=== axi4_lite_master ===
==> src/rtl/axi4_lite_master.sv <==
// AXI4-Lite initiator: turns one local command at a time into an AW/W/B write
// or an AR/R read, and reports completion with a one-cycle rsp_valid pulse.
module axi4_lite_master #(
  parameter int ADDR_WIDTH = 4,
  parameter int DATA_WIDTH = 32
) (
  input  logic                  ACLK,
  input  logic                  ARESETn,
  input  logic                  cmd_valid,
  output logic                  cmd_ready,
  input  logic                  cmd_write,
  input  logic [ADDR_WIDTH-1:0] cmd_addr,
  input  logic [DATA_WIDTH-1:0] cmd_wdata,
  output logic                  rsp_valid,
  output logic                  rsp_write,
  output logic [1:0]            rsp_resp,
  output logic [DATA_WIDTH-1:0] rsp_rdata,
  output logic [ADDR_WIDTH-1:0] AWADDR,
  output logic                  AWVALID,
  input  logic                  AWREADY,
  output logic [DATA_WIDTH-1:0] WDATA,
  output logic [3:0]            WSTRB,
  output logic                  WVALID,
  input  logic                  WREADY,
  input  logic [1:0]            BRESP,
  input  logic                  BVALID,
  output logic                  BREADY,
  output logic [ADDR_WIDTH-1:0] ARADDR,
  output logic                  ARVALID,
  input  logic                  ARREADY,
  input  logic [DATA_WIDTH-1:0] RDATA,
  input  logic [1:0]            RRESP,
  input  logic                  RVALID,
  output logic                  RREADY,
  output logic [2:0]            o_dbg_state
);

  typedef enum logic [2:0] {
    IDLE         = 3'd0,
    WR_ADDR_DATA = 3'd1,
    WR_RESP      = 3'd2,
    RD_ADDR      = 3'd3,
    RD_DATA      = 3'd4
  } state_t;

  state_t r_state, w_state_next;

  logic [ADDR_WIDTH-1:0] r_awaddr, r_araddr;
  logic [DATA_WIDTH-1:0] r_wdata, r_rsp_rdata;
  logic                  r_awvalid, r_wvalid, r_arvalid, r_bready, r_rready;
  logic                  r_aw_done, r_w_done;
  logic                  r_rsp_valid, r_rsp_write;
  logic [1:0]            r_rsp_resp;

  // A transfer happens on any rising edge where VALID and READY are both high;
  // a VALID and its payload never change until that edge has occurred.
  logic w_accept, w_aw_hs, w_w_hs, w_wr_done, w_b_hs, w_ar_hs, w_r_hs;

  assign w_accept  = cmd_valid && cmd_ready;
  assign w_aw_hs   = r_awvalid && AWREADY;
  assign w_w_hs    = r_wvalid && WREADY;
  assign w_wr_done = (r_aw_done || w_aw_hs) && (r_w_done || w_w_hs);
  assign w_b_hs    = r_bready && BVALID;
  assign w_ar_hs   = r_arvalid && ARREADY;
  assign w_r_hs    = r_rready && RVALID;

  // Ready is withheld during the response pulse so the next accept lands one cycle later.
  assign cmd_ready   = (r_state == IDLE) && !r_rsp_valid;
  assign rsp_valid   = r_rsp_valid;
  assign rsp_write   = r_rsp_write;
  assign rsp_resp    = r_rsp_resp;
  assign rsp_rdata   = r_rsp_rdata;
  assign AWADDR      = r_awaddr;
  assign AWVALID     = r_awvalid;
  assign WDATA       = r_wdata;
  assign WSTRB       = 4'hF;
  assign WVALID      = r_wvalid;
  assign BREADY      = r_bready;
  assign ARADDR      = r_araddr;
  assign ARVALID     = r_arvalid;
  assign RREADY      = r_rready;
  assign o_dbg_state = r_state;

  always_ff @(posedge ACLK or negedge ARESETn) begin
    if (!ARESETn) r_state <= IDLE;
    else          r_state <= w_state_next;
  end

  always_comb begin
    w_state_next = r_state;
    case (r_state)
      IDLE:         if (w_accept) w_state_next = cmd_write ? WR_ADDR_DATA : RD_ADDR;
      WR_ADDR_DATA: if (w_wr_done) w_state_next = WR_RESP;
      WR_RESP:      if (w_b_hs) w_state_next = IDLE;
      RD_ADDR:      if (w_ar_hs) w_state_next = RD_DATA;
      RD_DATA:      if (w_r_hs) w_state_next = IDLE;
      default:      w_state_next = IDLE;
    endcase
  end

  always_ff @(posedge ACLK or negedge ARESETn) begin
    if (!ARESETn) begin
      r_awaddr    <= '0;
      r_araddr    <= '0;
      r_wdata     <= '0;
      r_awvalid   <= 1'b0;
      r_wvalid    <= 1'b0;
      r_arvalid   <= 1'b0;
      r_bready    <= 1'b0;
      r_rready    <= 1'b0;
      r_aw_done   <= 1'b0;
      r_w_done    <= 1'b0;
      r_rsp_valid <= 1'b0;
      r_rsp_write <= 1'b0;
      r_rsp_resp  <= 2'b00;
      r_rsp_rdata <= '0;
    end else begin
      r_rsp_valid <= 1'b0;
      case (r_state)
        IDLE: begin
          if (w_accept) begin
            if (cmd_write) begin
              r_awaddr  <= cmd_addr;
              r_wdata   <= cmd_wdata;
              r_awvalid <= 1'b1;
              r_wvalid  <= 1'b1;
              r_aw_done <= 1'b0;
              r_w_done  <= 1'b0;
            end else begin
              r_araddr  <= cmd_addr;
              r_arvalid <= 1'b1;
            end
          end
        end
        WR_ADDR_DATA: begin
          if (w_aw_hs) begin
            r_awvalid <= 1'b0;
            r_aw_done <= 1'b1;
          end
          if (w_w_hs) begin
            r_wvalid <= 1'b0;
            r_w_done <= 1'b1;
          end
          if (w_wr_done) r_bready <= 1'b1;
        end
        WR_RESP: begin
          if (w_b_hs) begin
            r_bready    <= 1'b0;
            r_rsp_resp  <= BRESP;
            r_rsp_write <= 1'b1;
            r_rsp_valid <= 1'b1;
          end
        end
        RD_ADDR: begin
          if (w_ar_hs) begin
            r_arvalid <= 1'b0;
            r_rready  <= 1'b1;
          end
        end
        RD_DATA: begin
          if (w_r_hs) begin
            r_rready    <= 1'b0;
            r_rsp_rdata <= RDATA;
            r_rsp_resp  <= RRESP;
            r_rsp_write <= 1'b0;
            r_rsp_valid <= 1'b1;
          end
        end
        default: ;
      endcase
    end
  end

endmodule
==> config.mk <==
export PLATFORM = sky130hd
export DESIGN_NAME = axi4_lite_master
export DESIGN_NICKNAME = d
export VERILOG_FILES = /design/src/rtl/axi4_lite_master.sv
export SDC_FILE = /design/constraint.sdc
export NUM_CORES = 1
export LEC_CHECK = 0
export CORE_ASPECT_RATIO = 0.5
export CORE_MARGIN = 1.5
export CORE_UTILIZATION = 40
export CTS_CLUSTER_DIAMETER = 50
export DETAILED_ROUTE_END_ITERATION = 16
export MAX_ROUTING_LAYER = met4
export PLACE_DENSITY = 0.8
export SLEW_MARGIN = 20
export SYNTH_ARGS = -nofsm -noshare
export SYNTH_HDL_FRONTEND = slang
export SYNTH_SLANG_ARGS = --single-unit
==> constraint.sdc <==
create_clock -name ACLK -period 1.9 [get_ports ACLK]
set_clock_uncertainty 0.05 [all_clocks]
set_input_delay 0.475 -clock ACLK [delete_from_list [all_inputs] [get_ports ACLK]]
set_output_delay 0.475 -clock ACLK [all_outputs]
set_load 0.01 [all_outputs]
Fig. 1: axi4_lite_master, placed cells, one colour a class
Drawn at 3 px/um.
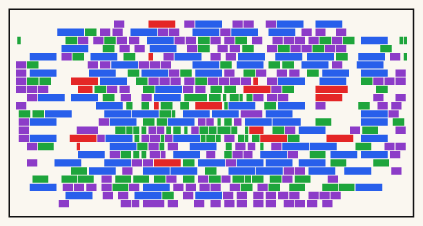
Key: red = clock drivers and dummy loads [cells 16]; blue = sequential cells [cells 86]; purple = remaining buffers and delay cells [cells 178]; green = combinational and other logic [cells 122]

==> results.ini <==
[power]
p_per_area_nw_per_um2=1500

[worst_setup_path]
r2r_start=rsp_valid
slowest_delay_ns=0.58

[global_routing]
grt_pass1_wl_mm=13.6
grtUsageMet2_pct=37.5
overflow=0

[final_layout]
logic_area_um2=1200
antenna_cells=0
regArea_um2=2150

[clocking]
postCtsHoldBufs=0
tritoncts=done
cts_resized=6

[logic_synthesis]
synth_warnings=0
synth-cells-yosys=216
ys_async_sr_fraction_pct=100

[run]
maxCapViolations=0

[routing]
dr_wl_met3_um=306
ant_nets=0

[run_status]
outcome=completed

Fig. 2: axi4_lite_master, clock wires, drivers and flops
Drawn at 4 px/um.
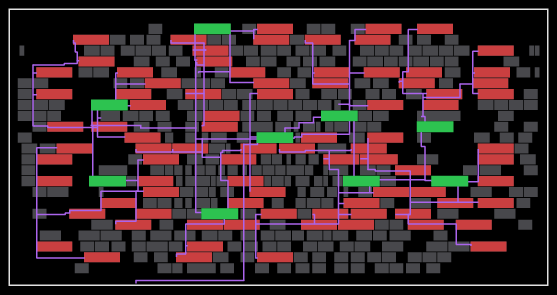
Key: green = clock drivers [count 9]; purple = clock wires [length 976 um]; red = flip-flops [count 86]
There are 10 routed clock nets. Position of the flops: all over the die.

cell usage after synthesis (2+ instances only):
| master | n |
|---|---|
| nor3b_1 | 2 |
| inv_1 | 5 |
| and3b_1 | 2 |
| mux2_2 | 58 |
| a32o_1 | 2 |
| mux2_4 | 18 |
| nand3_1 | 4 |
| buf_6 | 3 |
| a31oi_1 | 5 |
| a21oi_1 | 2 |
| buf_2 | 4 |
| nand2_1 | 5 |
| dfrtp_1 | 86 |
| buf_4 | 4 |

=== flt2int_conv_flat ===
Fig. 3: flt2int_conv_flat, clock routing
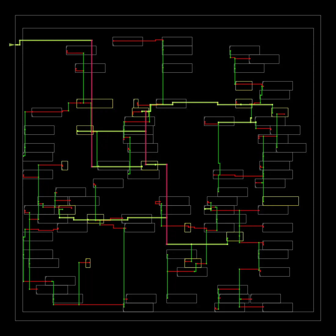
Fig. 4: flt2int_conv_flat, I/O nets highlighted
Drawn at 4 px/um.
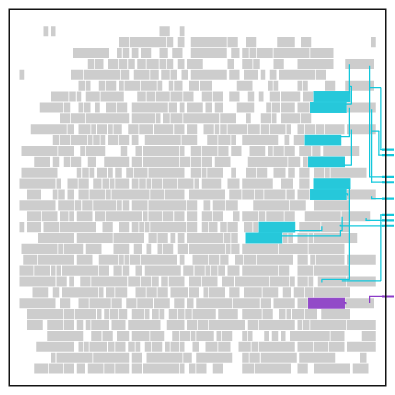
Fig. 5: flt2int_conv_flat, placed cells, one colour a class
Drawn at 3 px/um.
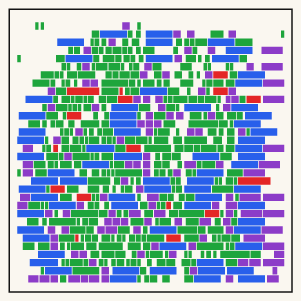
[src/rtl/flt2int_conv_if.sv]
// Request/acknowledge handshake and byte-wide data memory port of the
// half-precision to int16 converter.
interface flt2int_conv_if;
    logic       req;
    logic       ack;
    logic [7:0] DataAddress;
    logic       ReadMem;
    logic       WriteMem;
    logic [7:0] DataIn;
    logic [7:0] DataOut;

    modport master (
        output req,
        output DataOut,
        input  ack,
        input  DataAddress,
        input  ReadMem,
        input  WriteMem,
        input  DataIn
    );

    modport slave (
        input  req,
        input  DataOut,
        output ack,
        output DataAddress,
        output ReadMem,
        output WriteMem,
        output DataIn
    );
endinterface

[src/rtl/flt2int_conv.sv]
// Converts a half-precision operand held in data memory to a saturated int16
// with round-to-nearest-even, using a bit-serial shifter.
module flt2int_conv #(
    parameter logic [7:0] SRC_ADDR = 8'd4,
    parameter logic [7:0] DST_ADDR = 8'd6
) (
    input  logic           clk,
    input  logic           reset,
    flt2int_conv_if.slave  bus
);

    typedef enum logic [3:0] {
        IDLE     = 4'd0,
        RD_HI    = 4'd1,
        RD_LO    = 4'd2,
        CLASSIFY = 4'd3,
        SHIFT    = 4'd4,
        ROUND    = 4'd5,
        NEGATE   = 4'd6,
        WR_HI    = 4'd7,
        WR_LO    = 4'd8,
        DONE     = 4'd9
    } state_t;

    state_t      state_r, next_state_s;
    logic [7:0]  op_hi_r, op_lo_r;
    logic [15:0] mag_r, result_r, res_next_s;
    logic        guard_r, sticky_r, left_r;
    logic [4:0]  cnt_r;

    logic        ack_r, rd_r, wr_r;
    logic [7:0]  addr_r, din_r;
    logic        ack_s, rd_s, wr_s;
    logic [7:0]  addr_s, din_s;

    logic        sign_s;
    logic [4:0]  exp_s, cnt_s;
    logic [9:0]  man_s;
    logic        special_s, round_up_s;

    assign sign_s     = op_hi_r[7];
    assign exp_s      = op_hi_r[6:2];
    assign man_s      = {op_hi_r[1:0], op_lo_r};
    // |v| >= 2^15 saturates, |v| < 0.5 always rounds to zero
    assign special_s  = (exp_s >= 5'd30) || (exp_s <= 5'd13);
    assign cnt_s      = (exp_s > 5'd25) ? (exp_s - 5'd25) : (5'd25 - exp_s);
    assign round_up_s = guard_r & (sticky_r | mag_r[0]);

    // State register
    always_ff @(posedge clk or negedge reset) begin
        if (!reset) begin
            state_r <= IDLE;
        end else begin
            state_r <= next_state_s;
        end
    end

    // Next-state logic
    always_comb begin
        next_state_s = state_r;
        case (state_r)
            IDLE, DONE: next_state_s = bus.req ? RD_HI : state_r;
            RD_HI:      next_state_s = RD_LO;
            RD_LO:      next_state_s = CLASSIFY;
            CLASSIFY: begin
                if (special_s) begin
                    next_state_s = WR_HI;
                end else if (cnt_s == 5'd0) begin
                    next_state_s = ROUND;
                end else begin
                    next_state_s = SHIFT;
                end
            end
            SHIFT:      next_state_s = (cnt_r == 5'd1) ? ROUND : SHIFT;
            ROUND:      next_state_s = NEGATE;
            NEGATE:     next_state_s = WR_HI;
            WR_HI:      next_state_s = WR_LO;
            WR_LO:      next_state_s = DONE;
            default:    next_state_s = IDLE;
        endcase
    end

    // Result value: saturation/zero decided in CLASSIFY, sign applied in NEGATE
    always_comb begin
        res_next_s = result_r;
        if (state_r == CLASSIFY) begin
            if (exp_s >= 5'd30) begin
                res_next_s = sign_s ? 16'h8000 : 16'h7FFF;
            end else if (exp_s <= 5'd13) begin
                res_next_s = 16'h0000;
            end else begin
                res_next_s = result_r;
            end
        end else if (state_r == NEGATE) begin
            res_next_s = sign_s ? (~mag_r + 16'd1) : mag_r;
        end else begin
            res_next_s = result_r;
        end
    end

    // Datapath: operand capture, serial shifter with guard/sticky, rounding
    always_ff @(posedge clk or negedge reset) begin
        if (!reset) begin
            op_hi_r  <= 8'd0;
            op_lo_r  <= 8'd0;
            mag_r    <= 16'd0;
            guard_r  <= 1'b0;
            sticky_r <= 1'b0;
            left_r   <= 1'b0;
            cnt_r    <= 5'd0;
            result_r <= 16'd0;
        end else begin
            result_r <= res_next_s;
            case (state_r)
                RD_HI: op_hi_r <= bus.DataOut;
                RD_LO: op_lo_r <= bus.DataOut;
                CLASSIFY: begin
                    mag_r    <= {5'd0, 1'b1, man_s};
                    guard_r  <= 1'b0;
                    sticky_r <= 1'b0;
                    cnt_r    <= cnt_s;
                    left_r   <= (exp_s > 5'd25);
                end
                SHIFT: begin
                    cnt_r <= cnt_r - 5'd1;
                    if (left_r) begin
                        mag_r <= {mag_r[14:0], 1'b0};
                    end else begin
                        mag_r    <= {1'b0, mag_r[15:1]};
                        guard_r  <= mag_r[0];
                        sticky_r <= sticky_r | guard_r;
                    end
                end
                ROUND:   mag_r <= mag_r + {15'd0, round_up_s};
                default: mag_r <= mag_r;
            endcase
        end
    end

    // Bus outputs decoded from the state being entered so they are registered
    always_comb begin
        addr_s = 8'd0;
        rd_s   = 1'b0;
        wr_s   = 1'b0;
        din_s  = 8'd0;
        ack_s  = (state_r == DONE) && (next_state_s == DONE);
        case (next_state_s)
            RD_HI: begin
                addr_s = SRC_ADDR;
                rd_s   = 1'b1;
            end
            RD_LO: begin
                addr_s = SRC_ADDR + 8'd1;
                rd_s   = 1'b1;
            end
            WR_HI: begin
                addr_s = DST_ADDR;
                wr_s   = 1'b1;
                din_s  = res_next_s[15:8];
            end
            WR_LO: begin
                addr_s = DST_ADDR + 8'd1;
                wr_s   = 1'b1;
                din_s  = res_next_s[7:0];
            end
            default: begin
                addr_s = 8'd0;
                rd_s   = 1'b0;
                wr_s   = 1'b0;
                din_s  = 8'd0;
            end
        endcase
    end

    // Output registers
    always_ff @(posedge clk or negedge reset) begin
        if (!reset) begin
            ack_r  <= 1'b0;
            rd_r   <= 1'b0;
            wr_r   <= 1'b0;
            addr_r <= 8'd0;
            din_r  <= 8'd0;
        end else begin
            ack_r  <= ack_s;
            rd_r   <= rd_s;
            wr_r   <= wr_s;
            addr_r <= addr_s;
            din_r  <= din_s;
        end
    end

    assign bus.ack         = ack_r;
    assign bus.ReadMem     = rd_r;
    assign bus.WriteMem    = wr_r;
    assign bus.DataAddress = addr_r;
    assign bus.DataIn      = din_r;

endmodule

[src/flat_wrapper.sv]
// flat-port wrapper written by rule: the top's interface ports become plain ports
module flt2int_conv_flat 
#(
    parameter logic [7:0] SRC_ADDR = 8'd4,
    parameter logic [7:0] DST_ADDR = 8'd6
)
  (clk, reset, bus_req, bus_DataOut, bus_ack, bus_DataAddress, bus_ReadMem, bus_WriteMem, bus_DataIn);
  flt2int_conv_if bus_i ();
  input  logic clk;
  input  logic reset;
  input wire logic [$bits(bus_i.req)-1:0] bus_req;
  input wire logic [$bits(bus_i.DataOut)-1:0] bus_DataOut;
  output wire logic [$bits(bus_i.ack)-1:0] bus_ack;
  output wire logic [$bits(bus_i.DataAddress)-1:0] bus_DataAddress;
  output wire logic [$bits(bus_i.ReadMem)-1:0] bus_ReadMem;
  output wire logic [$bits(bus_i.WriteMem)-1:0] bus_WriteMem;
  output wire logic [$bits(bus_i.DataIn)-1:0] bus_DataIn;
  assign bus_i.req = bus_req;
  assign bus_i.DataOut = bus_DataOut;
  assign bus_ack = bus_i.ack;
  assign bus_DataAddress = bus_i.DataAddress;
  assign bus_ReadMem = bus_i.ReadMem;
  assign bus_WriteMem = bus_i.WriteMem;
  assign bus_DataIn = bus_i.DataIn;
  flt2int_conv #(.SRC_ADDR(SRC_ADDR), .DST_ADDR(DST_ADDR)) u_core (.clk(clk), .reset(reset), .bus(bus_i));
endmodule
[config.mk]
export PLATFORM = sky130hd
export DESIGN_NAME = flt2int_conv_flat
export DESIGN_NICKNAME = d
export VERILOG_FILES = /design/src/rtl/flt2int_conv_if.sv /design/src/rtl/flt2int_conv.sv /design/src/flat_wrapper.sv
export SDC_FILE = /design/constraint.sdc
export NUM_CORES = 1
export LEC_CHECK = 0
export CAP_MARGIN = 20
export CORE_MARGIN = 2
export CORE_UTILIZATION = 54
export DETAILED_ROUTE_END_ITERATION = 8
export PLACE_DENSITY = 0.77
export REMOVE_ABC_BUFFERS = 1
export SYNTH_ARGS = -nofsm -noshare
export SYNTH_HDL_FRONTEND = slang
export SYNTH_SLANG_ARGS = --single-unit
export TNS_END_PERCENT = 30
[constraint.sdc]
create_clock -name clk -period 1.9 [get_ports clk]
set_clock_uncertainty 0.1 [all_clocks]
set_input_delay 0.38 -clock clk [delete_from_list [all_inputs] [get_ports clk]]
set_output_delay 0.38 -clock clk [all_outputs]
set_load 0.1 [all_outputs]
==> results.ini <==
[run_status]
outcome=finished with violations
violations=negative setup slack

[min_path]
hold_depth=1

[worst_setup_path]
path_delay_family=AND-OR/OR-AND gates
reg2regPathDepth=6

[final_layout]
largest_reg_flops=16
final_nets=591
drive_above_1_share_pct=37.2
regArea_um2=1760
clock_area_share_pct=3.57
regMostFlops=u_core.mag_r

[sta]
setup_ws_ns=-0.292
hold_viol=0
fin_crit_ns=2.19
setup_viol=33
rsz0062_at_grt=yes

[logic_synthesis]
common_cells=70 x dfrtp_1, 45 x nand2_1, 30 x nor2_1, 30 x o21ai_0, 29 x clkbuf_1

[run]
maxCapViolations=0

[floorplanning]
core_area_um2=7770
fp_util_pct=56.0
dieWidth_um=93.7

[global_routing]
overflow=0
first_global_vias=3962
use_met1_pct=35.3

[place]
dp.cells=637

[clocking]
postCtsHoldBufs=1

About Fig. 3:
Clock Sinks: 70
Clk. pwr: 1.35 mW
Skew-Pair Late Insertion Delay: 0.36 ns
cts bufs inserted: 9
seq_cells: 70

About Fig. 4:
Key: purple = bus_ReadMem [direction output, edge right, end cells 1, wire 5.80 um]; cyan = bus_DataIn [direction output, edge right, end cells 8, wire 219 um]

About Fig. 5:
Key: green = combinational and other logic [cells 361]; red = clock drivers and dummy loads [cells 16]; purple = remaining buffers and delay cells [cells 125]; blue = sequential cells [cells 70]

path summary, 6_finish.rpt:
kind | startpoint | endpoint | slack (ns)
max | u_core.mag_r[2] | u_core.bus.DataIn[7] | -0.29
max in group asynchronous | reset | u_core.op_hi_r[3] | 0.90
max reg2reg | u_core.mag_r[2] | u_core.bus.DataIn[7] | -0.29
min in group asynchronous | reset | u_core.cnt_r[1] | 0.48
min reg2reg | u_core.op_lo_r[1] | u_core.op_lo_r[1] | 0.42
min | u_core.op_lo_r[1] | u_core.op_lo_r[1] | 0.42

=== afc_freq_comparator ===
## src/rtl/afc_freq_comparator.sv

```systemverilog
// AFC frequency comparator: counts divided-VCO ticks over a fixed window and issues fast/slow/freeze codes.
// Optional macro AFC_SETTLE_EN adds a SETTLE state before every measurement window.
module afc_freq_comparator #(
  parameter int CNT_W  = 12,
  parameter int WINDOW = 64,
  parameter int TOL    = 2,
  parameter int SETTLE = 8
) (
  input  logic             clk,
  input  logic             rst,
  input  logic             start,
  input  logic             vco_tick,
  input  logic [CNT_W-1:0] target_cnt,
  input  logic             done_in,
  output logic [2:0]       comp_out,
  output logic             busy,
  output logic [CNT_W-1:0] meas_cnt
);

  typedef enum logic [2:0] {
    S_IDLE    = 3'd0,
`ifdef AFC_SETTLE_EN
    S_SETTLE  = 3'd1,
`endif
    S_MEASURE = 3'd2,
    S_DECIDE  = 3'd3,
    S_DONE    = 3'd4
  } state_t;

  localparam logic [16:0]    WIN_LAST = 17'(WINDOW - 1);
  localparam logic [CNT_W:0] TOL_X    = (CNT_W + 1)'(TOL);
  localparam logic [CNT_W-1:0] CNT_MAX = {CNT_W{1'b1}};
  localparam logic [2:0] C_FAST   = 3'b100;
  localparam logic [2:0] C_SLOW   = 3'b010;
  localparam logic [2:0] C_FREEZE = 3'b001;

  state_t           state_q, state_d;
  logic [CNT_W-1:0] target_q, target_d;
  logic [CNT_W-1:0] cnt_q, cnt_d;
  logic [16:0]      win_q, win_d;
  logic [2:0]       comp_q, comp_d;
  logic             busy_q, busy_d;
  logic [CNT_W-1:0] meas_q, meas_d;
  logic [CNT_W-1:0] cnt_n;
  logic             run_s;
`ifdef AFC_SETTLE_EN
  localparam logic [16:0] SET_LAST = 17'(SETTLE - 1);
  logic [16:0] settle_q, settle_d;
`endif

  // Compare in CNT_W+1 bits so target+TOL cannot wrap; slow is suppressed when target < TOL.
  function automatic logic [2:0] decide(input logic [CNT_W-1:0] c, input logic [CNT_W-1:0] t);
    logic [CNT_W:0] c_x;
    logic [CNT_W:0] t_x;
    c_x = {1'b0, c};
    t_x = {1'b0, t};
    if (c_x > t_x + TOL_X) begin
      decide = C_FAST;
    end else if ((t_x >= TOL_X) && (c_x < t_x - TOL_X)) begin
      decide = C_SLOW;
    end else begin
      decide = C_FREEZE;
    end
  endfunction

  always_comb begin
    state_d  = state_q;
    target_d = target_q;
    cnt_d    = cnt_q;
    win_d    = win_q;
    meas_d   = meas_q;
    comp_d   = 3'b000;
    run_s    = 1'b0;
    cnt_n    = (vco_tick && (cnt_q != CNT_MAX)) ? cnt_q + {{(CNT_W-1){1'b0}}, 1'b1} : cnt_q;
`ifdef AFC_SETTLE_EN
    settle_d = settle_q;
`endif
    case (state_q)
      S_IDLE: begin
        if (start) begin
          target_d = target_cnt;
          run_s    = 1'b1;
        end else begin
          state_d = S_IDLE;
        end
      end
`ifdef AFC_SETTLE_EN
      S_SETTLE: begin
        if (settle_q == SET_LAST) begin
          state_d = S_MEASURE;
          cnt_d   = {CNT_W{1'b0}};
          win_d   = 17'd0;
        end else begin
          settle_d = settle_q + 17'd1;
        end
      end
`endif
      S_MEASURE: begin
        cnt_d = cnt_n;
        if (win_q == WIN_LAST) begin
          state_d = S_DECIDE;
          meas_d  = cnt_n;
          comp_d  = decide(cnt_n, target_q);
        end else begin
          win_d = win_q + 17'd1;
        end
      end
      S_DECIDE: begin
        if (comp_q == C_FREEZE) begin
          state_d = S_DONE;
        end else begin
          run_s = 1'b1;
        end
      end
      S_DONE: begin
        if (start) begin
          target_d = target_cnt;
          run_s    = 1'b1;
        end else begin
          state_d = S_DONE;
        end
      end
      default: begin
        state_d = S_IDLE;
      end
    endcase

    // Every new run or retry enters the settle phase, or the window directly when settle is absent.
    if (run_s) begin
`ifdef AFC_SETTLE_EN
      state_d  = S_SETTLE;
      settle_d = 17'd0;
`else
      state_d  = S_MEASURE;
      cnt_d    = {CNT_W{1'b0}};
      win_d    = 17'd0;
`endif
    end else begin
      state_d = state_d;
    end

    if (done_in && busy_q) begin
      state_d = S_DONE;
      comp_d  = 3'b000;
    end else begin
      comp_d = comp_d;
    end

    busy_d = (state_d != S_IDLE) && (state_d != S_DONE);
  end

  always_ff @(posedge clk) begin
    if (rst) begin
      state_q  <= S_IDLE;
      target_q <= {CNT_W{1'b0}};
      cnt_q    <= {CNT_W{1'b0}};
      win_q    <= 17'd0;
      comp_q   <= 3'b000;
      busy_q   <= 1'b0;
      meas_q   <= {CNT_W{1'b0}};
`ifdef AFC_SETTLE_EN
      settle_q <= 17'd0;
`endif
    end else begin
      state_q  <= state_d;
      target_q <= target_d;
      cnt_q    <= cnt_d;
      win_q    <= win_d;
      comp_q   <= comp_d;
      busy_q   <= busy_d;
      meas_q   <= meas_d;
`ifdef AFC_SETTLE_EN
      settle_q <= settle_d;
`endif
    end
  end

  assign comp_out = comp_q;
  assign busy     = busy_q;
  assign meas_cnt = meas_q;

endmodule

```

## config.mk

```make
export PLATFORM = sky130hd
export DESIGN_NAME = afc_freq_comparator
export DESIGN_NICKNAME = d
export VERILOG_FILES = /design/src/rtl/afc_freq_comparator.sv
export SDC_FILE = /design/constraint.sdc
export NUM_CORES = 1
export LEC_CHECK = 0
export CAP_MARGIN = 20
export CORE_ASPECT_RATIO = 1.2
export CORE_MARGIN = 2
export CORE_UTILIZATION = 50
export DETAILED_ROUTE_END_ITERATION = 16
export GPL_ROUTABILITY_DRIVEN = 0
export HOLD_SLACK_MARGIN = 0.1
export PLACE_DENSITY = 0.82
export SKIP_LAST_GASP = 1
export SLEW_MARGIN = 10
export SYNTH_ARGS = -nofsm -noshare
export SYNTH_HDL_FRONTEND = slang
export SYNTH_SLANG_ARGS = --single-unit
```

## constraint.sdc

```tcl
create_clock -name clk -period 8.1 [get_ports clk]
set_input_delay 2.025 -clock clk [delete_from_list [all_inputs] [get_ports clk]]
set_output_delay 2.025 -clock clk [all_outputs]
set_load 0.005 [all_outputs]
```

Fig. 6: afc_freq_comparator, clock wires, drivers and flops
Drawn at 4 px/um.
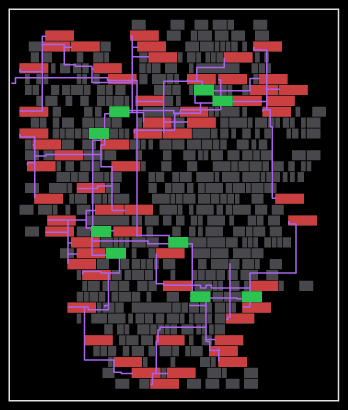
Key: green = clock drivers [count 9]; purple = clock wires [length 804 um]; red = flip-flops [count 60]
There are 10 routed clock nets.
post-route clock skew: 0.0124 ns
Clk. pwr: 0.314 mW
Skew-Pair Late Insertion Delay: 0.33 ns

Fig. 7: afc_freq_comparator, met3 routing
Drawn at 4 px/um. Cells faint in the background.
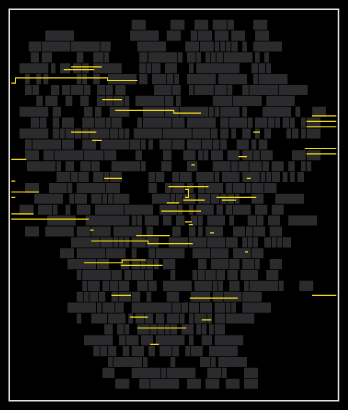
The layer carries 310 um of wire. The layer holds 3.6% of the routed length.
total wire length: 8.62 mm
DR vias: 3360
met3 Usage GRT: 5.02%

==> results.ini <==
[run_status]
outcome=completed

[logic_synthesis]
seq_area_frac_synth_pct=33.0
ys_sh_simple_pct=26.3
adder_share_pct=8.24
synth_warnings=0
syn_area_per_cell_um2=8.03

[power]
p_comb_mw=0.0961
power_frac_comb_pct=13.3

[worst_setup_path]
r2r_start=cnt_q[0]
reg2reg_to=comp_out[1]
endpoint=comp_out[1]

[clocking]
root_buffer=clkbuf_8
clock-sinks=60

[routing]
drt_iter0_drc=188
routedLengthMet1_mm=3.81

[sta]
fin_crit_ns=4.85

[final_layout]
final_nets=517
mostFrequentLayoutCell=dfxtp_1

[floorplanning]
dieArea_um2=7990

Fig. 8: afc_freq_comparator, placed cells, one colour a class
Drawn at 3 px/um.
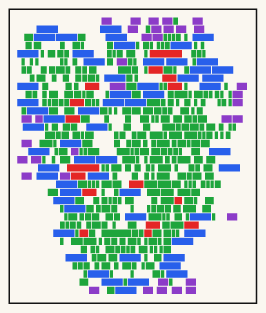
Key: blue = sequential cells [cells 60]; purple = remaining buffers and delay cells [cells 35]; green = combinational and other logic [cells 370]; red = clock drivers and dummy loads [cells 16]
Core Region: 7150 um^2
final std cell area, no fill: 4240 um^2

state kept, by name (all words and copies together), names as in the netlist:
signal,cells
cnt_q,12
busy,1
meas_cnt,12
comp_out,3
state_q,3
win_q,17
target_q,12
area by class of cell:
cell class                      instances  area, um^2
Tap cell                               90         113
Clock buffer                           11         151
Fill cell                             614        2910
Clock inverter                          5        83.8
Timing Repair Buffer                   35         350
Inverter                               17        63.8
Sequential cell                        60        1200
Multi-Input combinational cell        353        2270

=== aes_round_sequencer ===
Fig. 9: aes_round_sequencer, placed cells, one colour a class
Drawn at 4 px/um.
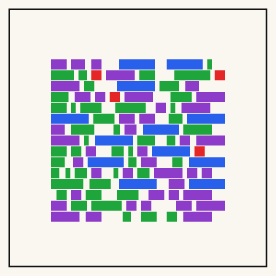
Fig. 10: aes_round_sequencer, I/O nets highlighted
Drawn at 8 px/um.
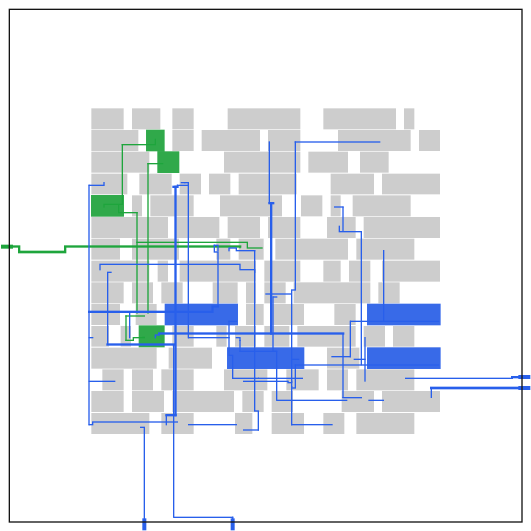
Fig. 11: aes_round_sequencer, met3 routing
Drawn at 6 px/um. Cells faint in the background.
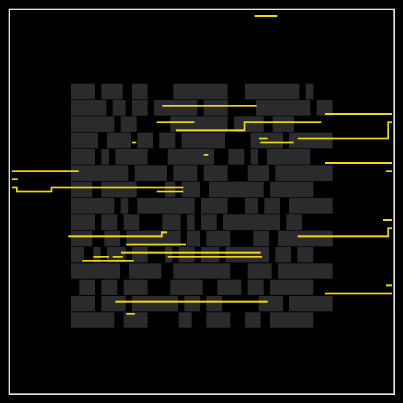
**config.mk**
```make
export PLATFORM = sky130hd
export DESIGN_NAME = aes_round_sequencer
export DESIGN_NICKNAME = d
export VERILOG_FILES = /design/src/rtl/aes_pkg.sv /design/src/rtl/aes_round_sequencer.sv
export SDC_FILE = /design/constraint.sdc
export NUM_CORES = 1
export LEC_CHECK = 0
export CAP_MARGIN = 20
export CELL_PAD_IN_SITES_DETAIL_PLACEMENT = 1
export CELL_PAD_IN_SITES_GLOBAL_PLACEMENT = 1
export CORE_MARGIN = 10
export CORE_UTILIZATION = 34
export CTS_BUF_LIST = sky130_fd_sc_hd__clkbuf_4 sky130_fd_sc_hd__clkbuf_8
export CTS_CLUSTER_DIAMETER = 120
export CTS_CLUSTER_SIZE = 40
export DETAILED_ROUTE_END_ITERATION = 10
export PLACE_DENSITY_LB_ADDON = 0.2
export REMOVE_ABC_BUFFERS = 1
export SETUP_SLACK_MARGIN = 0.5
export SLEW_MARGIN = 40
export SYNTH_ARGS = -nofsm -noshare
export SYNTH_HDL_FRONTEND = slang
export SYNTH_SLANG_ARGS = --single-unit
```
**constraint.sdc**
```tcl
create_clock -name clk -period 1.7 [get_ports clk]
set_input_delay 0.425 -clock clk [delete_from_list [all_inputs] [get_ports clk]]
set_output_delay 0.425 -clock clk [all_outputs]
set_load 0.1 [all_outputs]
```
**src/rtl/aes_pkg.sv**
```systemverilog
// aes_pkg: shared FSM state type and AES round-count constants for the round sequencer.
package aes_pkg;
    typedef enum logic [1:0] {IDLE, LOAD, ROUND, DONE} state_e;
    localparam int AES128_NR   = 10;
    localparam int AES192_NR   = 12;
    localparam int AES256_NR   = 14;
    localparam int ROUND_CNT_W = 4;
endpackage

```
**src/rtl/aes_round_sequencer.sv**
```systemverilog
// aes_round_sequencer: Moore FSM driving the iterative AES round datapath and key schedule.
// Outputs are registered from the next state, so nothing passes combinationally from inputs to outputs.
module aes_round_sequencer
    import aes_pkg::*;
#(
    parameter int NR    = AES128_NR,
    parameter int CNT_W = ROUND_CNT_W
) (
    input  logic             clk,
    input  logic             rst_n,
    input  logic             start,
    input  logic             clear,
    output logic             ready,
    output logic             busy,
    output logic             sel,
    output logic             state_en,
    output logic             key_load,
    output logic             key_en,
    output logic [CNT_W-1:0] round,
    output logic             last_round,
    output logic             out_valid,
    input  logic             out_ready
);
    localparam logic [CNT_W-1:0] NR_C = CNT_W'(NR);

    state_e           state_q, state_d;
    logic [CNT_W-1:0] round_q, round_d;
    logic             ready_q, ready_d, busy_q, busy_d, sel_q, sel_d;
    logic             state_en_q, state_en_d, key_load_q, key_load_d, key_en_q, key_en_d;
    logic             last_round_q, last_round_d, out_valid_q, out_valid_d;

    always_comb begin
        state_d = state_q;
        round_d = round_q;
        if (clear) begin
            state_d = IDLE;
            round_d = '0;
        end else begin
            case (state_q)
                IDLE:  state_d = start ? LOAD : IDLE;
                LOAD: begin
                    state_d = ROUND;
                    round_d = CNT_W'(1);
                end
                ROUND: begin
                    state_d = (round_q == NR_C) ? DONE : ROUND;
                    round_d = (round_q == NR_C) ? round_q : round_q + 1'b1;
                end
                DONE: begin
                    state_d = out_ready ? IDLE : DONE;
                    round_d = out_ready ? '0 : round_q;
                end
            endcase
        end
        ready_d      = state_d == IDLE;
        busy_d       = state_d == LOAD || state_d == ROUND;
        sel_d        = state_d == ROUND;
        state_en_d   = state_d == LOAD || state_d == ROUND;
        key_load_d   = state_d == LOAD;
        key_en_d     = state_d == ROUND;
        last_round_d = state_d == ROUND && round_d == NR_C;
        out_valid_d  = state_d == DONE;
    end

    always_ff @(posedge clk or negedge rst_n) begin
        if (!rst_n) begin
            state_q      <= IDLE;
            round_q      <= '0;
            ready_q      <= 1'b1;
            busy_q       <= 1'b0;
            sel_q        <= 1'b0;
            state_en_q   <= 1'b0;
            key_load_q   <= 1'b0;
            key_en_q     <= 1'b0;
            last_round_q <= 1'b0;
            out_valid_q  <= 1'b0;
        end else begin
            state_q      <= state_d;
            round_q      <= round_d;
            ready_q      <= ready_d;
            busy_q       <= busy_d;
            sel_q        <= sel_d;
            state_en_q   <= state_en_d;
            key_load_q   <= key_load_d;
            key_en_q     <= key_en_d;
            last_round_q <= last_round_d;
            out_valid_q  <= out_valid_d;
        end
    end

    assign ready      = ready_q;
    assign busy       = busy_q;
    assign sel        = sel_q;
    assign state_en   = state_en_q;
    assign key_load   = key_load_q;
    assign key_en     = key_en_q;
    assign round      = round_q;
    assign last_round = last_round_q;
    assign out_valid  = out_valid_q;
endmodule

```
==> results.ini <==
[run_status]
outcome=completed

[power]
p_leak_nw=0.607
p_per_area_nw_per_um2=722
ir_drop_mv=0.767
internal-power_mw=0.573

[sta]
tightest_slew_ns=0.591
rsz0062_at_grt=yes

[logic_synthesis]
synth_area_leader_cell=dfrtp_1
syn_area_um2=656
ys_chip_area_um2=656
ys_top_logic_family=simple AND/OR/NAND/NOR gates
synth-edff-count=0
synth_flops=12
xor_area_share_pct=0
topCellsByArea=dfrtp_1 42%, ha_1 11%, dfstp_2 4.0%

[final_layout]
comb_area_share_pct=34.2
mostFrequentLayoutCell=buf_4
comb_cells=41
regArea_um2=308

[clocking]
postCtsHoldBufs=0
cts_made_buffers=3

[routing]
routedLengthMet1_mm=1.35

[worst_setup_path]
crit_start=round[0]
reg2reg_to=last_round

About Fig. 9:
Key: blue = sequential cells [cells 12]; purple = remaining buffers and delay cells [cells 41]; green = combinational and other logic [cells 44]; red = clock drivers and dummy loads [cells 4]

About Fig. 10:
Key: blue = round [direction output, edge 2 bottom, 2 right, end cells 4, wire 523 um]; green = out_ready [direction input, edge left, end cells 4, wire 106 um]

About Fig. 11:
The wires run mostly horizontal. 24 nets have wire on it. The longest straight run is 25.1 um. The layer carries 275 um of wire.
DR vias: 684
total wire length: 3.37 mm
met3 Usage GRT: 3.83%

==> critical path, stage by stage (launching register included) <==
cell,delay (ns)
dfrtp_1,0.43
inv_2,0.11
ha_4,0.21
or3b_4,0.42
a31oi_4,0.17
nand2_1,0.09
nor4_2,0.12
==> per-stage QoR <==
step	area (um^2)	hold WS, ns	std cells	utilization, %	setup TNS [ns]
finish	1340	0.506	126	75.4	0
global route	1340	0.510	126	75.4	0
CTS	1200	0.499	120	67.3	0
detailed placement	1010	0.741	106	56.7	-0.864
global placement	1010	0.734	106	56.7	-0.458
floorplan	632	0.129	56	-	-4.79

=== ddfs_sweep_controller ===
Fig. 12: ddfs_sweep_controller, clock wires, drivers and flops
Drawn at 2 px/um.
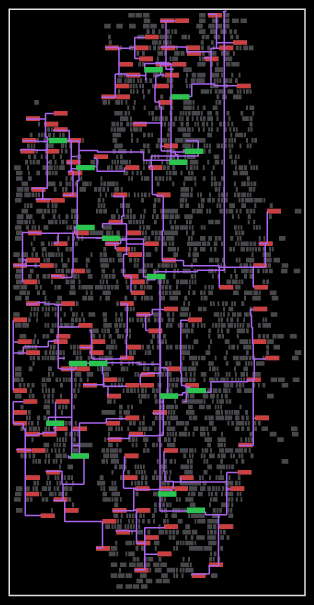
Fig. 13: ddfs_sweep_controller, clock routing
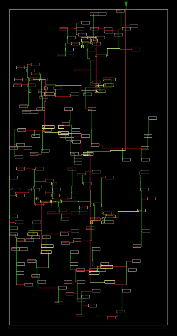
Fig. 14: ddfs_sweep_controller, placed cells, one colour a class
Drawn at 1 px/um.
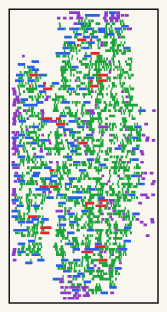
`src/rtl/ddfs_sweep_controller.sv`:
```
// Linear frequency sweep sequencer feeding freq_C2 of the DDFS frequency converter.
// Optional pause input is enabled by defining DDFS_SWEEP_PAUSE_EN.
module ddfs_sweep_controller #(
    parameter int FREQ_W   = 23,
    parameter int DWELL_W  = 24,
    parameter int MAX_FREQ = 5000000
) (
    input  logic               clk,
    input  logic               reset,
    input  logic               start,
    input  logic               abort,
    input  logic               mode_loop,
    input  logic [FREQ_W-1:0]  f_start,
    input  logic [FREQ_W-1:0]  f_stop,
    input  logic [FREQ_W-1:0]  f_step,
    input  logic [DWELL_W-1:0] dwell,
`ifdef DDFS_SWEEP_PAUSE_EN
    input  logic               pause,
`endif
    output logic [FREQ_W-1:0]  freq_C2,
    output logic               freq_valid,
    output logic               busy,
    output logic               done,
    output logic               err
);

    localparam logic [FREQ_W-1:0]  MAX_F     = FREQ_W'(MAX_FREQ);
    localparam logic [DWELL_W-1:0] DWELL_ONE = DWELL_W'(1);

    typedef enum logic [0:0] {
        ST_IDLE  = 1'b0,
        ST_DWELL = 1'b1
    } state_t;

    state_t             state_q, state_d;
    logic [FREQ_W-1:0]  freq_q, freq_d;
    logic               valid_q, valid_d;
    logic               busy_q, busy_d;
    logic               done_q, done_d;
    logic               err_q, err_d;
    logic [DWELL_W-1:0] cnt_q, cnt_d;
    logic [FREQ_W-1:0]  fstart_q, fstart_d;
    logic [FREQ_W-1:0]  fstop_q, fstop_d;
    logic [FREQ_W-1:0]  fstep_q, fstep_d;
    logic [DWELL_W-1:0] dwell_q, dwell_d;
    logic               loop_q, loop_d;
    logic               up_q, up_d;

    logic               pause_s;
    logic               illegal_s;
    logic [DWELL_W-1:0] dwell_eff_s;
    logic [FREQ_W:0]    sum_s;
    logic [FREQ_W:0]    diff_s;
    logic [FREQ_W-1:0]  next_freq_s;

`ifdef DDFS_SWEEP_PAUSE_EN
    assign pause_s = pause;
`else
    assign pause_s = 1'b0;
`endif

    assign illegal_s   = (f_start > MAX_F) || (f_stop > MAX_F) ||
                         ((f_step == {FREQ_W{1'b0}}) && (f_start != f_stop));
    assign dwell_eff_s = (dwell == {DWELL_W{1'b0}}) ? DWELL_ONE : dwell;

    // One extra bit keeps the step from wrapping; the result is clamped to the stop value.
    always_comb begin
        sum_s  = {1'b0, freq_q} + {1'b0, fstep_q};
        diff_s = {1'b0, freq_q} - {1'b0, fstep_q};
        if (up_q) begin
            if (sum_s >= {1'b0, fstop_q}) begin
                next_freq_s = fstop_q;
            end else begin
                next_freq_s = sum_s[FREQ_W-1:0];
            end
        end else begin
            if (diff_s[FREQ_W] || (diff_s[FREQ_W-1:0] <= fstop_q)) begin
                next_freq_s = fstop_q;
            end else begin
                next_freq_s = diff_s[FREQ_W-1:0];
            end
        end
    end

    always_comb begin
        state_d  = state_q;
        freq_d   = freq_q;
        valid_d  = 1'b0;
        busy_d   = busy_q;
        done_d   = 1'b0;
        err_d    = 1'b0;
        cnt_d    = cnt_q;
        fstart_d = fstart_q;
        fstop_d  = fstop_q;
        fstep_d  = fstep_q;
        dwell_d  = dwell_q;
        loop_d   = loop_q;
        up_d     = up_q;
        case (state_q)
            ST_IDLE: begin
                if (start) begin
                    if (illegal_s) begin
                        err_d = 1'b1;
                    end else begin
                        fstart_d = f_start;
                        fstop_d  = f_stop;
                        fstep_d  = f_step;
                        dwell_d  = dwell_eff_s;
                        loop_d   = mode_loop;
                        up_d     = (f_stop >= f_start);
                        freq_d   = f_start;
                        valid_d  = 1'b1;
                        busy_d   = 1'b1;
                        cnt_d    = dwell_eff_s;
                        state_d  = ST_DWELL;
                    end
                end else begin
                    state_d = ST_IDLE;
                end
            end
            ST_DWELL: begin
                if (abort) begin
                    state_d = ST_IDLE;
                    busy_d  = 1'b0;
                    cnt_d   = {DWELL_W{1'b0}};
                end else if (pause_s) begin
                    cnt_d = cnt_q;
                end else if (cnt_q <= DWELL_ONE) begin
                    // Dwell expiry: advance, wrap to start, or finish.
                    if (freq_q != fstop_q) begin
                        freq_d  = next_freq_s;
                        valid_d = 1'b1;
                        cnt_d   = dwell_q;
                    end else if (loop_q) begin
                        freq_d  = fstart_q;
                        valid_d = 1'b1;
                        cnt_d   = dwell_q;
                    end else begin
                        state_d = ST_IDLE;
                        busy_d  = 1'b0;
                        done_d  = 1'b1;
                        cnt_d   = {DWELL_W{1'b0}};
                    end
                end else begin
                    cnt_d = cnt_q - DWELL_ONE;
                end
            end
            default: begin
                state_d = ST_IDLE;
                busy_d  = 1'b0;
                cnt_d   = {DWELL_W{1'b0}};
            end
        endcase
    end

    always_ff @(posedge clk) begin
        if (reset) begin
            state_q  <= ST_IDLE;
            freq_q   <= {FREQ_W{1'b0}};
            valid_q  <= 1'b0;
            busy_q   <= 1'b0;
            done_q   <= 1'b0;
            err_q    <= 1'b0;
            cnt_q    <= {DWELL_W{1'b0}};
            fstart_q <= {FREQ_W{1'b0}};
            fstop_q  <= {FREQ_W{1'b0}};
            fstep_q  <= {FREQ_W{1'b0}};
            dwell_q  <= {DWELL_W{1'b0}};
            loop_q   <= 1'b0;
            up_q     <= 1'b0;
        end else begin
            state_q  <= state_d;
            freq_q   <= freq_d;
            valid_q  <= valid_d;
            busy_q   <= busy_d;
            done_q   <= done_d;
            err_q    <= err_d;
            cnt_q    <= cnt_d;
            fstart_q <= fstart_d;
            fstop_q  <= fstop_d;
            fstep_q  <= fstep_d;
            dwell_q  <= dwell_d;
            loop_q   <= loop_d;
            up_q     <= up_d;
        end
    end

    assign freq_C2    = freq_q;
    assign freq_valid = valid_q;
    assign busy       = busy_q;
    assign done       = done_q;
    assign err        = err_q;

endmodule

```
`config.mk`:
```
export PLATFORM = sky130hd
export DESIGN_NAME = ddfs_sweep_controller
export DESIGN_NICKNAME = d
export VERILOG_FILES = /design/src/rtl/ddfs_sweep_controller.sv
export SDC_FILE = /design/constraint.sdc
export NUM_CORES = 1
export LEC_CHECK = 0
export ABC_AREA = 1
export CORE_ASPECT_RATIO = 2
export CORE_UTILIZATION = 30
export DETAILED_ROUTE_END_ITERATION = 7
export PLACE_DENSITY_LB_ADDON = 0.25
export SLEW_MARGIN = 10
export SYNTH_ARGS = -nofsm -noshare
export SYNTH_HDL_FRONTEND = slang
export SYNTH_SLANG_ARGS = --single-unit
```
`constraint.sdc`:
```
create_clock -name clk -period 4.8 [get_ports clk]
set_input_delay 1.2 -clock clk [delete_from_list [all_inputs] [get_ports clk]]
set_output_delay 1.2 -clock clk [all_outputs]
set_load 0.05 [all_outputs]
```
==> results.ini <==
[run_status]
outcome=completed

[logic_synthesis]
synth_warnings=0
synth.most_common_cell=nand2_1
syn_inst=1988
fp_nets=2205
ff_type=dfxtp_1
common_cells=342 x nand2_1, 268 x nor2_1, 241 x inv_1, 186 x a21oi_1, 175 x o21ai_0

[worst_setup_path]
crit_start=fstep_q[8]
cp.depth=26

[place]
hpwlAfterDp_mm=43.0

[routing]
vias=13800

[final_layout]
drive_above_1_share_pct=8.03
sh_seq_area_pct=19.2

[power]
total_power_mw=5.29

[sta]
fin_hold_ws_ns=0.448
fmax_ghz=0.230

[global_routing]
grt_max_degree=97

About Fig. 12:
Key: purple = clock wires [length 2820 um]; red = flip-flops [count 147]; green = clock drivers [count 17]
Position of the flops: all over the die.
Clk. pwr: 1.50 mW
Clk pwr share: 28.3%

About Fig. 13:
seq_cells: 147
Clock Sinks: 147
cts bufs inserted: 17
post-route clock skew: 0.0186 ns

About Fig. 14:
Key: blue = sequential cells [cells 147]; purple = remaining buffers and delay cells [cells 202]; red = clock drivers and dummy loads [cells 31]; green = combinational and other logic [cells 1750]
number of cell rows: 106
post-layout util: 36.8%
Core Region: 41600 um^2

-- per-layer routing --
layer,vias up,track usage (%)
met3,158,2.49
met2,427,47.8
li1,6814,-
met1,6432,22.9
met5,-,0
met4,0,19.1
-- kinds of logic after synthesis --
group	share of synthesized area [%]
buffers and inverters	11.7
adders and majority gates	11.9
xor gates and xnor gates	3.88
AOI/OAI and AO/OA	19.3
DFF	23.3
and+or+nand+nor	30.0
-- worst min-delay path: stages, from the launching register on --
cell	delay, ns
dfxtp_1	0.30
inv_1	0.05
a21oi_1	0.05

=== seg7_scan_controller ===
Fig. 15: seg7_scan_controller, placed cells, one colour a class
Drawn at 3 px/um.
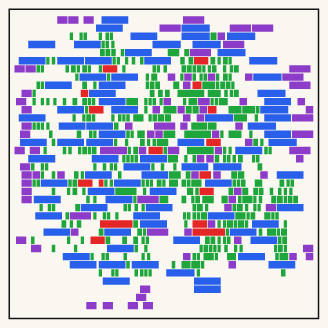
## src/rtl/seg7_pkg.sv

```systemverilog
// Shared types and constants for the four-digit seven-segment scan controller.
// Optional blink support is compiled in when SEG7_BLINK_EN is defined; it adds
// a per-digit blink field to the display buffer.
package seg7_pkg;

    // Segment patterns are active-low, ordered {g,f,e,d,c,b,a}
    localparam logic [6:0] SEG_BLANK = 7'h7F;
    localparam logic [3:0] ANODE_OFF = 4'b1111;

    localparam logic [6:0] SEG_HEX_0 = 7'b1000000;
    localparam logic [6:0] SEG_HEX_1 = 7'b1111001;
    localparam logic [6:0] SEG_HEX_2 = 7'b0100100;
    localparam logic [6:0] SEG_HEX_3 = 7'b0110000;
    localparam logic [6:0] SEG_HEX_4 = 7'b0011001;
    localparam logic [6:0] SEG_HEX_5 = 7'b0010010;
    localparam logic [6:0] SEG_HEX_6 = 7'b0000010;
    localparam logic [6:0] SEG_HEX_7 = 7'b1111000;
    localparam logic [6:0] SEG_HEX_8 = 7'b0000000;
    localparam logic [6:0] SEG_HEX_9 = 7'b0010000;
    localparam logic [6:0] SEG_HEX_A = 7'b0001000;
    localparam logic [6:0] SEG_HEX_B = 7'b0000011;
    localparam logic [6:0] SEG_HEX_C = 7'b1000110;
    localparam logic [6:0] SEG_HEX_D = 7'b0100001;
    localparam logic [6:0] SEG_HEX_E = 7'b0000110;
    localparam logic [6:0] SEG_HEX_F = 7'b0001110;

    typedef logic [1:0] digit_idx_t;

    // One complete display image; used for both the shadow and active copies
    typedef struct packed {
        logic [15:0] value;
        logic [3:0]  dp;
        logic [3:0]  blank;
`ifdef SEG7_BLINK_EN
        logic [3:0]  blink;
`endif
    } disp_buf_t;

    // Hex digit to active-low segment pattern
    function automatic logic [6:0] hex_to_seg(input logic [3:0] nibble);
        case (nibble)
            4'h0:    hex_to_seg = SEG_HEX_0;
            4'h1:    hex_to_seg = SEG_HEX_1;
            4'h2:    hex_to_seg = SEG_HEX_2;
            4'h3:    hex_to_seg = SEG_HEX_3;
            4'h4:    hex_to_seg = SEG_HEX_4;
            4'h5:    hex_to_seg = SEG_HEX_5;
            4'h6:    hex_to_seg = SEG_HEX_6;
            4'h7:    hex_to_seg = SEG_HEX_7;
            4'h8:    hex_to_seg = SEG_HEX_8;
            4'h9:    hex_to_seg = SEG_HEX_9;
            4'hA:    hex_to_seg = SEG_HEX_A;
            4'hB:    hex_to_seg = SEG_HEX_B;
            4'hC:    hex_to_seg = SEG_HEX_C;
            4'hD:    hex_to_seg = SEG_HEX_D;
            4'hE:    hex_to_seg = SEG_HEX_E;
            default: hex_to_seg = SEG_HEX_F;
        endcase
    endfunction

endpackage

```

## src/rtl/seg7_hex_encode.sv

```systemverilog
// Combinational hex-to-segment encoder with a blanking override.
module seg7_hex_encode
    import seg7_pkg::*;
(
    input  logic [3:0] i_nibble,
    input  logic       i_blank,
    output logic [6:0] o_seg
);

    // Blanking wins over the decoded digit so the selected slot stays dark
    always_comb begin
        o_seg = i_blank ? SEG_BLANK : hex_to_seg(i_nibble);
    end

endmodule

```

## src/rtl/seg7_scan_controller.sv

```systemverilog
// Time-multiplexed scan controller for a 4-digit common-anode display.
// A prescaler divides clk into digit slots, each starting with a few dark
// cycles to stop ghosting. Display data is double-buffered and only swapped
// at frame boundaries (or immediately while scanning is disabled).
// Define SEG7_BLINK_EN to add the blink_i port and the BLINK_FRAMES phase timer.
module seg7_scan_controller
    import seg7_pkg::*;
#(
    parameter int REFRESH_DIV = 100000,
    parameter int DEAD_CYCLES = 16,
    parameter bit LZ_BLANK    = 1'b0
`ifdef SEG7_BLINK_EN
    ,parameter int BLINK_FRAMES = 60
`endif
)(
    input  logic        clk,
    input  logic        rst_n,
    input  logic        enable_i,
    input  logic [15:0] value_i,
    input  logic [3:0]  dp_i,
    input  logic [3:0]  blank_i,
`ifdef SEG7_BLINK_EN
    input  logic [3:0]  blink_i,
`endif
    input  logic        load_i,
    output logic [3:0]  anode_o,
    output logic [6:0]  seg_o,
    output logic        dp_o,
    output logic [1:0]  digit_o,
    output logic        frame_o
);

    localparam int CNT_W = $clog2(REFRESH_DIV);

    logic [CNT_W-1:0] r_count;
    digit_idx_t       r_index;
    disp_buf_t        r_shadow;
    disp_buf_t        r_active;
    logic             r_pending;

    disp_buf_t        w_inputs;
    logic             w_tick;
    logic             w_boundary;
    logic             w_commit;
    logic [3:0]       w_nibble;
    logic             w_leadZero;
    logic             w_blinkOff;
    logic             w_blank;
    logic [6:0]       w_seg;

    assign w_tick     = enable_i && (r_count == CNT_W'(REFRESH_DIV - 1));
    assign w_boundary = w_tick && (r_index == 2'd3);
    // While dark there is no frame to tear, so updates go straight through
    assign w_commit   = w_boundary || !enable_i;

    // Gather the loadable inputs into one display image
    always_comb begin
        w_inputs       = '0;
        w_inputs.value = value_i;
        w_inputs.dp    = dp_i;
        w_inputs.blank = blank_i;
`ifdef SEG7_BLINK_EN
        w_inputs.blink = blink_i;
`endif
    end

    // Prescaler and digit index advance only while scanning is enabled
    always_ff @(posedge clk or negedge rst_n) begin
        if (!rst_n) begin
            r_count <= '0;
            r_index <= '0;
        end else if (enable_i) begin
            if (w_tick) begin
                r_count <= '0;
                r_index <= r_index + 2'd1;
            end else begin
                r_count <= r_count + 1'b1;
            end
        end
    end

    // Shadow/active double buffer; a load on the commit cycle bypasses the shadow
    always_ff @(posedge clk or negedge rst_n) begin
        if (!rst_n) begin
            r_shadow  <= '0;
            r_active  <= '0;
            r_pending <= 1'b0;
        end else begin
            if (load_i) begin
                r_shadow <= w_inputs;
            end
            if (w_commit) begin
                if (load_i) begin
                    r_active <= w_inputs;
                end else if (r_pending) begin
                    r_active <= r_shadow;
                end
                r_pending <= 1'b0;
            end else if (load_i) begin
                r_pending <= 1'b1;
            end
        end
    end

`ifdef SEG7_BLINK_EN
    localparam int BLINK_W = (BLINK_FRAMES > 1) ? $clog2(BLINK_FRAMES) : 1;

    logic [BLINK_W-1:0] r_blinkCount;
    logic               r_blinkOn;

    // Blink phase toggles after every BLINK_FRAMES frame boundaries
    always_ff @(posedge clk or negedge rst_n) begin
        if (!rst_n) begin
            r_blinkCount <= '0;
            r_blinkOn    <= 1'b1;
        end else if (w_boundary) begin
            if (r_blinkCount == BLINK_W'(BLINK_FRAMES - 1)) begin
                r_blinkCount <= '0;
                r_blinkOn    <= ~r_blinkOn;
            end else begin
                r_blinkCount <= r_blinkCount + 1'b1;
            end
        end
    end

    assign w_blinkOff = !r_blinkOn && r_active.blink[r_index];
`else
    assign w_blinkOff = 1'b0;
`endif

    assign w_nibble = r_active.value[{r_index, 2'b00} +: 4];

    // A digit is a leading zero when it and every digit above it are zero
    always_comb begin
        w_leadZero = 1'b0;
        case (r_index)
            2'd3:    w_leadZero = (r_active.value[15:12] == '0);
            2'd2:    w_leadZero = (r_active.value[15:8] == '0);
            2'd1:    w_leadZero = (r_active.value[15:4] == '0);
            default: w_leadZero = 1'b0;
        endcase
    end

    assign w_blank = r_active.blank[r_index] || (LZ_BLANK && w_leadZero) || w_blinkOff;

    seg7_hex_encode u_hexEncode (
        .i_nibble (w_nibble),
        .i_blank  (w_blank),
        .o_seg    (w_seg)
    );

    // Register all display outputs; the anode stays lit for blanked digits for even brightness
    always_ff @(posedge clk or negedge rst_n) begin
        if (!rst_n) begin
            anode_o <= ANODE_OFF;
            seg_o   <= SEG_BLANK;
            dp_o    <= 1'b1;
            digit_o <= '0;
            frame_o <= 1'b0;
        end else begin
            digit_o <= r_index;
            frame_o <= w_boundary;
            if (!enable_i) begin
                anode_o <= ANODE_OFF;
                seg_o   <= SEG_BLANK;
                dp_o    <= 1'b1;
            end else begin
                anode_o <= (r_count < CNT_W'(DEAD_CYCLES)) ? ANODE_OFF : ~(4'b0001 << r_index);
                seg_o   <= w_seg;
                dp_o    <= w_blank ? 1'b1 : ~r_active.dp[r_index];
            end
        end
    end

endmodule

```

## config.mk

```make
export PLATFORM = sky130hd
export DESIGN_NAME = seg7_scan_controller
export DESIGN_NICKNAME = d
export VERILOG_FILES = /design/src/rtl/seg7_pkg.sv /design/src/rtl/seg7_hex_encode.sv /design/src/rtl/seg7_scan_controller.sv
export SDC_FILE = /design/constraint.sdc
export NUM_CORES = 1
export LEC_CHECK = 0
export ABC_AREA = 1
export CAP_MARGIN = 20
export CELL_PAD_IN_SITES_DETAIL_PLACEMENT = 0
export CELL_PAD_IN_SITES_GLOBAL_PLACEMENT = 1
export CORE_UTILIZATION = 38
export DETAILED_ROUTE_END_ITERATION = 12
export PLACE_DENSITY = 0.86
export SYNTH_ARGS = -nofsm -noshare
export SYNTH_HDL_FRONTEND = slang
export SYNTH_SLANG_ARGS = --single-unit
```

## constraint.sdc

```tcl
create_clock -name clk -period 1.83 [get_ports clk]
set_clock_uncertainty 0.2 [all_clocks]
set_input_delay 0.366 -clock clk [delete_from_list [all_inputs] [get_ports clk]]
set_output_delay 0.366 -clock clk [all_outputs]
set_load 0.05 [all_outputs]
```

==> results.ini <==
[clocking]
cts_htree_levels=3
cts_made_buffers=9
clk_pin_slew_worst_paths_ns=0.09

[worst_setup_path]
rrSetupSlack_ns=0.05
path_delay_family=flip-flops
critPathSlowestCell=dfrtp_2
crit_arrival_ns=1.84
path_max_fanout=12

[floorplanning]
fp_util_pct=39.3

[logic_synthesis]
yosysUniqueCellTypes=30
ys_async_sr_fraction_pct=100
synth_flops=83
ys_sh_simple_pct=31.4
ff_type=dfrtp_1
syn_area_um2=3850

[final_layout]
final_util_pct=53.8

[run_status]
outcome=completed

[power]
powerSeq_mw=2.26
power_frac_comb_pct=22.7
p_comb_mw=1.09
internal-power_mw=3.35

[global_routing]
grt_pass1_wl_mm=14.5

[sta]
setup_ws_ns=0.0459
setup_viol=0

Notes on Fig. 15 above:
Key: red = clock drivers and dummy loads [cells 16]; green = combinational and other logic [cells 368]; blue = sequential cells [cells 83]; purple = remaining buffers and delay cells [cells 89]

-- layer usage --
layer,global-route usage (%),vias to the layer above,part of all wire (%)
met1,23.0,1573,45
met2,30.1,54,50
li1,-,1649,-
met5,0,-,0
met4,6.59,0,1.3
met3,3.66,12,3.3
-- path summary, 6_finish.rpt --
kind | start | endpoint
worst max-delay path | r_index[0] | r_active[17]
worst min-delay path | r_shadow[16] | r_shadow[16]
worst max register to register | r_index[0] | r_active[17]
worst min register to register | r_shadow[16] | r_shadow[16]
max in group asynchronous | rst_n | seg_o[3]
min in group asynchronous | rst_n | r_count[14]

=== life_grid_sequencer ===
===== config.mk =====
export PLATFORM = sky130hd
export DESIGN_NAME = life_grid_sequencer
export DESIGN_NICKNAME = d
export VERILOG_FILES = /design/src/rtl/life_pkg.sv /design/src/rtl/life_grid_sequencer_step_timer.sv /design/src/rtl/life_grid_sequencer.sv
export SDC_FILE = /design/constraint.sdc
export NUM_CORES = 1
export LEC_CHECK = 0
export ABC_CLOCK_PERIOD_IN_PS = 3050
export CORE_UTILIZATION = 47
export DETAILED_ROUTE_END_ITERATION = 8
export HOLD_SLACK_MARGIN = 0.02
export PLACE_DENSITY = 0.8
export SYNTH_ARGS = -nofsm -noshare
export SYNTH_HDL_FRONTEND = slang
export SYNTH_HIERARCHICAL = 1
export SYNTH_SLANG_ARGS = --single-unit
export TNS_END_PERCENT = 50

===== constraint.sdc =====
create_clock -name clk -period 3.05 [get_ports clk]
set_input_delay 0.305 -clock clk [delete_from_list [all_inputs] [get_ports clk]]
set_output_delay 0.305 -clock clk [all_outputs]
set_load 0.05 [all_outputs]

===== src/rtl/life_pkg.sv =====
// Shared types and sizing helpers for the life grid sequencer.
package life_pkg;

   typedef enum logic [1:0] {
      IDLE = 2'd0,
      LOAD = 2'd1,
      RUN  = 2'd2,
      HALT = 2'd3
   } seq_state_t;

   // Counter width for n distinct values. Always at least one bit, so that
   // single-row grids and one-cycle step periods still give a legal vector.
   function automatic int width_min1(input int n);
      return (n <= 1) ? 1 : $clog2(n);
   endfunction

endpackage


===== src/rtl/life_grid_sequencer_step_timer.sv =====
// Generation cadence timer: emits one tick every STEP_PERIOD enabled cycles.
// Implemented as a down-counter of cycles remaining until the next tick.
module step_timer
   import life_pkg::*;
#(
   parameter int STEP_PERIOD = 4
) (
   input  logic clk,
   input  logic rst,
   input  logic enable,
   input  logic clear,
   output logic tick
);

   localparam int CW = width_min1(STEP_PERIOD);
   localparam logic [CW-1:0] LAST = CW'(STEP_PERIOD - 1);

   logic [CW-1:0] remaining;

   assign tick = enable && !clear && (remaining == '0);

   // Reload on clear or terminal count, otherwise count down while enabled.
   always_ff @(posedge clk) begin
      if (rst) begin
         remaining <= LAST;
      end else if (clear) begin
         remaining <= LAST;
      end else if (enable) begin
         if (remaining == '0) remaining <= LAST;
         else                 remaining <= remaining - CW'(1);
      end
   end

endmodule


===== src/rtl/life_grid_sequencer.sv =====
// Holds the registered life grid, loads it row by row, and sequences
// generation updates (single step or free run) from an external
// combinational next-state stage.
//
//   state | meaning
//   IDLE  | grid held; step runs one generation, run enters RUN
//   LOAD  | accepting rows 0..GRID_HEIGHT-1 on row_valid
//   RUN   | one generation every STEP_PERIOD cycles while run is high
//   HALT  | grid stable or extinct in RUN; frozen until load_start
module life_grid_sequencer
   import life_pkg::*;
#(
   parameter int GRID_WIDTH     = 8,
   parameter int GRID_HEIGHT    = 8,
   parameter int STEP_PERIOD    = 4,
   parameter int GEN_WIDTH      = 16,
   parameter int HALT_ON_STABLE = 1
) (
   input  logic                              clk,
   input  logic                              rst,
   input  logic                              load_start,
   input  logic [GRID_WIDTH-1:0]             row_data,
   input  logic                              row_valid,
   output logic                              row_ready,
   input  logic                              run,
   input  logic                              step,
   input  logic [GRID_WIDTH*GRID_HEIGHT-1:0] next_state,
   output logic [GRID_WIDTH*GRID_HEIGHT-1:0] grid_state,
   output logic [GEN_WIDTH-1:0]              generation,
   output logic                              stable,
   output logic                              extinct,
   output logic [1:0]                        seq_state
);

   localparam int RW = width_min1(GRID_HEIGHT);
   localparam logic [RW-1:0] LAST_ROW = RW'(GRID_HEIGHT - 1);

   seq_state_t    state;
   logic [RW-1:0] row_idx;
   logic          tick;
   logic          do_update;
   logic          stable_next;
   logic          extinct_next;

   assign row_ready = (state == LOAD);
   assign seq_state = state;

   assign stable_next  = (next_state == grid_state);
   assign extinct_next = (next_state == '0);

   // load_start overrides any pending generation in the same cycle.
   assign do_update = !load_start &&
                      (((state == IDLE) && step) ||
                       ((state == RUN) && run && tick));

   step_timer #(.STEP_PERIOD(STEP_PERIOD)) u_step_timer (
      .clk    (clk),
      .rst    (rst),
      .enable (state == RUN),
      .clear  ((state != RUN) || !run || load_start),
      .tick   (tick)
   );

   // Sequencer FSM, grid register, generation counter and status flags.
   always_ff @(posedge clk) begin
      if (rst) begin
         state      <= IDLE;
         grid_state <= '0;
         generation <= '0;
         stable     <= 1'b0;
         extinct    <= 1'b0;
         row_idx    <= '0;
      end else if (load_start) begin
         state      <= LOAD;
         grid_state <= '0;
         generation <= '0;
         stable     <= 1'b0;
         extinct    <= 1'b0;
         row_idx    <= '0;
      end else begin
         if (do_update) begin
            grid_state <= next_state;
            if (generation != '1) generation <= generation + GEN_WIDTH'(1);
            stable     <= stable_next;
            extinct    <= extinct_next;
         end
         case (state)
            LOAD: begin
               if (row_valid) begin
                  grid_state[row_idx*GRID_WIDTH +: GRID_WIDTH] <= row_data;
                  row_idx <= row_idx + RW'(1);
                  if (row_idx == LAST_ROW) state <= IDLE;
               end
            end
            IDLE: begin
               if (run) state <= RUN;
            end
            RUN: begin
               if (!run) state <= IDLE;
               else if (tick && (HALT_ON_STABLE != 0) && (stable_next || extinct_next))
                  state <= HALT;
            end
            HALT: ;
            default: state <= IDLE;
         endcase
      end
   end

endmodule


Fig. 16: life_grid_sequencer, clock wires, drivers and flops
Drawn at 4 px/um.
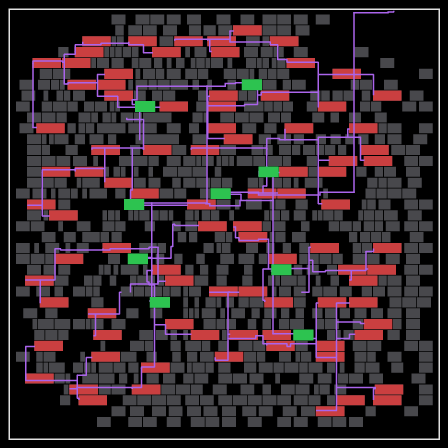
Key: green = clock drivers [count 9]; red = flip-flops [count 89]; purple = clock wires [length 1150 um]
There are 10 routed clock nets.

==> results.ini <==
[place]
globalplace.congestion=0.983

[worst_setup_path]
rrSetupSlack_ns=0.31
endpoint=generation[10]
crit_arrival_ns=3.05

[power]
total_power_mw=2.62
power_frac_comb_pct=20.3
pg_clk_mw=0.887
ir_drop_mv=0.193
p_comb_mw=0.532
pwr-share-seq_pct=45.9
p_leak_nw=2.36
p_per_area_nw_per_um2=365

[logic_synthesis]
synth.most_common_cell=dfxtp_1
synth-edff-count=0
adder_share_pct=2.17
mux_area_share_pct=10.1
ff_type=dfxtp_1

[final_layout]
mostFrequentLayoutCell=clkdlybuf4s50_1
clock_area_share_pct=2.92
drive_above_1_share_pct=4.85
antenna_cells=0
regArea_um2=1780

[global_routing]
grt_pass1_wl_mm=28.1

[run_status]
violations=design-rule violations
outcome=finished with violations

[min_path]
hp-start=stable

[routing]
route.detailed.drc=2

[floorplanning]
dieWidth_um=107

[clocking]
clockBufferDepth=2
tritoncts=done

[critical path, cell delays in order, from the launching register on]
cell	delay, ns
dfxtp_1	0.45
nor2b_2	0.31
nand3b_1	0.13
and3b_2	0.25
nand3_1	0.16
a211oi_4	0.38
buf_4	0.22
o2111ai_1	0.24
or3_1	0.40
a21oi_1	0.14
[routing by layer]
metal  wire length [um]  part of all wire, %  vias to the layer above  global-route usage, %
met5                  0                    0                        -                      0
met4                651                  3.5                        0                   13.4
met3               1990                   11                       49                   7.54
met2               8200                   45                      325                   50.2
met1               7530                   41                     2551                   43.6
li1                   -                    -                     2469                      -

=== cyclic_encoder_ctrl ===
Fig. 17: cyclic_encoder_ctrl, placed cells, one colour a class
Drawn at 4 px/um.
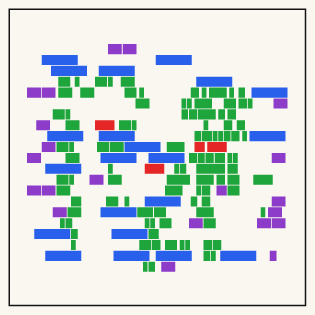
Fig. 18: cyclic_encoder_ctrl, clock routing
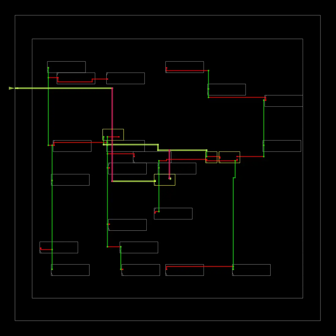
## src/rtl/cyclic_encoder_ctrl.sv

```systemverilog
// Serial systematic cyclic (CRC-style) encoder: accepts a K-bit message, streams it
// MSB first followed by the P parity bits of m(x)*x^P mod g(x), with valid/ready flow control.
module cyclic_encoder_ctrl #(
  parameter int N = 15,
  parameter int K = 11,
  parameter logic [N-K:0] GEN = 5'b10011
) (
  input  logic         clk,
  input  logic         rst_n,
  input  logic         in_valid,
  output logic         in_ready,
  input  logic [K-1:0] msg_data,
  output logic         out_valid,
  input  logic         out_ready,
  output logic         out_bit,
  output logic         out_sop,
  output logic         out_eop,
  output logic         busy
);

  localparam int P  = N - K;
  localparam int IW = (N > 1) ? $clog2(N) : 1;

  typedef enum logic [1:0] {
    IDLE   = 2'd0,
    DATA   = 2'd1,
    PARITY = 2'd2
  } state_t;

  state_t        state_q, state_d;
  logic [K-1:0]  msg_q, msg_d;
  logic [P-1:0]  par_q, par_d;
  logic [IW-1:0] idx_q, idx_d;

  logic accept;
  logic xfer;
  logic fb;

  assign in_ready  = (state_q == IDLE);
  assign out_valid = (state_q != IDLE);
  assign busy      = (state_q != IDLE);
  assign accept    = in_valid && in_ready;
  assign xfer      = out_valid && out_ready;

  // The latched message shifts left per data transfer, so its MSB is always the current bit.
  assign fb = msg_q[K-1] ^ par_q[P-1];

  always_comb begin
    out_bit = 1'b0;
    case (state_q)
      DATA:    out_bit = msg_q[K-1];
      PARITY:  out_bit = par_q[P-1];
      default: out_bit = 1'b0;
    endcase
  end

  assign out_sop = (state_q == DATA)   && (idx_q == '0);
  assign out_eop = (state_q == PARITY) && (idx_q == IW'(N - 1));

  always_comb begin
    state_d = state_q;
    msg_d   = msg_q;
    par_d   = par_q;
    idx_d   = idx_q;
    case (state_q)
      IDLE: begin
        if (accept) begin
          msg_d   = msg_data;
          par_d   = '0;
          idx_d   = '0;
          state_d = DATA;
        end
      end
      DATA: begin
        if (xfer) begin
          msg_d = msg_q << 1;
          par_d = (par_q << 1) ^ (fb ? GEN[P-1:0] : {P{1'b0}});
          idx_d = idx_q + 1'b1;
          if (idx_q == IW'(K - 1)) begin
            state_d = PARITY;
          end
        end
      end
      PARITY: begin
        if (xfer) begin
          par_d = par_q << 1;
          if (idx_q == IW'(N - 1)) begin
            idx_d   = '0;
            state_d = IDLE;
          end else begin
            idx_d = idx_q + 1'b1;
          end
        end
      end
      default: begin
        state_d = IDLE;
        idx_d   = '0;
      end
    endcase
  end

  always_ff @(posedge clk or negedge rst_n) begin
    if (!rst_n) begin
      state_q <= IDLE;
      msg_q   <= '0;
      par_q   <= '0;
      idx_q   <= '0;
    end else begin
      state_q <= state_d;
      msg_q   <= msg_d;
      par_q   <= par_d;
      idx_q   <= idx_d;
    end
  end

endmodule

```

## config.mk

```make
export PLATFORM = sky130hd
export DESIGN_NAME = cyclic_encoder_ctrl
export DESIGN_NICKNAME = d
export VERILOG_FILES = /design/src/rtl/cyclic_encoder_ctrl.sv
export SDC_FILE = /design/constraint.sdc
export NUM_CORES = 1
export LEC_CHECK = 0
export ABC_AREA = 0
export CAP_MARGIN = 20
export CORE_MARGIN = 4
export CORE_UTILIZATION = 30
export CTS_CLUSTER_DIAMETER = 30
export CTS_CLUSTER_SIZE = 28
export DETAILED_ROUTE_END_ITERATION = 8
export MAX_ROUTING_LAYER = met4
export PLACE_DENSITY = 0.48
export SLEW_MARGIN = 40
export SYNTH_ARGS = -nofsm -noshare
export SYNTH_HDL_FRONTEND = slang
export SYNTH_SLANG_ARGS = --single-unit
```

## constraint.sdc

```tcl
create_clock -name clk -period 4.75 [get_ports clk]
set_input_delay 0.7125 -clock clk [delete_from_list [all_inputs] [get_ports clk]]
set_output_delay 0.7125 -clock clk [all_outputs]
set_load 0.005 [all_outputs]
```

==> results.ini <==
[routing]
dr_wl_met3_um=130

[worst_setup_path]
path_max_fanout=21

[logic_synthesis]
syn_inst=129
common_cells=21 x dfrtp_1, 13 x inv_1, 13 x nor2_1, 10 x a21oi_2, 10 x mux2i_1
synth_flops=21
ff_type=dfrtp_1

[global_routing]
grt_most_used_layer=met2
antenna_found_initial=0
grt_usage_pct=11.1

[sta]
drv_slew=0
clock_skew_ns=0.00436

[clocking]
cts_resized=0

[floorplanning]
fp_util_pct=31.7
dieWidth_um=73.7

[power]
power_leader=combinational cells

[run_status]
outcome=completed

About Fig. 17:
Key: green = combinational and other logic [cells 101]; purple = remaining buffers and delay cells [cells 21]; red = clock drivers and dummy loads [cells 4]; blue = sequential cells [cells 21]

About Fig. 18:
cts bufs inserted: 3
Clock Sinks: 21
number of clock buffers in the layout: 3
seq_cells: 21

==> final timing paths <==
kind | cells past startpoint | startpoint | end | slack [ns]
max in group asynchronous | 1 | rst_n | msg_q[9] | 4.02
min | 1 | rst_n | par_q[2] | 0.39
max | 6 | state_q[1] | out_bit | 1.91
max reg2reg | 6 | state_q[1] | par_q[0] | 2.77
min reg2reg | 2 | msg_q[6] | msg_q[6] | 0.52
min in group clk | 2 | msg_q[6] | msg_q[6] | 0.52

=== edge_update_scheduler ===
Fig. 19: edge_update_scheduler, met3 routing
Drawn at 1.5 px/um. Cells faint in the background.
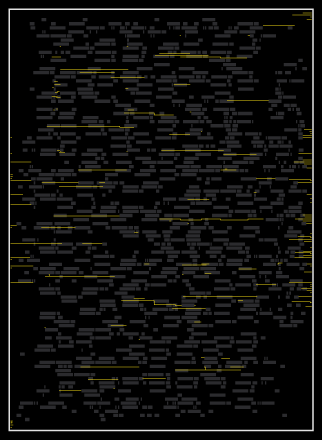
Fig. 20: edge_update_scheduler, I/O nets highlighted
Drawn at 1.5 px/um.
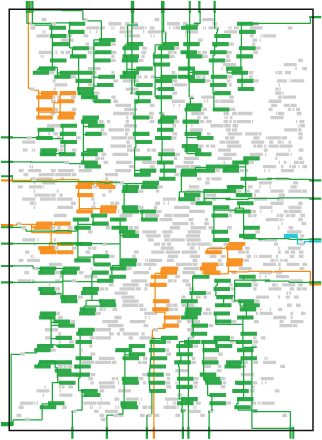
Fig. 21: edge_update_scheduler, clock wires, drivers and flops
Drawn at 1.5 px/um.
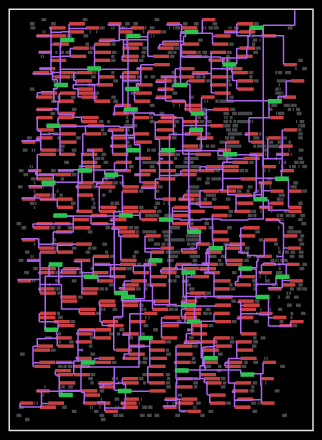
$ cat src/rtl/edge_update_scheduler.sv
// edge_update_scheduler: queues host edge updates and writes them into the Container only between passes.
module edge_update_scheduler #(
  parameter int NODE_W   = 5,
  parameter int WEIGHT_W = 32,
  parameter int DEPTH    = 8
) (
  input  logic                      clk,
  input  logic                      reset,
  input  logic                      upd_valid,
  input  logic [NODE_W-1:0]         upd_src,
  input  logic [NODE_W-1:0]         upd_dst,
  input  logic [WEIGHT_W-1:0]       upd_weight,
  output logic                      upd_ready,
  input  logic                      run_req,
  output logic [NODE_W-1:0]         u_src,
  output logic [NODE_W-1:0]         u_dst,
  output logic [WEIGHT_W-1:0]       u_e,
  output logic                      u_we,
  output logic                      container_reset,
  input  logic                      container_done,
  output logic                      busy,
  output logic [$clog2(DEPTH):0]    pending,
  output logic                      overflow,
  output logic [15:0]               pass_count
);
  localparam int AW = $clog2(DEPTH);
  localparam logic [AW:0] FULL = (AW+1)'(DEPTH);
  typedef enum logic [1:0] {IDLE, LOAD, RUN} state_t;
  state_t state, state_n;
  logic [2*NODE_W+WEIGHT_W-1:0] mem [DEPTH];
  logic [AW-1:0] wr_ptr, rd_ptr;
  logic [AW:0] batch;
  logic push, pop, done_ok;
  assign upd_ready = pending != FULL;
  assign push = upd_valid && upd_ready;
  // the batch cap bounds LOAD even while the host keeps refilling the FIFO
  assign pop = state == LOAD && pending != '0 && batch < FULL;
  // container_reset is high only in the first RUN cycle, so it masks an early done
  assign done_ok = state == RUN && !container_reset && container_done;
  assign busy = state != IDLE;
  always_comb begin
    state_n = state;
    case (state)
      IDLE:    state_n = (pending != '0 || run_req) ? LOAD : IDLE;
      LOAD:    state_n = pop ? LOAD : RUN;
      RUN:     state_n = done_ok ? IDLE : RUN;
      default: state_n = IDLE;
    endcase
  end
  always_ff @(posedge clk or posedge reset)
    if (reset) state <= IDLE;
    else state <= state_n;
  always_ff @(posedge clk)
    if (push) mem[wr_ptr] <= {upd_src, upd_dst, upd_weight};
  always_ff @(posedge clk or posedge reset) begin
    if (reset) begin
      pending         <= '0;
      wr_ptr          <= '0;
      rd_ptr          <= '0;
      batch           <= '0;
      overflow        <= 1'b0;
      u_we            <= 1'b0;
      u_src           <= '0;
      u_dst           <= '0;
      u_e             <= '0;
      container_reset <= 1'b0;
      pass_count      <= '0;
    end else begin
      pending         <= pending + (AW+1)'(push) - (AW+1)'(pop);
      wr_ptr          <= wr_ptr + AW'(push);
      rd_ptr          <= rd_ptr + AW'(pop);
      overflow        <= overflow | (upd_valid && !upd_ready);
      batch           <= state == IDLE ? '0 : batch + (AW+1)'(pop);
      u_we            <= pop;
      container_reset <= state == LOAD && !pop;
      pass_count      <= pass_count + 16'(done_ok);
      if (pop) {u_src, u_dst, u_e} <= mem[rd_ptr];
    end
  end
endmodule
$ cat config.mk
export PLATFORM = sky130hd
export DESIGN_NAME = edge_update_scheduler
export DESIGN_NICKNAME = d
export VERILOG_FILES = /design/src/rtl/edge_update_scheduler.sv
export SDC_FILE = /design/constraint.sdc
export NUM_CORES = 1
export LEC_CHECK = 0
export CAP_MARGIN = 20
export CORE_ASPECT_RATIO = 1.4
export CORE_MARGIN = 3
export CORE_UTILIZATION = 30
export CTS_CLUSTER_DIAMETER = 60
export DETAILED_ROUTE_END_ITERATION = 6
export GPL_TIMING_DRIVEN = 0
export PLACE_DENSITY_LB_ADDON = 0.05
export REMOVE_ABC_BUFFERS = 1
export SLEW_MARGIN = 20
export SYNTH_ARGS = -nofsm -noshare
export SYNTH_HDL_FRONTEND = slang
export SYNTH_SLANG_ARGS = --single-unit
export TNS_END_PERCENT = 30
$ cat constraint.sdc
create_clock -name clk -period 4.2 [get_ports clk]
set_input_delay 0.84 -clock clk [delete_from_list [all_inputs] [get_ports clk]]
set_output_delay 0.84 -clock clk [all_outputs]
set_load 0.01 [all_outputs]
==> results.ini <==
[sta]
fin_hold_ws_ns=0.471
setup_viol=0
slew_headroom_pct=46.3
tns_ns=0

[worst_setup_path]
r2r_start=pending[2]
worst_setup_path_start_kind=flip-flop
path_max_fanout=48
reg2regPathDepth=12

[clocking]
cts_resized=0
clockBufferDepth=3

[final_layout]
fin_area_um2=20100
clock_area_share_pct=7.29
inv_count=14
fillers=4960

[logic_synthesis]
ff_type=edfxtp_1

[run]
maxCapViolations=0

[min_path]
hold_depth=2

[global_routing]
grt_most_used_layer=met2

[power]
switchingPower_mw=4.80

[place]
globalplace.congestion=0.655

[run_status]
outcome=completed

[floorplanning]
taps=707

About Fig. 19:
91 nets have wire on it. The longest straight run is 49.2 um. The layer holds 3.9% of the routed length.
DR vias: 8514
met3 Usage GRT: 2.36%
total wire length: 39.1 mm

About Fig. 20:
Key: cyan = u_we [direction output, edge right, end cells 1, wire 12.2 um]; green = upd_weight [direction input, edge 10 top, 9 left, 8 bottom, 5 right, end cells 256, wire 3500 um]; orange = upd_dst [direction input, edge 2 left, 1 bottom, 1 right, 1 top, end cells 40, wire 596 um]

About Fig. 21:
Key: red = flip-flops [count 413]; purple = clock wires [length 5720 um]; green = clock drivers [count 46]
Position of the flops: all over the die. There are 47 routed clock nets.

-- cell families (layout without fill, tap and decap cells) --
kind of cell | Yosys count | after routing | share of synthesized area, %
flops | 413 | 413 | 74.8
simple gates | 177 | 177 | 5.86
mux | 168 | 168 | 10.5
compound gates | 90 | 90 | 4.17
buf+inv | 61 | 253 | 2.39
xor+xnor | 20 | 20 | 1.09
fa+ha+maj | 15 | 15 | 1.22
-- sequential cells by signal, indices dropped and copies added (netlist names) --
name,cells
batch,4
pending,4
container_reset,1
mem,336
u_we,1
overflow,1
pass_count,16
u_src,5
rd_ptr,3
u_e,32
wr_ptr,3
u_dst,5
state,2

=== spm_seq_ctrl ===
===== config.mk =====
export PLATFORM = sky130hd
export DESIGN_NAME = spm_seq_ctrl
export DESIGN_NICKNAME = d
export VERILOG_FILES = /design/src/rtl/spm_seq_ctrl.sv
export SDC_FILE = /design/constraint.sdc
export NUM_CORES = 1
export LEC_CHECK = 0
export CORE_ASPECT_RATIO = 0.9
export CORE_MARGIN = 5
export CORE_UTILIZATION = 30
export DETAILED_ROUTE_END_ITERATION = 8
export GPL_ROUTABILITY_DRIVEN = 0
export PLACE_DENSITY = 0.56
export SETUP_SLACK_MARGIN = 0.4
export SYNTH_ARGS = -nofsm -noshare
export SYNTH_HDL_FRONTEND = slang
export SYNTH_SLANG_ARGS = --single-unit

===== constraint.sdc =====
create_clock -name clk -period 2.41 [get_ports clk]
set_input_delay 0.482 -clock clk [delete_from_list [all_inputs] [get_ports clk]]
set_output_delay 0.482 -clock clk [all_outputs]
set_load 0.05 [all_outputs]

===== src/rtl/spm_seq_ctrl.sv =====
// spm_seq_ctrl: sequences operands into a serial-parallel multiplier and deserializes its product; define SPM_BACKPRESSURE_EN to hold results until result_ready
module spm_seq_ctrl #(
  parameter int SIZE    = 32,
  parameter int SPM_LAT = 1
) (
  input  logic              clk,
  input  logic              rst_n,
  input  logic              start,
  input  logic [SIZE-1:0]   a,
  input  logic [SIZE-1:0]   b,
  output logic              busy,
  output logic              done,
  output logic [2*SIZE-1:0] product,
  input  logic              result_ready,
  output logic              spm_rst,
  output logic [SIZE-1:0]   spm_x,
  output logic              spm_y,
  input  logic              spm_p
);
  localparam int CW = $clog2(2*SIZE+SPM_LAT+1);
  localparam logic [CW-1:0] LAST = CW'(2*SIZE+SPM_LAT-1);
  localparam logic [CW-1:0] LAT  = CW'(SPM_LAT);
  typedef enum logic [1:0] {IDLE, RUN, DONE} state_t;
  state_t            state_q, state_d;
  logic [CW-1:0]     cnt_q;
  logic [SIZE-1:0]   x_q, y_q;
  logic [2*SIZE-1:0] prod_q;
  logic              leave_done;
`ifdef SPM_BACKPRESSURE_EN
  assign leave_done = result_ready;
`else
  logic unused_result_ready;
  assign unused_result_ready = result_ready;
  assign leave_done = 1'b1;
`endif
  // state register
  always_ff @(posedge clk or negedge rst_n)
    if (!rst_n) state_q <= IDLE;
    else        state_q <= state_d;
  // next-state: RUN lasts until the last product bit has been captured
  always_comb begin
    state_d = state_q;
    unique case (state_q)
      IDLE:    if (start) state_d = RUN;
      RUN:     if (cnt_q == LAST) state_d = DONE;
      DONE:    if (leave_done) state_d = IDLE;
      default: state_d = IDLE;
    endcase
  end
  // outputs decoded from state; the SPM is held clear whenever it is not running
  always_comb begin
    busy    = state_q != IDLE;
    done    = state_q == DONE;
    spm_rst = state_q != RUN;
    spm_y   = (state_q == RUN) & y_q[0];
    spm_x   = x_q;
    product = prod_q;
  end
  // operand latch, y serializer, cycle counter and product deserializer
  always_ff @(posedge clk or negedge rst_n)
    if (!rst_n) begin
      x_q    <= '0;
      y_q    <= '0;
      cnt_q  <= '0;
      prod_q <= '0;
    end else if (state_q == IDLE && start) begin
      x_q    <= a;
      y_q    <= b;
      cnt_q  <= '0;
      prod_q <= '0;
    end else if (state_q == RUN) begin
      y_q   <= y_q >> 1;
      cnt_q <= cnt_q + CW'(1);
      if (cnt_q >= LAT) prod_q <= {spm_p, prod_q[2*SIZE-1:1]};
    end
endmodule


Fig. 22: spm_seq_ctrl, placed cells, one colour a class
Drawn at 2 px/um.
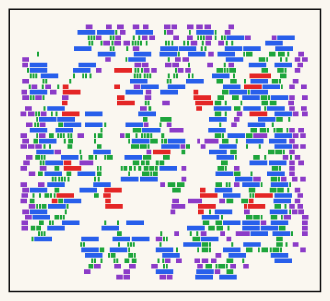
Key: blue = sequential cells [cells 137]; green = combinational and other logic [cells 363]; purple = remaining buffers and delay cells [cells 188]; red = clock drivers and dummy loads [cells 32]
Seq area share: 42.2%
final std cell area, no fill: 8140 um^2

==> results.ini <==
[worst_setup_path]
crit_start=cnt_q[0]
path_max_fanout=16
endpoint=product[42]
r2r_start=cnt_q[0]
critPathCaptureType=flip-flop
cp.depth=6

[global_routing]
use_met1_pct=18.2

[logic_synthesis]
synth-cells-yosys=532
ys_chip_area_um2=5660
top_cell_area_share_pct=60.5
ff_type=dfrtp_1
ys_top_logic_family=simple AND/OR/NAND/NOR gates
ys_sh_simple_pct=17.4

[final_layout]
n_clock_buffer=17
comb_area_share_pct=24.6
clock_area_share_pct=7.12

[routing]
drt_first_pass_iters=4
vias=4369

[clocking]
clk_pin_slew_worst_paths_ns=0.06
postCtsHoldBufs=1

[place]
dp.cells=928
hpwlAfterDp_mm=10.2

[min_path]
worstHoldEndpoint=spm_x[20]
hold_depth=2

[floorplanning]
dieHeight_um=140
dieWidth_um=155

[power]
p_sw_share_pct=27.4

[sta]
rsz0062_at_grt=no

[run_status]
outcome=completed

Fig. 23: spm_seq_ctrl, I/O nets highlighted
Drawn at 3 px/um.
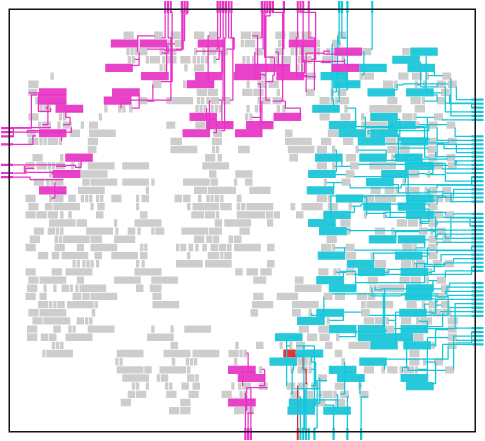
Key: cyan = product [direction output, edge 52 right, 8 bottom, 4 top, end cells 64, wire 2200 um]; red = spm_p [direction input, edge bottom, end cells 1, wire 29.7 um]; magenta = spm_x [direction output, edge 22 top, 7 left, 3 bottom, end cells 32, wire 1100 um]

per-layer routing:
metal | vias up | wire length (um)
li1 | 2109 | -
met1 | 2120 | 6560
met2 | 126 | 6580
met3 | 14 | 985
met4 | 0 | 212
met5 | - | 0
layout by cell type (no fill, tap or decap), types with 4 or more instances in the layout:
cell,synthesis,final
dfrtp_1,137,135
buf_12,7,7
dlygate4sd2_1,0,96
inv_1,5,4
a22oi_1,31,31
buf_4,0,14
mux2i_1,65,65
clkdlybuf4s50_1,0,66
clkbuf_16,0,17
nand2_1,230,230
inv_6,0,7

=== btn_debounce_step ===
Fig. 24: btn_debounce_step, placed cells, one colour a class
Drawn at 4 px/um.
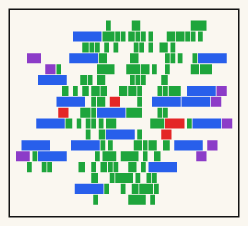
Fig. 25: btn_debounce_step, met3 routing
Drawn at 6 px/um. Cells faint in the background.
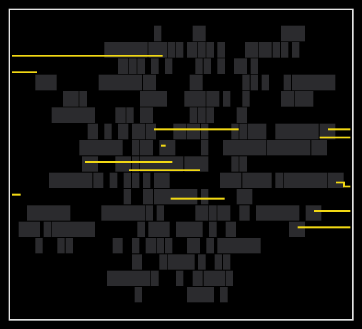
Fig. 26: btn_debounce_step, clock wires, drivers and flops
Drawn at 8 px/um.
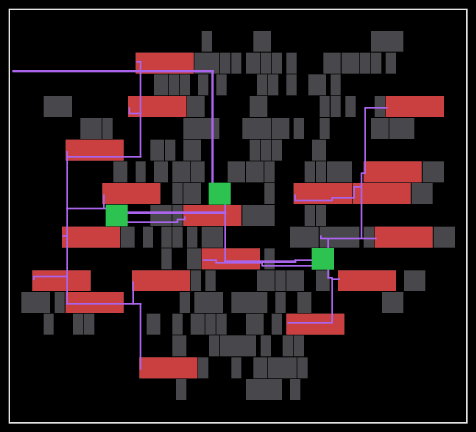
## config.mk

```make
export PLATFORM = sky130hd
export DESIGN_NAME = btn_debounce_step
export DESIGN_NICKNAME = d
export VERILOG_FILES = /design/src/rtl/btn_pkg.sv /design/src/rtl/sync_2ff.sv /design/src/rtl/btn_debounce_step.sv
export SDC_FILE = /design/constraint.sdc
export NUM_CORES = 1
export LEC_CHECK = 0
export ABC_AREA = 1
export CAP_MARGIN = 20
export CORE_ASPECT_RATIO = 0.9
export CORE_UTILIZATION = 35
export CTS_CLUSTER_SIZE = 8
export DETAILED_ROUTE_END_ITERATION = 12
export PLACE_DENSITY = 0.57
export SETUP_SLACK_MARGIN = 0.02
export SLEW_MARGIN = 10
export SYNTH_ARGS = -nofsm -noshare
export SYNTH_HDL_FRONTEND = slang
export SYNTH_SLANG_ARGS = --single-unit
```

## constraint.sdc

```tcl
create_clock -name clk -period 2.5 [get_ports clk]
set_input_delay 0.5 -clock clk [delete_from_list [all_inputs] [get_ports clk]]
set_output_delay 0.5 -clock clk [all_outputs]
set_load 0.1 [all_outputs]
```

## src/rtl/btn_pkg.sv

```systemverilog
// Shared types and default parameters for the button debounce front end.
package btn_pkg;

  // Debounce FSM state
  typedef enum logic [1:0] {
    IDLE       = 2'd0,
    CONFIRM_HI = 2'd1,
    HELD       = 2'd2,
    CONFIRM_LO = 2'd3
  } btn_state_e;

  localparam int DEF_DEBOUNCE_CYCLES = 4;
  localparam int DEF_REPEAT_DELAY    = 16;
  localparam int DEF_REPEAT_PERIOD   = 8;
  localparam bit DEF_REPEAT_EN       = 1'b1;

endpackage

```

## src/rtl/sync_2ff.sv

```systemverilog
// Two-flop synchronizer for a single asynchronous input; both flops reset to 0.
module sync_2ff (
  input  logic clk,
  input  logic rst,
  input  logic d,
  output logic q
);

  logic meta_q;

  // Shift the raw input through two flops to settle metastability
  always_ff @(posedge clk) begin
    if (rst) begin
      meta_q <= 1'b0;
      q      <= 1'b0;
    end else begin
      meta_q <= d;
      q      <= meta_q;
    end
  end

endmodule

```

## src/rtl/btn_debounce_step.sv

```systemverilog
// Push-button debounce with press/release/auto-repeat pulses; step feeds the
// count-enable of the downstream mod-8 counter.
module btn_debounce_step
  import btn_pkg::*;
#(
  parameter int DEBOUNCE_CYCLES = DEF_DEBOUNCE_CYCLES,
  parameter int REPEAT_DELAY    = DEF_REPEAT_DELAY,
  parameter int REPEAT_PERIOD   = DEF_REPEAT_PERIOD,
  parameter bit REPEAT_EN       = DEF_REPEAT_EN
) (
  input  logic clk,
  input  logic rst,
  input  logic btn_in,
  output logic btn_level,
  output logic press_pulse,
  output logic release_pulse,
  output logic repeat_pulse,
  output logic step
);

  localparam int SW   = $clog2(DEBOUNCE_CYCLES + 1);
  localparam int RMAX = (REPEAT_DELAY > REPEAT_PERIOD) ? REPEAT_DELAY : REPEAT_PERIOD;
  localparam int RW   = $clog2(RMAX + 1);

  localparam logic [SW-1:0] STAB_ONE = SW'(1);
  localparam logic [SW-1:0] STAB_MAX = SW'(DEBOUNCE_CYCLES);
  localparam logic [RW-1:0] REP_DLY  = RW'(REPEAT_DELAY);
  localparam logic [RW-1:0] REP_PER  = RW'(REPEAT_PERIOD);

  logic s;

  btn_state_e    state_q, state_d;
  logic [SW-1:0] stab_q, stab_d, stab_nxt;
  logic [RW-1:0] rep_q, rep_d, rep_inc, rep_tgt;
  logic          first_q, first_d;
  logic          level_q, level_d;
  logic          press_q, press_d;
  logic          release_q, release_d;
  logic          repeat_q, repeat_d;
  logic          step_q, step_d;

  sync_2ff u_sync (
    .clk (clk),
    .rst (rst),
    .d   (btn_in),
    .q   (s)
  );

  // Next state, counters and pulses; the confirm counter saturates at
  // DEBOUNCE_CYCLES, and the sample that brings it there completes the change.
  // With DEBOUNCE_CYCLES=1 the entry value is already at the limit, so the
  // first stable sample inside the CONFIRM state completes it.
  always_comb begin
    state_d   = state_q;
    stab_d    = stab_q;
    rep_d     = rep_q;
    first_d   = first_q;
    level_d   = level_q;
    press_d   = 1'b0;
    release_d = 1'b0;
    repeat_d  = 1'b0;
    stab_nxt  = (stab_q == STAB_MAX) ? stab_q : stab_q + STAB_ONE;
    rep_inc   = rep_q + RW'(1);
    rep_tgt   = first_q ? REP_DLY : REP_PER;

    case (state_q)
      IDLE: begin
        if (s) begin
          state_d = CONFIRM_HI;
          stab_d  = STAB_ONE;
        end
      end
      CONFIRM_HI: begin
        if (!s) begin
          state_d = IDLE;
          stab_d  = '0;
        end else if (stab_nxt == STAB_MAX) begin
          state_d = HELD;
          stab_d  = '0;
          press_d = 1'b1;
          level_d = 1'b1;
          rep_d   = '0;
          first_d = 1'b1;
        end else begin
          stab_d = stab_nxt;
        end
      end
      HELD: begin
        // Repeat timer runs every cycle spent in HELD; first interval is the
        // delay, later ones the period.
        if (rep_inc == rep_tgt) begin
          rep_d    = '0;
          first_d  = 1'b0;
          repeat_d = REPEAT_EN;
        end else begin
          rep_d = rep_inc;
        end
        if (!s) begin
          state_d = CONFIRM_LO;
          stab_d  = STAB_ONE;
        end
      end
      CONFIRM_LO: begin
        // Repeat timer frozen here; a bounce back high resumes it
        if (s) begin
          state_d = HELD;
          stab_d  = '0;
        end else if (stab_nxt == STAB_MAX) begin
          state_d   = IDLE;
          stab_d    = '0;
          release_d = 1'b1;
          level_d   = 1'b0;
        end else begin
          stab_d = stab_nxt;
        end
      end
      default: begin
        state_d = IDLE;
        stab_d  = '0;
      end
    endcase

    step_d = press_d | repeat_d;
  end

  // State, counters and registered outputs
  always_ff @(posedge clk) begin
    if (rst) begin
      state_q   <= IDLE;
      stab_q    <= '0;
      rep_q     <= '0;
      first_q   <= 1'b0;
      level_q   <= 1'b0;
      press_q   <= 1'b0;
      release_q <= 1'b0;
      repeat_q  <= 1'b0;
      step_q    <= 1'b0;
    end else begin
      state_q   <= state_d;
      stab_q    <= stab_d;
      rep_q     <= rep_d;
      first_q   <= first_d;
      level_q   <= level_d;
      press_q   <= press_d;
      release_q <= release_d;
      repeat_q  <= repeat_d;
      step_q    <= step_d;
    end
  end

  assign btn_level     = level_q;
  assign press_pulse   = press_q;
  assign release_pulse = release_q;
  assign repeat_pulse  = repeat_q;
  assign step          = step_q;

endmodule

```

==> results.ini <==
[run_status]
outcome=finished with violations
violations=design-rule violations

[logic_synthesis]
synth_area_leader_cell=dfxtp_1
ys_sh_aoi_pct=9.19
syn_area_per_cell_um2=7.22
synth_flops=18
synth-edff-count=0

[worst_setup_path]
r2r_start=stab_q[0]
critPathSlowestCell=dfxtp_1

[routing]
dr_wl_met3_um=103
route.detailed.drc=2

[floorplanning]
ios=8

[final_layout]
logic_area_um2=494

[clocking]
postCtsHoldBufs=0

[power]
pwr-share-seq_pct=58.6
power_frac_comb_pct=5.6

[place]
hpwlAfterDp_mm=1.42

[min_path]
hp-class=reg2reg

[sta]
rsz0062_at_grt=no
hold_viol=0
fmax_ghz=0.657

About Fig. 24:
Key: red = clock drivers and dummy loads [cells 4]; green = combinational and other logic [cells 112]; blue = sequential cells [cells 18]; purple = remaining buffers and delay cells [cells 8]
final std cell area, no fill: 1070 um^2
Core Region: 2510 um^2
Seq area share: 33.6%
post-layout util: 42.8%
number of cell rows: 17

About Fig. 25:
The layer holds 5.7% of the routed length. The layer carries 104 um of wire. The longest straight run is 24.8 um. 11 nets have wire on it.
DR vias: 814
met3 Usage GRT: 5.47%
total wire length: 1.83 mm

About Fig. 26:
Key: green = clock drivers [count 3]; purple = clock wires [length 229 um]; red = flip-flops [count 18]
There are 4 routed clock nets.
Clk pwr share: 35.8%
Skew-Pair Late Insertion Delay: 0.29 ns
Clk. pwr: 0.179 mW
post-route clock skew: 0.00141 ns

-- cells in the final DEF, fill, tap and decap left out, drive strengths merged --
cell and instances:
nand2 40, inv 21, dfxtp 18, nor2 14
nand3 11, nand4 7, buf 6, a21oi 6
o21ai 5, clkbuf 4, ha 3, clkdlybuf4s50 2
clkinv 1, o21bai 1, nor4 1, o211ai 1
a31oi 1
-- per-layer routing --
layer	GRT usage [%]	vias to the layer above
li1	-	441
met1	18.9	353
met5	0	-
met4	4.88	0
met2	22.0	18
met3	5.47	2

=== noc_eject_port ===
Fig. 27: noc_eject_port, met3 routing
Drawn at 2 px/um. Cells faint in the background.
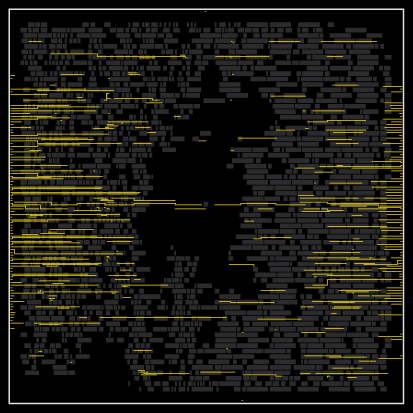
Fig. 28: noc_eject_port, placed cells, one colour a class
Drawn at 1.5 px/um.
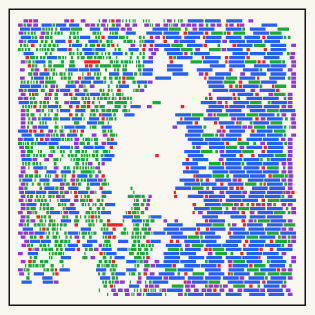
===== src/rtl/noc_eject_pkg.sv =====
// Shared constants for the NoC ejection port: flit field offsets, source-id range,
// and the saturating event-counter type and helper.
package noc_eject_pkg;

  localparam int unsigned DX_MSB   = 63;
  localparam int unsigned DX_LSB   = 56;
  localparam int unsigned DY_MSB   = 55;
  localparam int unsigned DY_LSB   = 48;
  localparam int unsigned TYPE_MSB = 47;
  localparam int unsigned TYPE_LSB = 46;
  localparam int unsigned SRC_MSB  = 15;
  localparam int unsigned SRC_LSB  = 12;
  localparam int unsigned SEQ_MSB  = 11;
  localparam int unsigned SEQ_LSB  = 0;

  localparam int unsigned SRC_W = SRC_MSB - SRC_LSB + 1;
  localparam int unsigned SEQ_W = SEQ_MSB - SEQ_LSB + 1;

  localparam int unsigned SRC_ID_MIN = 1;
  localparam int unsigned SRC_ID_MAX = 4;
  localparam int unsigned NUM_SRC    = SRC_ID_MAX - SRC_ID_MIN + 1;

  localparam int unsigned CNT_W = 32;
  typedef logic [CNT_W-1:0] cnt_t;

  function automatic cnt_t sat_inc(input cnt_t v, input logic en);
    return (en && (v != '1)) ? v + cnt_t'(1) : v;
  endfunction

endpackage


===== src/rtl/noc_eject_fifo.sv =====
// Registered-output FIFO for the ejection port: no bypass, no fall-through,
// pointers wrap modulo DEPTH (DEPTH must be a power of two).
module noc_eject_fifo #(
  parameter int unsigned WIDTH    = 64,
  parameter int unsigned DEPTH    = 4,
  parameter int unsigned CNT_BITS = 5
) (
  input  logic                clk,
  input  logic                reset,
  input  logic                push,
  input  logic [WIDTH-1:0]    push_data,
  input  logic                pop,
  output logic [WIDTH-1:0]    head_data,
  output logic                full,
  output logic                empty,
  output logic [CNT_BITS-1:0] count
);

  localparam int unsigned AW = (DEPTH > 1) ? $clog2(DEPTH) : 1;

  logic [WIDTH-1:0]    mem_q [DEPTH];
  logic [WIDTH-1:0]    mem_d [DEPTH];
  logic [AW-1:0]       wr_ptr_q, wr_ptr_d;
  logic [AW-1:0]       rd_ptr_q, rd_ptr_d;
  logic [CNT_BITS-1:0] count_q, count_d;
  logic                do_push, do_pop;

  assign full    = (count_q == CNT_BITS'(DEPTH));
  assign empty   = (count_q == '0);
  assign do_push = push && !full;
  assign do_pop  = pop && !empty;
  assign count   = count_q;
  // Storage is not reset; gating on empty keeps the head at zero after reset.
  assign head_data = empty ? '0 : mem_q[rd_ptr_q];

  always_comb begin
    mem_d    = mem_q;
    wr_ptr_d = wr_ptr_q;
    rd_ptr_d = rd_ptr_q;
    count_d  = count_q;
    if (do_push) begin
      mem_d[wr_ptr_q] = push_data;
      wr_ptr_d        = wr_ptr_q + AW'(1);
    end
    if (do_pop) begin
      rd_ptr_d = rd_ptr_q + AW'(1);
    end
    case ({do_push, do_pop})
      2'b10:   count_d = count_q + CNT_BITS'(1);
      2'b01:   count_d = count_q - CNT_BITS'(1);
      default: count_d = count_q;
    endcase
  end

  always_ff @(posedge clk) begin
    mem_q <= mem_d;
    if (reset) begin
      wr_ptr_q <= '0;
      rd_ptr_q <= '0;
      count_q  <= '0;
    end else begin
      wr_ptr_q <= wr_ptr_d;
      rd_ptr_q <= rd_ptr_d;
      count_q  <= count_d;
    end
  end

endmodule


===== src/rtl/noc_eject_port.sv =====
// NoC ejection port: buffers router flits for the tile, returns credits, keeps event
// counters. Define NOC_EJECT_SEQCHK_EN to compile in per-source sequence checking.
module noc_eject_port
  import noc_eject_pkg::*;
#(
  parameter int unsigned FLIT_WIDTH = 64,
  parameter int unsigned DEPTH      = 4
) (
  input  logic                  clk,
  input  logic                  reset,
  input  logic [FLIT_WIDTH-1:0] flit_in,
  input  logic                  valid_in,
  output logic                  ready_out,
  output logic                  credit_out,
  output logic [FLIT_WIDTH-1:0] tile_data_out,
  output logic                  tile_valid_out,
  input  logic                  tile_ready_in,
  output logic [4:0]            occupancy,
  output logic [31:0]           flits_rx_count,
  output logic [31:0]           flits_delivered_count,
  output logic [31:0]           backpressure_count,
  output logic [31:0]           misroute_count,
  output logic [31:0]           seq_err_count,
  output logic                  seq_err
);

  logic full, empty, push, pop, misrouted;
  logic credit_q, credit_d;
  cnt_t rx_q, rx_d, dlv_q, dlv_d, bp_q, bp_d, mis_q, mis_d;

  assign ready_out      = !full;
  assign tile_valid_out = !empty;
  assign push           = valid_in && !full;
  assign pop            = !empty && tile_ready_in;
  assign misrouted      = (|flit_in[DX_MSB:DX_LSB]) || (|flit_in[DY_MSB:DY_LSB]);

  noc_eject_fifo #(
    .WIDTH    (FLIT_WIDTH),
    .DEPTH    (DEPTH),
    .CNT_BITS (5)
  ) u_fifo (
    .clk       (clk),
    .reset     (reset),
    .push      (push),
    .push_data (flit_in),
    .pop       (pop),
    .head_data (tile_data_out),
    .full      (full),
    .empty     (empty),
    .count     (occupancy)
  );

  always_comb begin
    credit_d = pop;
    rx_d     = sat_inc(rx_q, push);
    dlv_d    = sat_inc(dlv_q, pop);
    bp_d     = sat_inc(bp_q, valid_in && full);
    mis_d    = sat_inc(mis_q, push && misrouted);
  end

  // Reset forces credit low, so a pop coinciding with reset returns no credit.
  always_ff @(posedge clk) begin
    if (reset) begin
      credit_q <= 1'b0;
      rx_q     <= '0;
      dlv_q    <= '0;
      bp_q     <= '0;
      mis_q    <= '0;
    end else begin
      credit_q <= credit_d;
      rx_q     <= rx_d;
      dlv_q    <= dlv_d;
      bp_q     <= bp_d;
      mis_q    <= mis_d;
    end
  end

  assign credit_out            = credit_q;
  assign flits_rx_count        = rx_q;
  assign flits_delivered_count = dlv_q;
  assign backpressure_count    = bp_q;
  assign misroute_count        = mis_q;

`ifdef NOC_EJECT_SEQCHK_EN
  localparam int unsigned SRC_IDX_W = (NUM_SRC > 1) ? $clog2(NUM_SRC) : 1;

  logic [NUM_SRC-1:0] seen_q, seen_d;
  logic [SEQ_W-1:0]   exp_q [NUM_SRC];
  logic [SEQ_W-1:0]   exp_d [NUM_SRC];
  cnt_t               seq_cnt_q, seq_cnt_d;
  logic               seq_err_q, seq_err_d;
  logic [SRC_W-1:0]   src_id;
  logic [SEQ_W-1:0]   seq;
  logic [SRC_IDX_W-1:0] src_idx;

  assign src_id  = flit_in[SRC_MSB:SRC_LSB];
  assign seq     = flit_in[SEQ_MSB:SEQ_LSB];
  assign src_idx = SRC_IDX_W'(src_id - SRC_W'(SRC_ID_MIN));

  // Every tracked flit resyncs expected to seq+1, whether or not it matched.
  always_comb begin
    seen_d    = seen_q;
    exp_d     = exp_q;
    seq_cnt_d = seq_cnt_q;
    seq_err_d = seq_err_q;
    if (push && (src_id >= SRC_W'(SRC_ID_MIN)) && (src_id <= SRC_W'(SRC_ID_MAX))) begin
      if (seen_q[src_idx] && (seq != exp_q[src_idx])) begin
        seq_cnt_d = sat_inc(seq_cnt_q, 1'b1);
        seq_err_d = 1'b1;
      end
      seen_d[src_idx] = 1'b1;
      exp_d[src_idx]  = seq + SEQ_W'(1);
    end
  end

  always_ff @(posedge clk) begin
    if (reset) begin
      seen_q    <= '0;
      seq_cnt_q <= '0;
      seq_err_q <= 1'b0;
      for (int unsigned i = 0; i < NUM_SRC; i++) begin
        exp_q[i] <= '0;
      end
    end else begin
      seen_q    <= seen_d;
      exp_q     <= exp_d;
      seq_cnt_q <= seq_cnt_d;
      seq_err_q <= seq_err_d;
    end
  end

  assign seq_err_count = seq_cnt_q;
  assign seq_err       = seq_err_q;
`else
  assign seq_err_count = '0;
  assign seq_err       = 1'b0;
`endif

endmodule


===== config.mk =====
export PLATFORM = sky130hd
export DESIGN_NAME = noc_eject_port
export DESIGN_NICKNAME = d
export VERILOG_FILES = /design/src/rtl/noc_eject_pkg.sv /design/src/rtl/noc_eject_fifo.sv /design/src/rtl/noc_eject_port.sv
export SDC_FILE = /design/constraint.sdc
export NUM_CORES = 1
export LEC_CHECK = 0
export CORE_MARGIN = 5
export CORE_UTILIZATION = 50
export CTS_BUF_LIST = sky130_fd_sc_hd__clkbuf_4
export DETAILED_ROUTE_END_ITERATION = 8
export GPL_ROUTABILITY_DRIVEN = 0
export PLACE_DENSITY = 0.76
export SETUP_SLACK_MARGIN = 0.1
export SLEW_MARGIN = 10
export SYNTH_ARGS = -nofsm -noshare
export SYNTH_HDL_FRONTEND = slang
export SYNTH_HIERARCHICAL = 1
export SYNTH_SLANG_ARGS = --single-unit

===== constraint.sdc =====
create_clock -name clk -period 11.2 [get_ports clk]
set_input_delay 2.24 -clock clk [delete_from_list [all_inputs] [get_ports clk]]
set_output_delay 2.24 -clock clk [all_outputs]
set_load 0.05 [all_outputs]

==> results.ini <==
[power]
clkPwrFrac_pct=27.5
powerSeq_mw=1.77
pwr-share-seq_pct=39.1
power_frac_comb_pct=33.4

[routing]
dr_wl_met2_mm=19.4
drt_iter0_drc=679
ant_nets=0

[clocking]
cts_resized=0

[final_layout]
antenna_cells=2

[place]
place_area_um2=20300

[worst_setup_path]
rrSetupSlack_ns=6.71
cp.depth=4
path_class=reg2out
cp.buffers_inverters=2
path_delay_family=buffers and inverters

[run_status]
outcome=completed

[sta]
hold_viol=0
fin_crit_sh_pct=53.0
slew_headroom_pct=34.1

[min_path]
hp-start=u_fifo/rd_ptr_q[1]

[logic_synthesis]
synth_warnings=6
synth.most_common_cell=edfxtp_1
ff_type=edfxtp_1
ys_async_sr_fraction_pct=0

## Picture notes: Fig. 27
The longest straight run is 64.6 um. The layer carries 4330 um of wire. The wires run mostly horizontal.

## Picture notes: Fig. 28
Key: green = combinational and other logic [cells 885]; blue = sequential cells [cells 394]; purple = remaining buffers and delay cells [cells 279]; red = clock drivers and dummy loads [cells 187]

## logic make-up after synthesis
| group | after synthesis | share of synthesized area [%] |
|---|---|---|
| xor+xnor | 19 | 0.958 |
| simple gates | 498 | 17.2 |
| fa+ha+maj | 11 | 0.793 |
| buf+inv | 118 | 3.50 |
| mux | 92 | 10.1 |
| compound gates | 208 | 7.25 |
| flops | 394 | 60.2 |
| other cells | 1 | 0.0216 |

=== serial_adder_16bit ===
Fig. 29: serial_adder_16bit, met3 routing
Drawn at 4 px/um. Cells faint in the background.
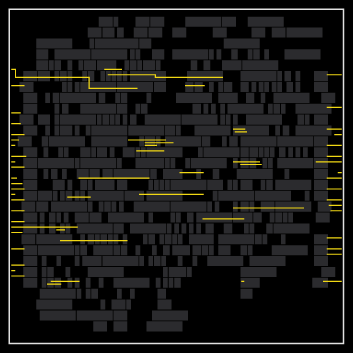
Fig. 30: serial_adder_16bit, placed cells, one colour a class
Drawn at 3 px/um.
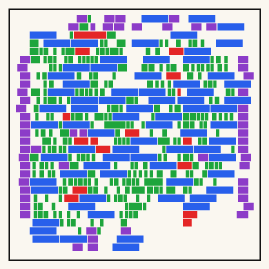
## src/rtl/serial_adder_16bit.sv

```systemverilog
// serial_adder_16bit: bit-serial W-bit two's-complement add/subtract, one result bit per clock
// through a single full-adder cell, with start/done handshake and registered result flags.
module serial_adder_16bit #(
  parameter int W = 16
) (
  input  logic         i_clk,
  input  logic         i_rst_n,
  input  logic         i_start,
  input  logic         i_sub,
  input  logic [W-1:0] i_a,
  input  logic [W-1:0] i_b,
  output logic         o_busy,
  output logic         o_done,
  output logic [W-1:0] o_sum,
  output logic         o_cout,
  output logic         o_ovfl,
  output logic         o_zero
);
  localparam int CW = $clog2(W);
  typedef enum logic [1:0] {IDLE, RUN, DONE} state_t;
  state_t        r_state, w_next;
  logic [W-1:0]  r_opa, r_opb, r_res, w_res;
  logic [CW-1:0] r_cnt;
  logic          r_carry, r_cmsb, w_s, w_co, w_accept, w_last;
  full_adder_1bit u_fa (
    .i_a   (r_opa[0]),
    .i_b   (r_opb[0]),
    .i_cin (r_carry),
    .o_sum (w_s),
    .o_cout(w_co)
  );
  always_comb begin
    w_accept = i_start && (r_state != RUN);
    w_last   = (r_state == RUN) && (r_cnt == CW'(W-1));
    w_res    = {w_s, r_res[W-1:1]};
    w_next   = (r_state == RUN) ? (w_last ? DONE : RUN) : (i_start ? RUN : IDLE);
  end
  assign o_busy = (r_state == RUN);
  assign o_done = (r_state == DONE);
  always_ff @(posedge i_clk or negedge i_rst_n) begin
    if (!i_rst_n) begin
      r_state <= IDLE;
      r_opa   <= '0;
      r_opb   <= '0;
      r_res   <= '0;
      r_cnt   <= '0;
      r_carry <= 1'b0;
      r_cmsb  <= 1'b0;
      o_sum   <= '0;
      o_cout  <= 1'b0;
      o_ovfl  <= 1'b0;
      o_zero  <= 1'b0;
    end else begin
      r_state <= w_next;
      if (w_accept) begin
        r_opa   <= i_a;
        r_opb   <= i_sub ? ~i_b : i_b;
        r_carry <= i_sub;
        r_cnt   <= '0;
        r_res   <= '0;
      end else if (r_state == RUN) begin
        r_opa   <= r_opa >> 1;
        r_opb   <= r_opb >> 1;
        r_carry <= w_co;
        r_cnt   <= r_cnt + CW'(1);
        r_res   <= w_res;
        // carry into the MSB; XOR with carry out of the MSB gives signed overflow
        if (r_cnt == CW'(W-2))
          r_cmsb <= w_co;
        if (w_last) begin
          o_sum  <= w_res;
          o_cout <= w_co;
          o_ovfl <= r_cmsb ^ w_co;
          o_zero <= (w_res == '0);
        end
      end
    end
  end
endmodule

module full_adder_1bit (
  input  logic i_a,
  input  logic i_b,
  input  logic i_cin,
  output logic o_sum,
  output logic o_cout
);
  assign o_sum  = i_a ^ i_b ^ i_cin;
  assign o_cout = (i_a & i_b) | (i_cin & (i_a ^ i_b));
endmodule

```

## config.mk

```make
export PLATFORM = sky130hd
export DESIGN_NAME = serial_adder_16bit
export DESIGN_NICKNAME = d
export VERILOG_FILES = /design/src/rtl/serial_adder_16bit.sv
export SDC_FILE = /design/constraint.sdc
export NUM_CORES = 1
export LEC_CHECK = 0
export ABC_AREA = 1
export ABC_CLOCK_PERIOD_IN_PS = 2900
export CAP_MARGIN = 10
export CORE_MARGIN = 1.5
export CORE_UTILIZATION = 50
export CTS_BUF_LIST = sky130_fd_sc_hd__clkbuf_8
export DETAILED_ROUTE_END_ITERATION = 16
export GPL_ROUTABILITY_DRIVEN = 0
export GPL_TIMING_DRIVEN = 1
export PLACE_DENSITY = 0.83
export SLEW_MARGIN = 40
export SYNTH_ARGS = -nofsm -noshare
export SYNTH_HDL_FRONTEND = slang
export SYNTH_SLANG_ARGS = --single-unit
export TNS_END_PERCENT = 30
```

## constraint.sdc

```tcl
create_clock -name i_clk -period 2.9 [get_ports i_clk]
set_input_delay 0.29 -clock i_clk [delete_from_list [all_inputs] [get_ports i_clk]]
set_output_delay 0.29 -clock i_clk [all_outputs]
set_load 0.03 [all_outputs]
```

==> results.ini <==
[routing]
dr_wl_met3_um=337
routed_wl_mm=6.44

[place]
hpwlAfterDp_mm=4.25
io_buffers=56

[final_layout]
final_util_pct=63.9
layoutNonFillerInstCount=495
inv_count=27
comb_cells=242
nonClkBufAreaFrac_pct=14.5
clock_area_share_pct=5.09

[worst_setup_path]
reg2reg_to=r_opa[14]
path_class=reg2out

[power]
p_leak_nw=1.88
internal-power_mw=2.49
powerSeq_mw=1.66

[logic_synthesis]
ys_chip_area_um2=3210
synth_area_leader_cell=dfrtp_1
ys_async_sr_fraction_pct=100

[sta]
tightest_slew_ns=0.688
hold_viol=0

[clocking]
clock-sinks=74

[global_routing]
grtUsageMet2_pct=33.2
overflow=0

[run_status]
outcome=completed

Notes on Fig. 29 above:
The layer carries 338 um of wire. The wires run mostly horizontal.

Notes on Fig. 30 above:
Key: red = clock drivers and dummy loads [cells 16]; purple = remaining buffers and delay cells [cells 59]; blue = sequential cells [cells 74]; green = combinational and other logic [cells 269]

[kinds of logic (layout without fill, tap and decap cells)]
logic type | count (synthesis) | count (layout) | synth area share (%)
simple gates | 179 | 179 | 22.9
flops | 74 | 74 | 57.6
buf+inv | 44 | 102 | 5.80
compound gates | 43 | 43 | 7.63
xor+xnor | 17 | 17 | 4.63
fa+ha+maj | 3 | 3 | 1.40
[critical path: stages, from the launching register on]
cell and delay, ns:
dfrtp_1 0.40, inv_2 0.06, nor2_4 0.34, clkdlybuf4s50_1 0.75
[what timing repair did]
action,in CTS,in global routing
endpoints found under the setup margin,0,0
endpoints found under the hold margin,74,0
hold buffers,1,0

=== integrate_dump ===
$ cat config.mk
export PLATFORM = sky130hd
export DESIGN_NAME = integrate_dump
export DESIGN_NICKNAME = d
export VERILOG_FILES = /design/src/rtl/integrate_dump.sv
export SDC_FILE = /design/constraint.sdc
export NUM_CORES = 1
export LEC_CHECK = 0
export CORE_ASPECT_RATIO = 1.5
export CORE_MARGIN = 2
export CORE_UTILIZATION = 44
export CTS_CLUSTER_SIZE = 12
export DETAILED_ROUTE_END_ITERATION = 10
export GPL_ROUTABILITY_DRIVEN = 0
export GPL_TIMING_DRIVEN = 0
export PLACE_DENSITY = 0.72
export SKIP_LAST_GASP = 1
export SYNTH_ARGS = -nofsm -noshare
export SYNTH_HDL_FRONTEND = slang
export SYNTH_SLANG_ARGS = --single-unit
$ cat constraint.sdc
create_clock -name clk -period 3.3 [get_ports clk]
set_clock_uncertainty 0.05 [all_clocks]
set_input_delay 0.825 -clock clk [delete_from_list [all_inputs] [get_ports clk]]
set_output_delay 0.825 -clock clk [all_outputs]
set_load 0.03 [all_outputs]
$ cat src/rtl/integrate_dump.sv
// Decimating integrate-and-dump stage: sums DECIM Q15.16 products and emits one scaled result per block.
// Optional output saturation is enabled by defining INTEGRATE_DUMP_SAT_EN (default build wraps to 32 bits).
module integrate_dump #(
  parameter int DECIM = 8,
  parameter int SHIFT = 3
) (
  input  logic        clk,
  input  logic        rst,
  input  logic        in_valid,
  output logic        in_ready,
  input  logic [31:0] in_data,
  output logic        out_valid,
  input  logic        out_ready,
  output logic [31:0] out_data,
  output logic        busy
);

  localparam int CNT_W = $clog2(DECIM);
  localparam int ACC_W = 32 + CNT_W;
  localparam logic [CNT_W-1:0] LAST_CNT = CNT_W'(DECIM - 1);

  logic signed [ACC_W-1:0] acc_q, acc_d;
  logic        [CNT_W-1:0] cnt_q, cnt_d;
  logic                    out_valid_q, out_valid_d;
  logic        [31:0]      out_data_q, out_data_d;
  logic                    busy_q, busy_d;

  logic signed [ACC_W-1:0] sum;
  logic signed [ACC_W-1:0] scaled;
  logic        [31:0]      result;
  logic                    in_fire;
  logic                    out_fire;

  // The single output register may be reloaded in the same cycle it drains.
  assign in_ready = ~out_valid_q | out_ready;
  assign in_fire  = in_valid & in_ready;
  assign out_fire = out_valid_q & out_ready;

  assign sum    = acc_q + $signed({{CNT_W{in_data[31]}}, in_data});
  assign scaled = sum >>> SHIFT;

`ifdef INTEGRATE_DUMP_SAT_EN
  localparam logic signed [ACC_W-1:0] MAX_Q = ACC_W'(64'sd2147483647);
  localparam logic signed [ACC_W-1:0] MIN_Q = ACC_W'(-64'sd2147483648);

  always_comb begin
    result = 32'(scaled);
    if (scaled > MAX_Q) begin
      result = 32'h7FFF_FFFF;
    end else if (scaled < MIN_Q) begin
      result = 32'h8000_0000;
    end
  end
`else
  assign result = 32'(scaled);
`endif

  always_comb begin
    acc_d       = acc_q;
    cnt_d       = cnt_q;
    out_valid_d = out_valid_q;
    out_data_d  = out_data_q;
    if (out_fire) begin
      out_valid_d = 1'b0;
    end
    if (in_fire) begin
      if (cnt_q == LAST_CNT) begin
        out_data_d  = result;
        out_valid_d = 1'b1;
        acc_d       = '0;
        cnt_d       = '0;
      end else begin
        acc_d = sum;
        cnt_d = cnt_q + 1'b1;
      end
    end
    busy_d = (cnt_d != '0);
  end

  always_ff @(posedge clk) begin
    if (rst) begin
      acc_q       <= '0;
      cnt_q       <= '0;
      out_valid_q <= 1'b0;
      out_data_q  <= '0;
      busy_q      <= 1'b0;
    end else begin
      acc_q       <= acc_d;
      cnt_q       <= cnt_d;
      out_valid_q <= out_valid_d;
      out_data_q  <= out_data_d;
      busy_q      <= busy_d;
    end
  end

  assign out_valid = out_valid_q;
  assign out_data  = out_data_q;
  assign busy      = busy_q;

endmodule

==> results.ini <==
[run_status]
outcome=completed

[floorplanning]
dieArea_um2=11300
fp_util_pct=45.3

[global_routing]
grt_usage_pct=22.7
grt_pass1_wl_mm=20.2
grt_most_used_layer=met2

[place]
dp.cells=745

[worst_setup_path]
cp.buffers_inverters=1
crit_arrival_ns=3.42
slowest_delay_ns=0.47

[sta]
fin_hold_ws_ns=0.405
setup_ws_ns=0.0518
setup_viol=0
drv_slew=0
tns_ns=0

[final_layout]
comb_cells=440

[clocking]
cts_htree_levels=3
cts_resized=6

[routing]
dr_wl_met2_mm=6.79
detail_route.wl_per_cell_um=16.6
routed.top_layer=met4

[power]
clkPwrFrac_pct=31.1
total_power_mw=2.90

[logic_synthesis]
synth_warnings=0

==> cell families (layout without fill, tap and decap cells) <==
kind of cell	Yosys count	in the layout	share of synthesized area [%]
XOR/XNOR	30	30	5.73
flip-flops	72	72	31.4
AND-OR/OR-AND	186	186	29.1
multiplexers	4	4	0.873
buffers and inverters	46	136	4.34
adder cells (fa/ha/maj)	37	37	10.3
AND/OR/NAND/NOR	183	183	18.3
==> state kept, by name, summed over array words and instances, names as in the netlist <==
register and count:
acc_q 35, out_data 32, cnt_q 3, busy 1, out_valid 1
Fig. 31: integrate_dump, clock routing
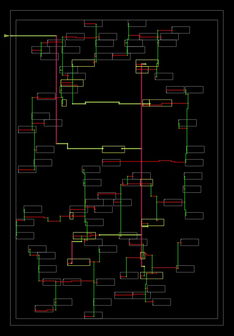
Clock Sinks: 72
Clk. pwr: 0.903 mW
cts bufs inserted: 9
number of clock buffers in the layout: 12
seq_cells: 72



==> gallery <==
Clock wires, drivers and flops.
(a)
Drawn at 4 px/um.
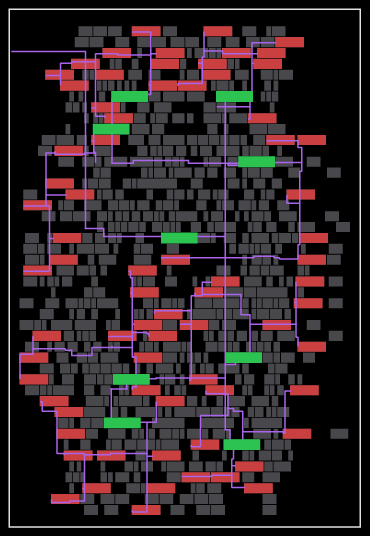
(b)
Drawn at 2 px/um.
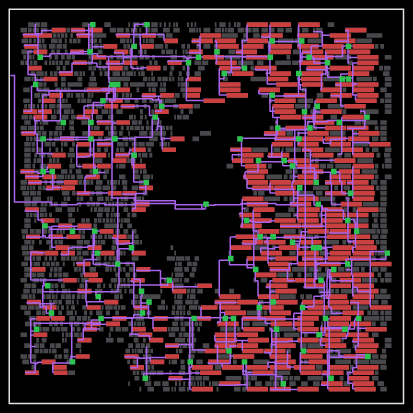
(c)
Drawn at 6 px/um.
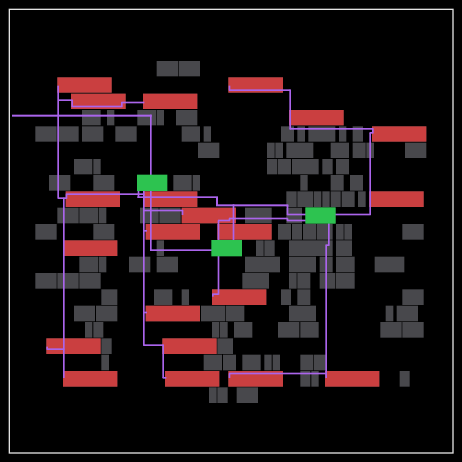
(d)
Drawn at 3 px/um.
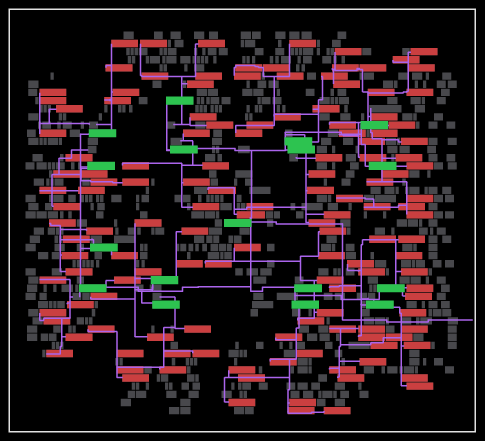
(e)
Drawn at 4 px/um.
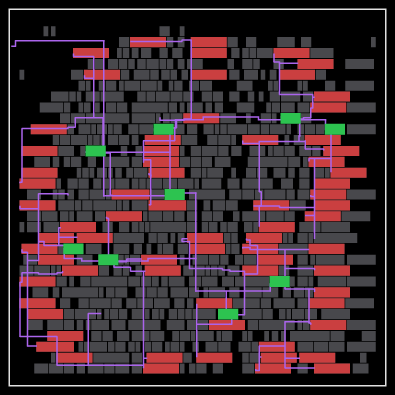
(f)
Drawn at 8 px/um.
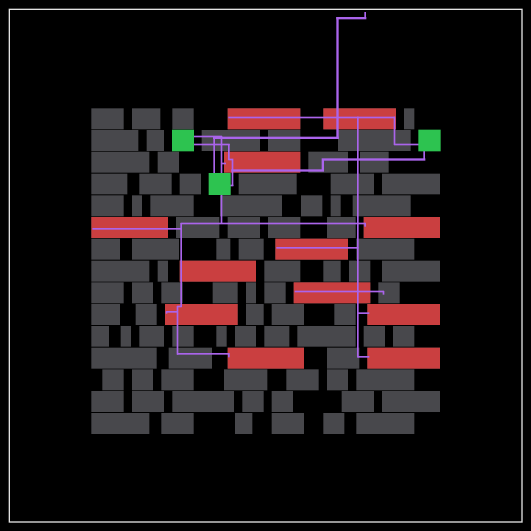
(a): integrate_dump
(b): noc_eject_port
(c): cyclic_encoder_ctrl
(d): spm_seq_ctrl
(f): aes_round_sequencer
(e): flt2int_conv_flat


## Gallery

Placed cells, one colour a class.
panel A
Drawn at 1 px/um.
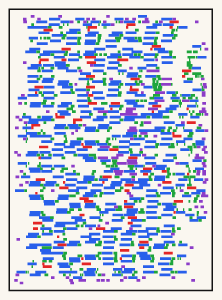
panel B
Drawn at 2 px/um.
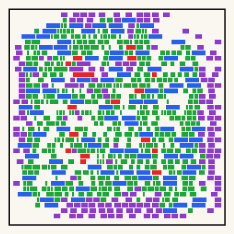
panel C
Drawn at 2 px/um.
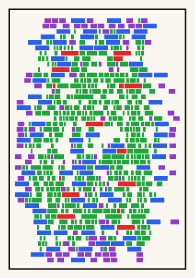
- integrate_dump = panel C
- edge_update_scheduler = panel A
- life_grid_sequencer = panel B
Of these, fewest cells: panel C
Of these, lowest utilization: panel A

Key to panel B:
Key: green = combinational and other logic [cells 462]; blue = sequential cells [cells 89]; purple = remaining buffers and delay cells [cells 176]; red = clock drivers and dummy loads [cells 16]

Power is estimated from default activity; no workload was simulated.
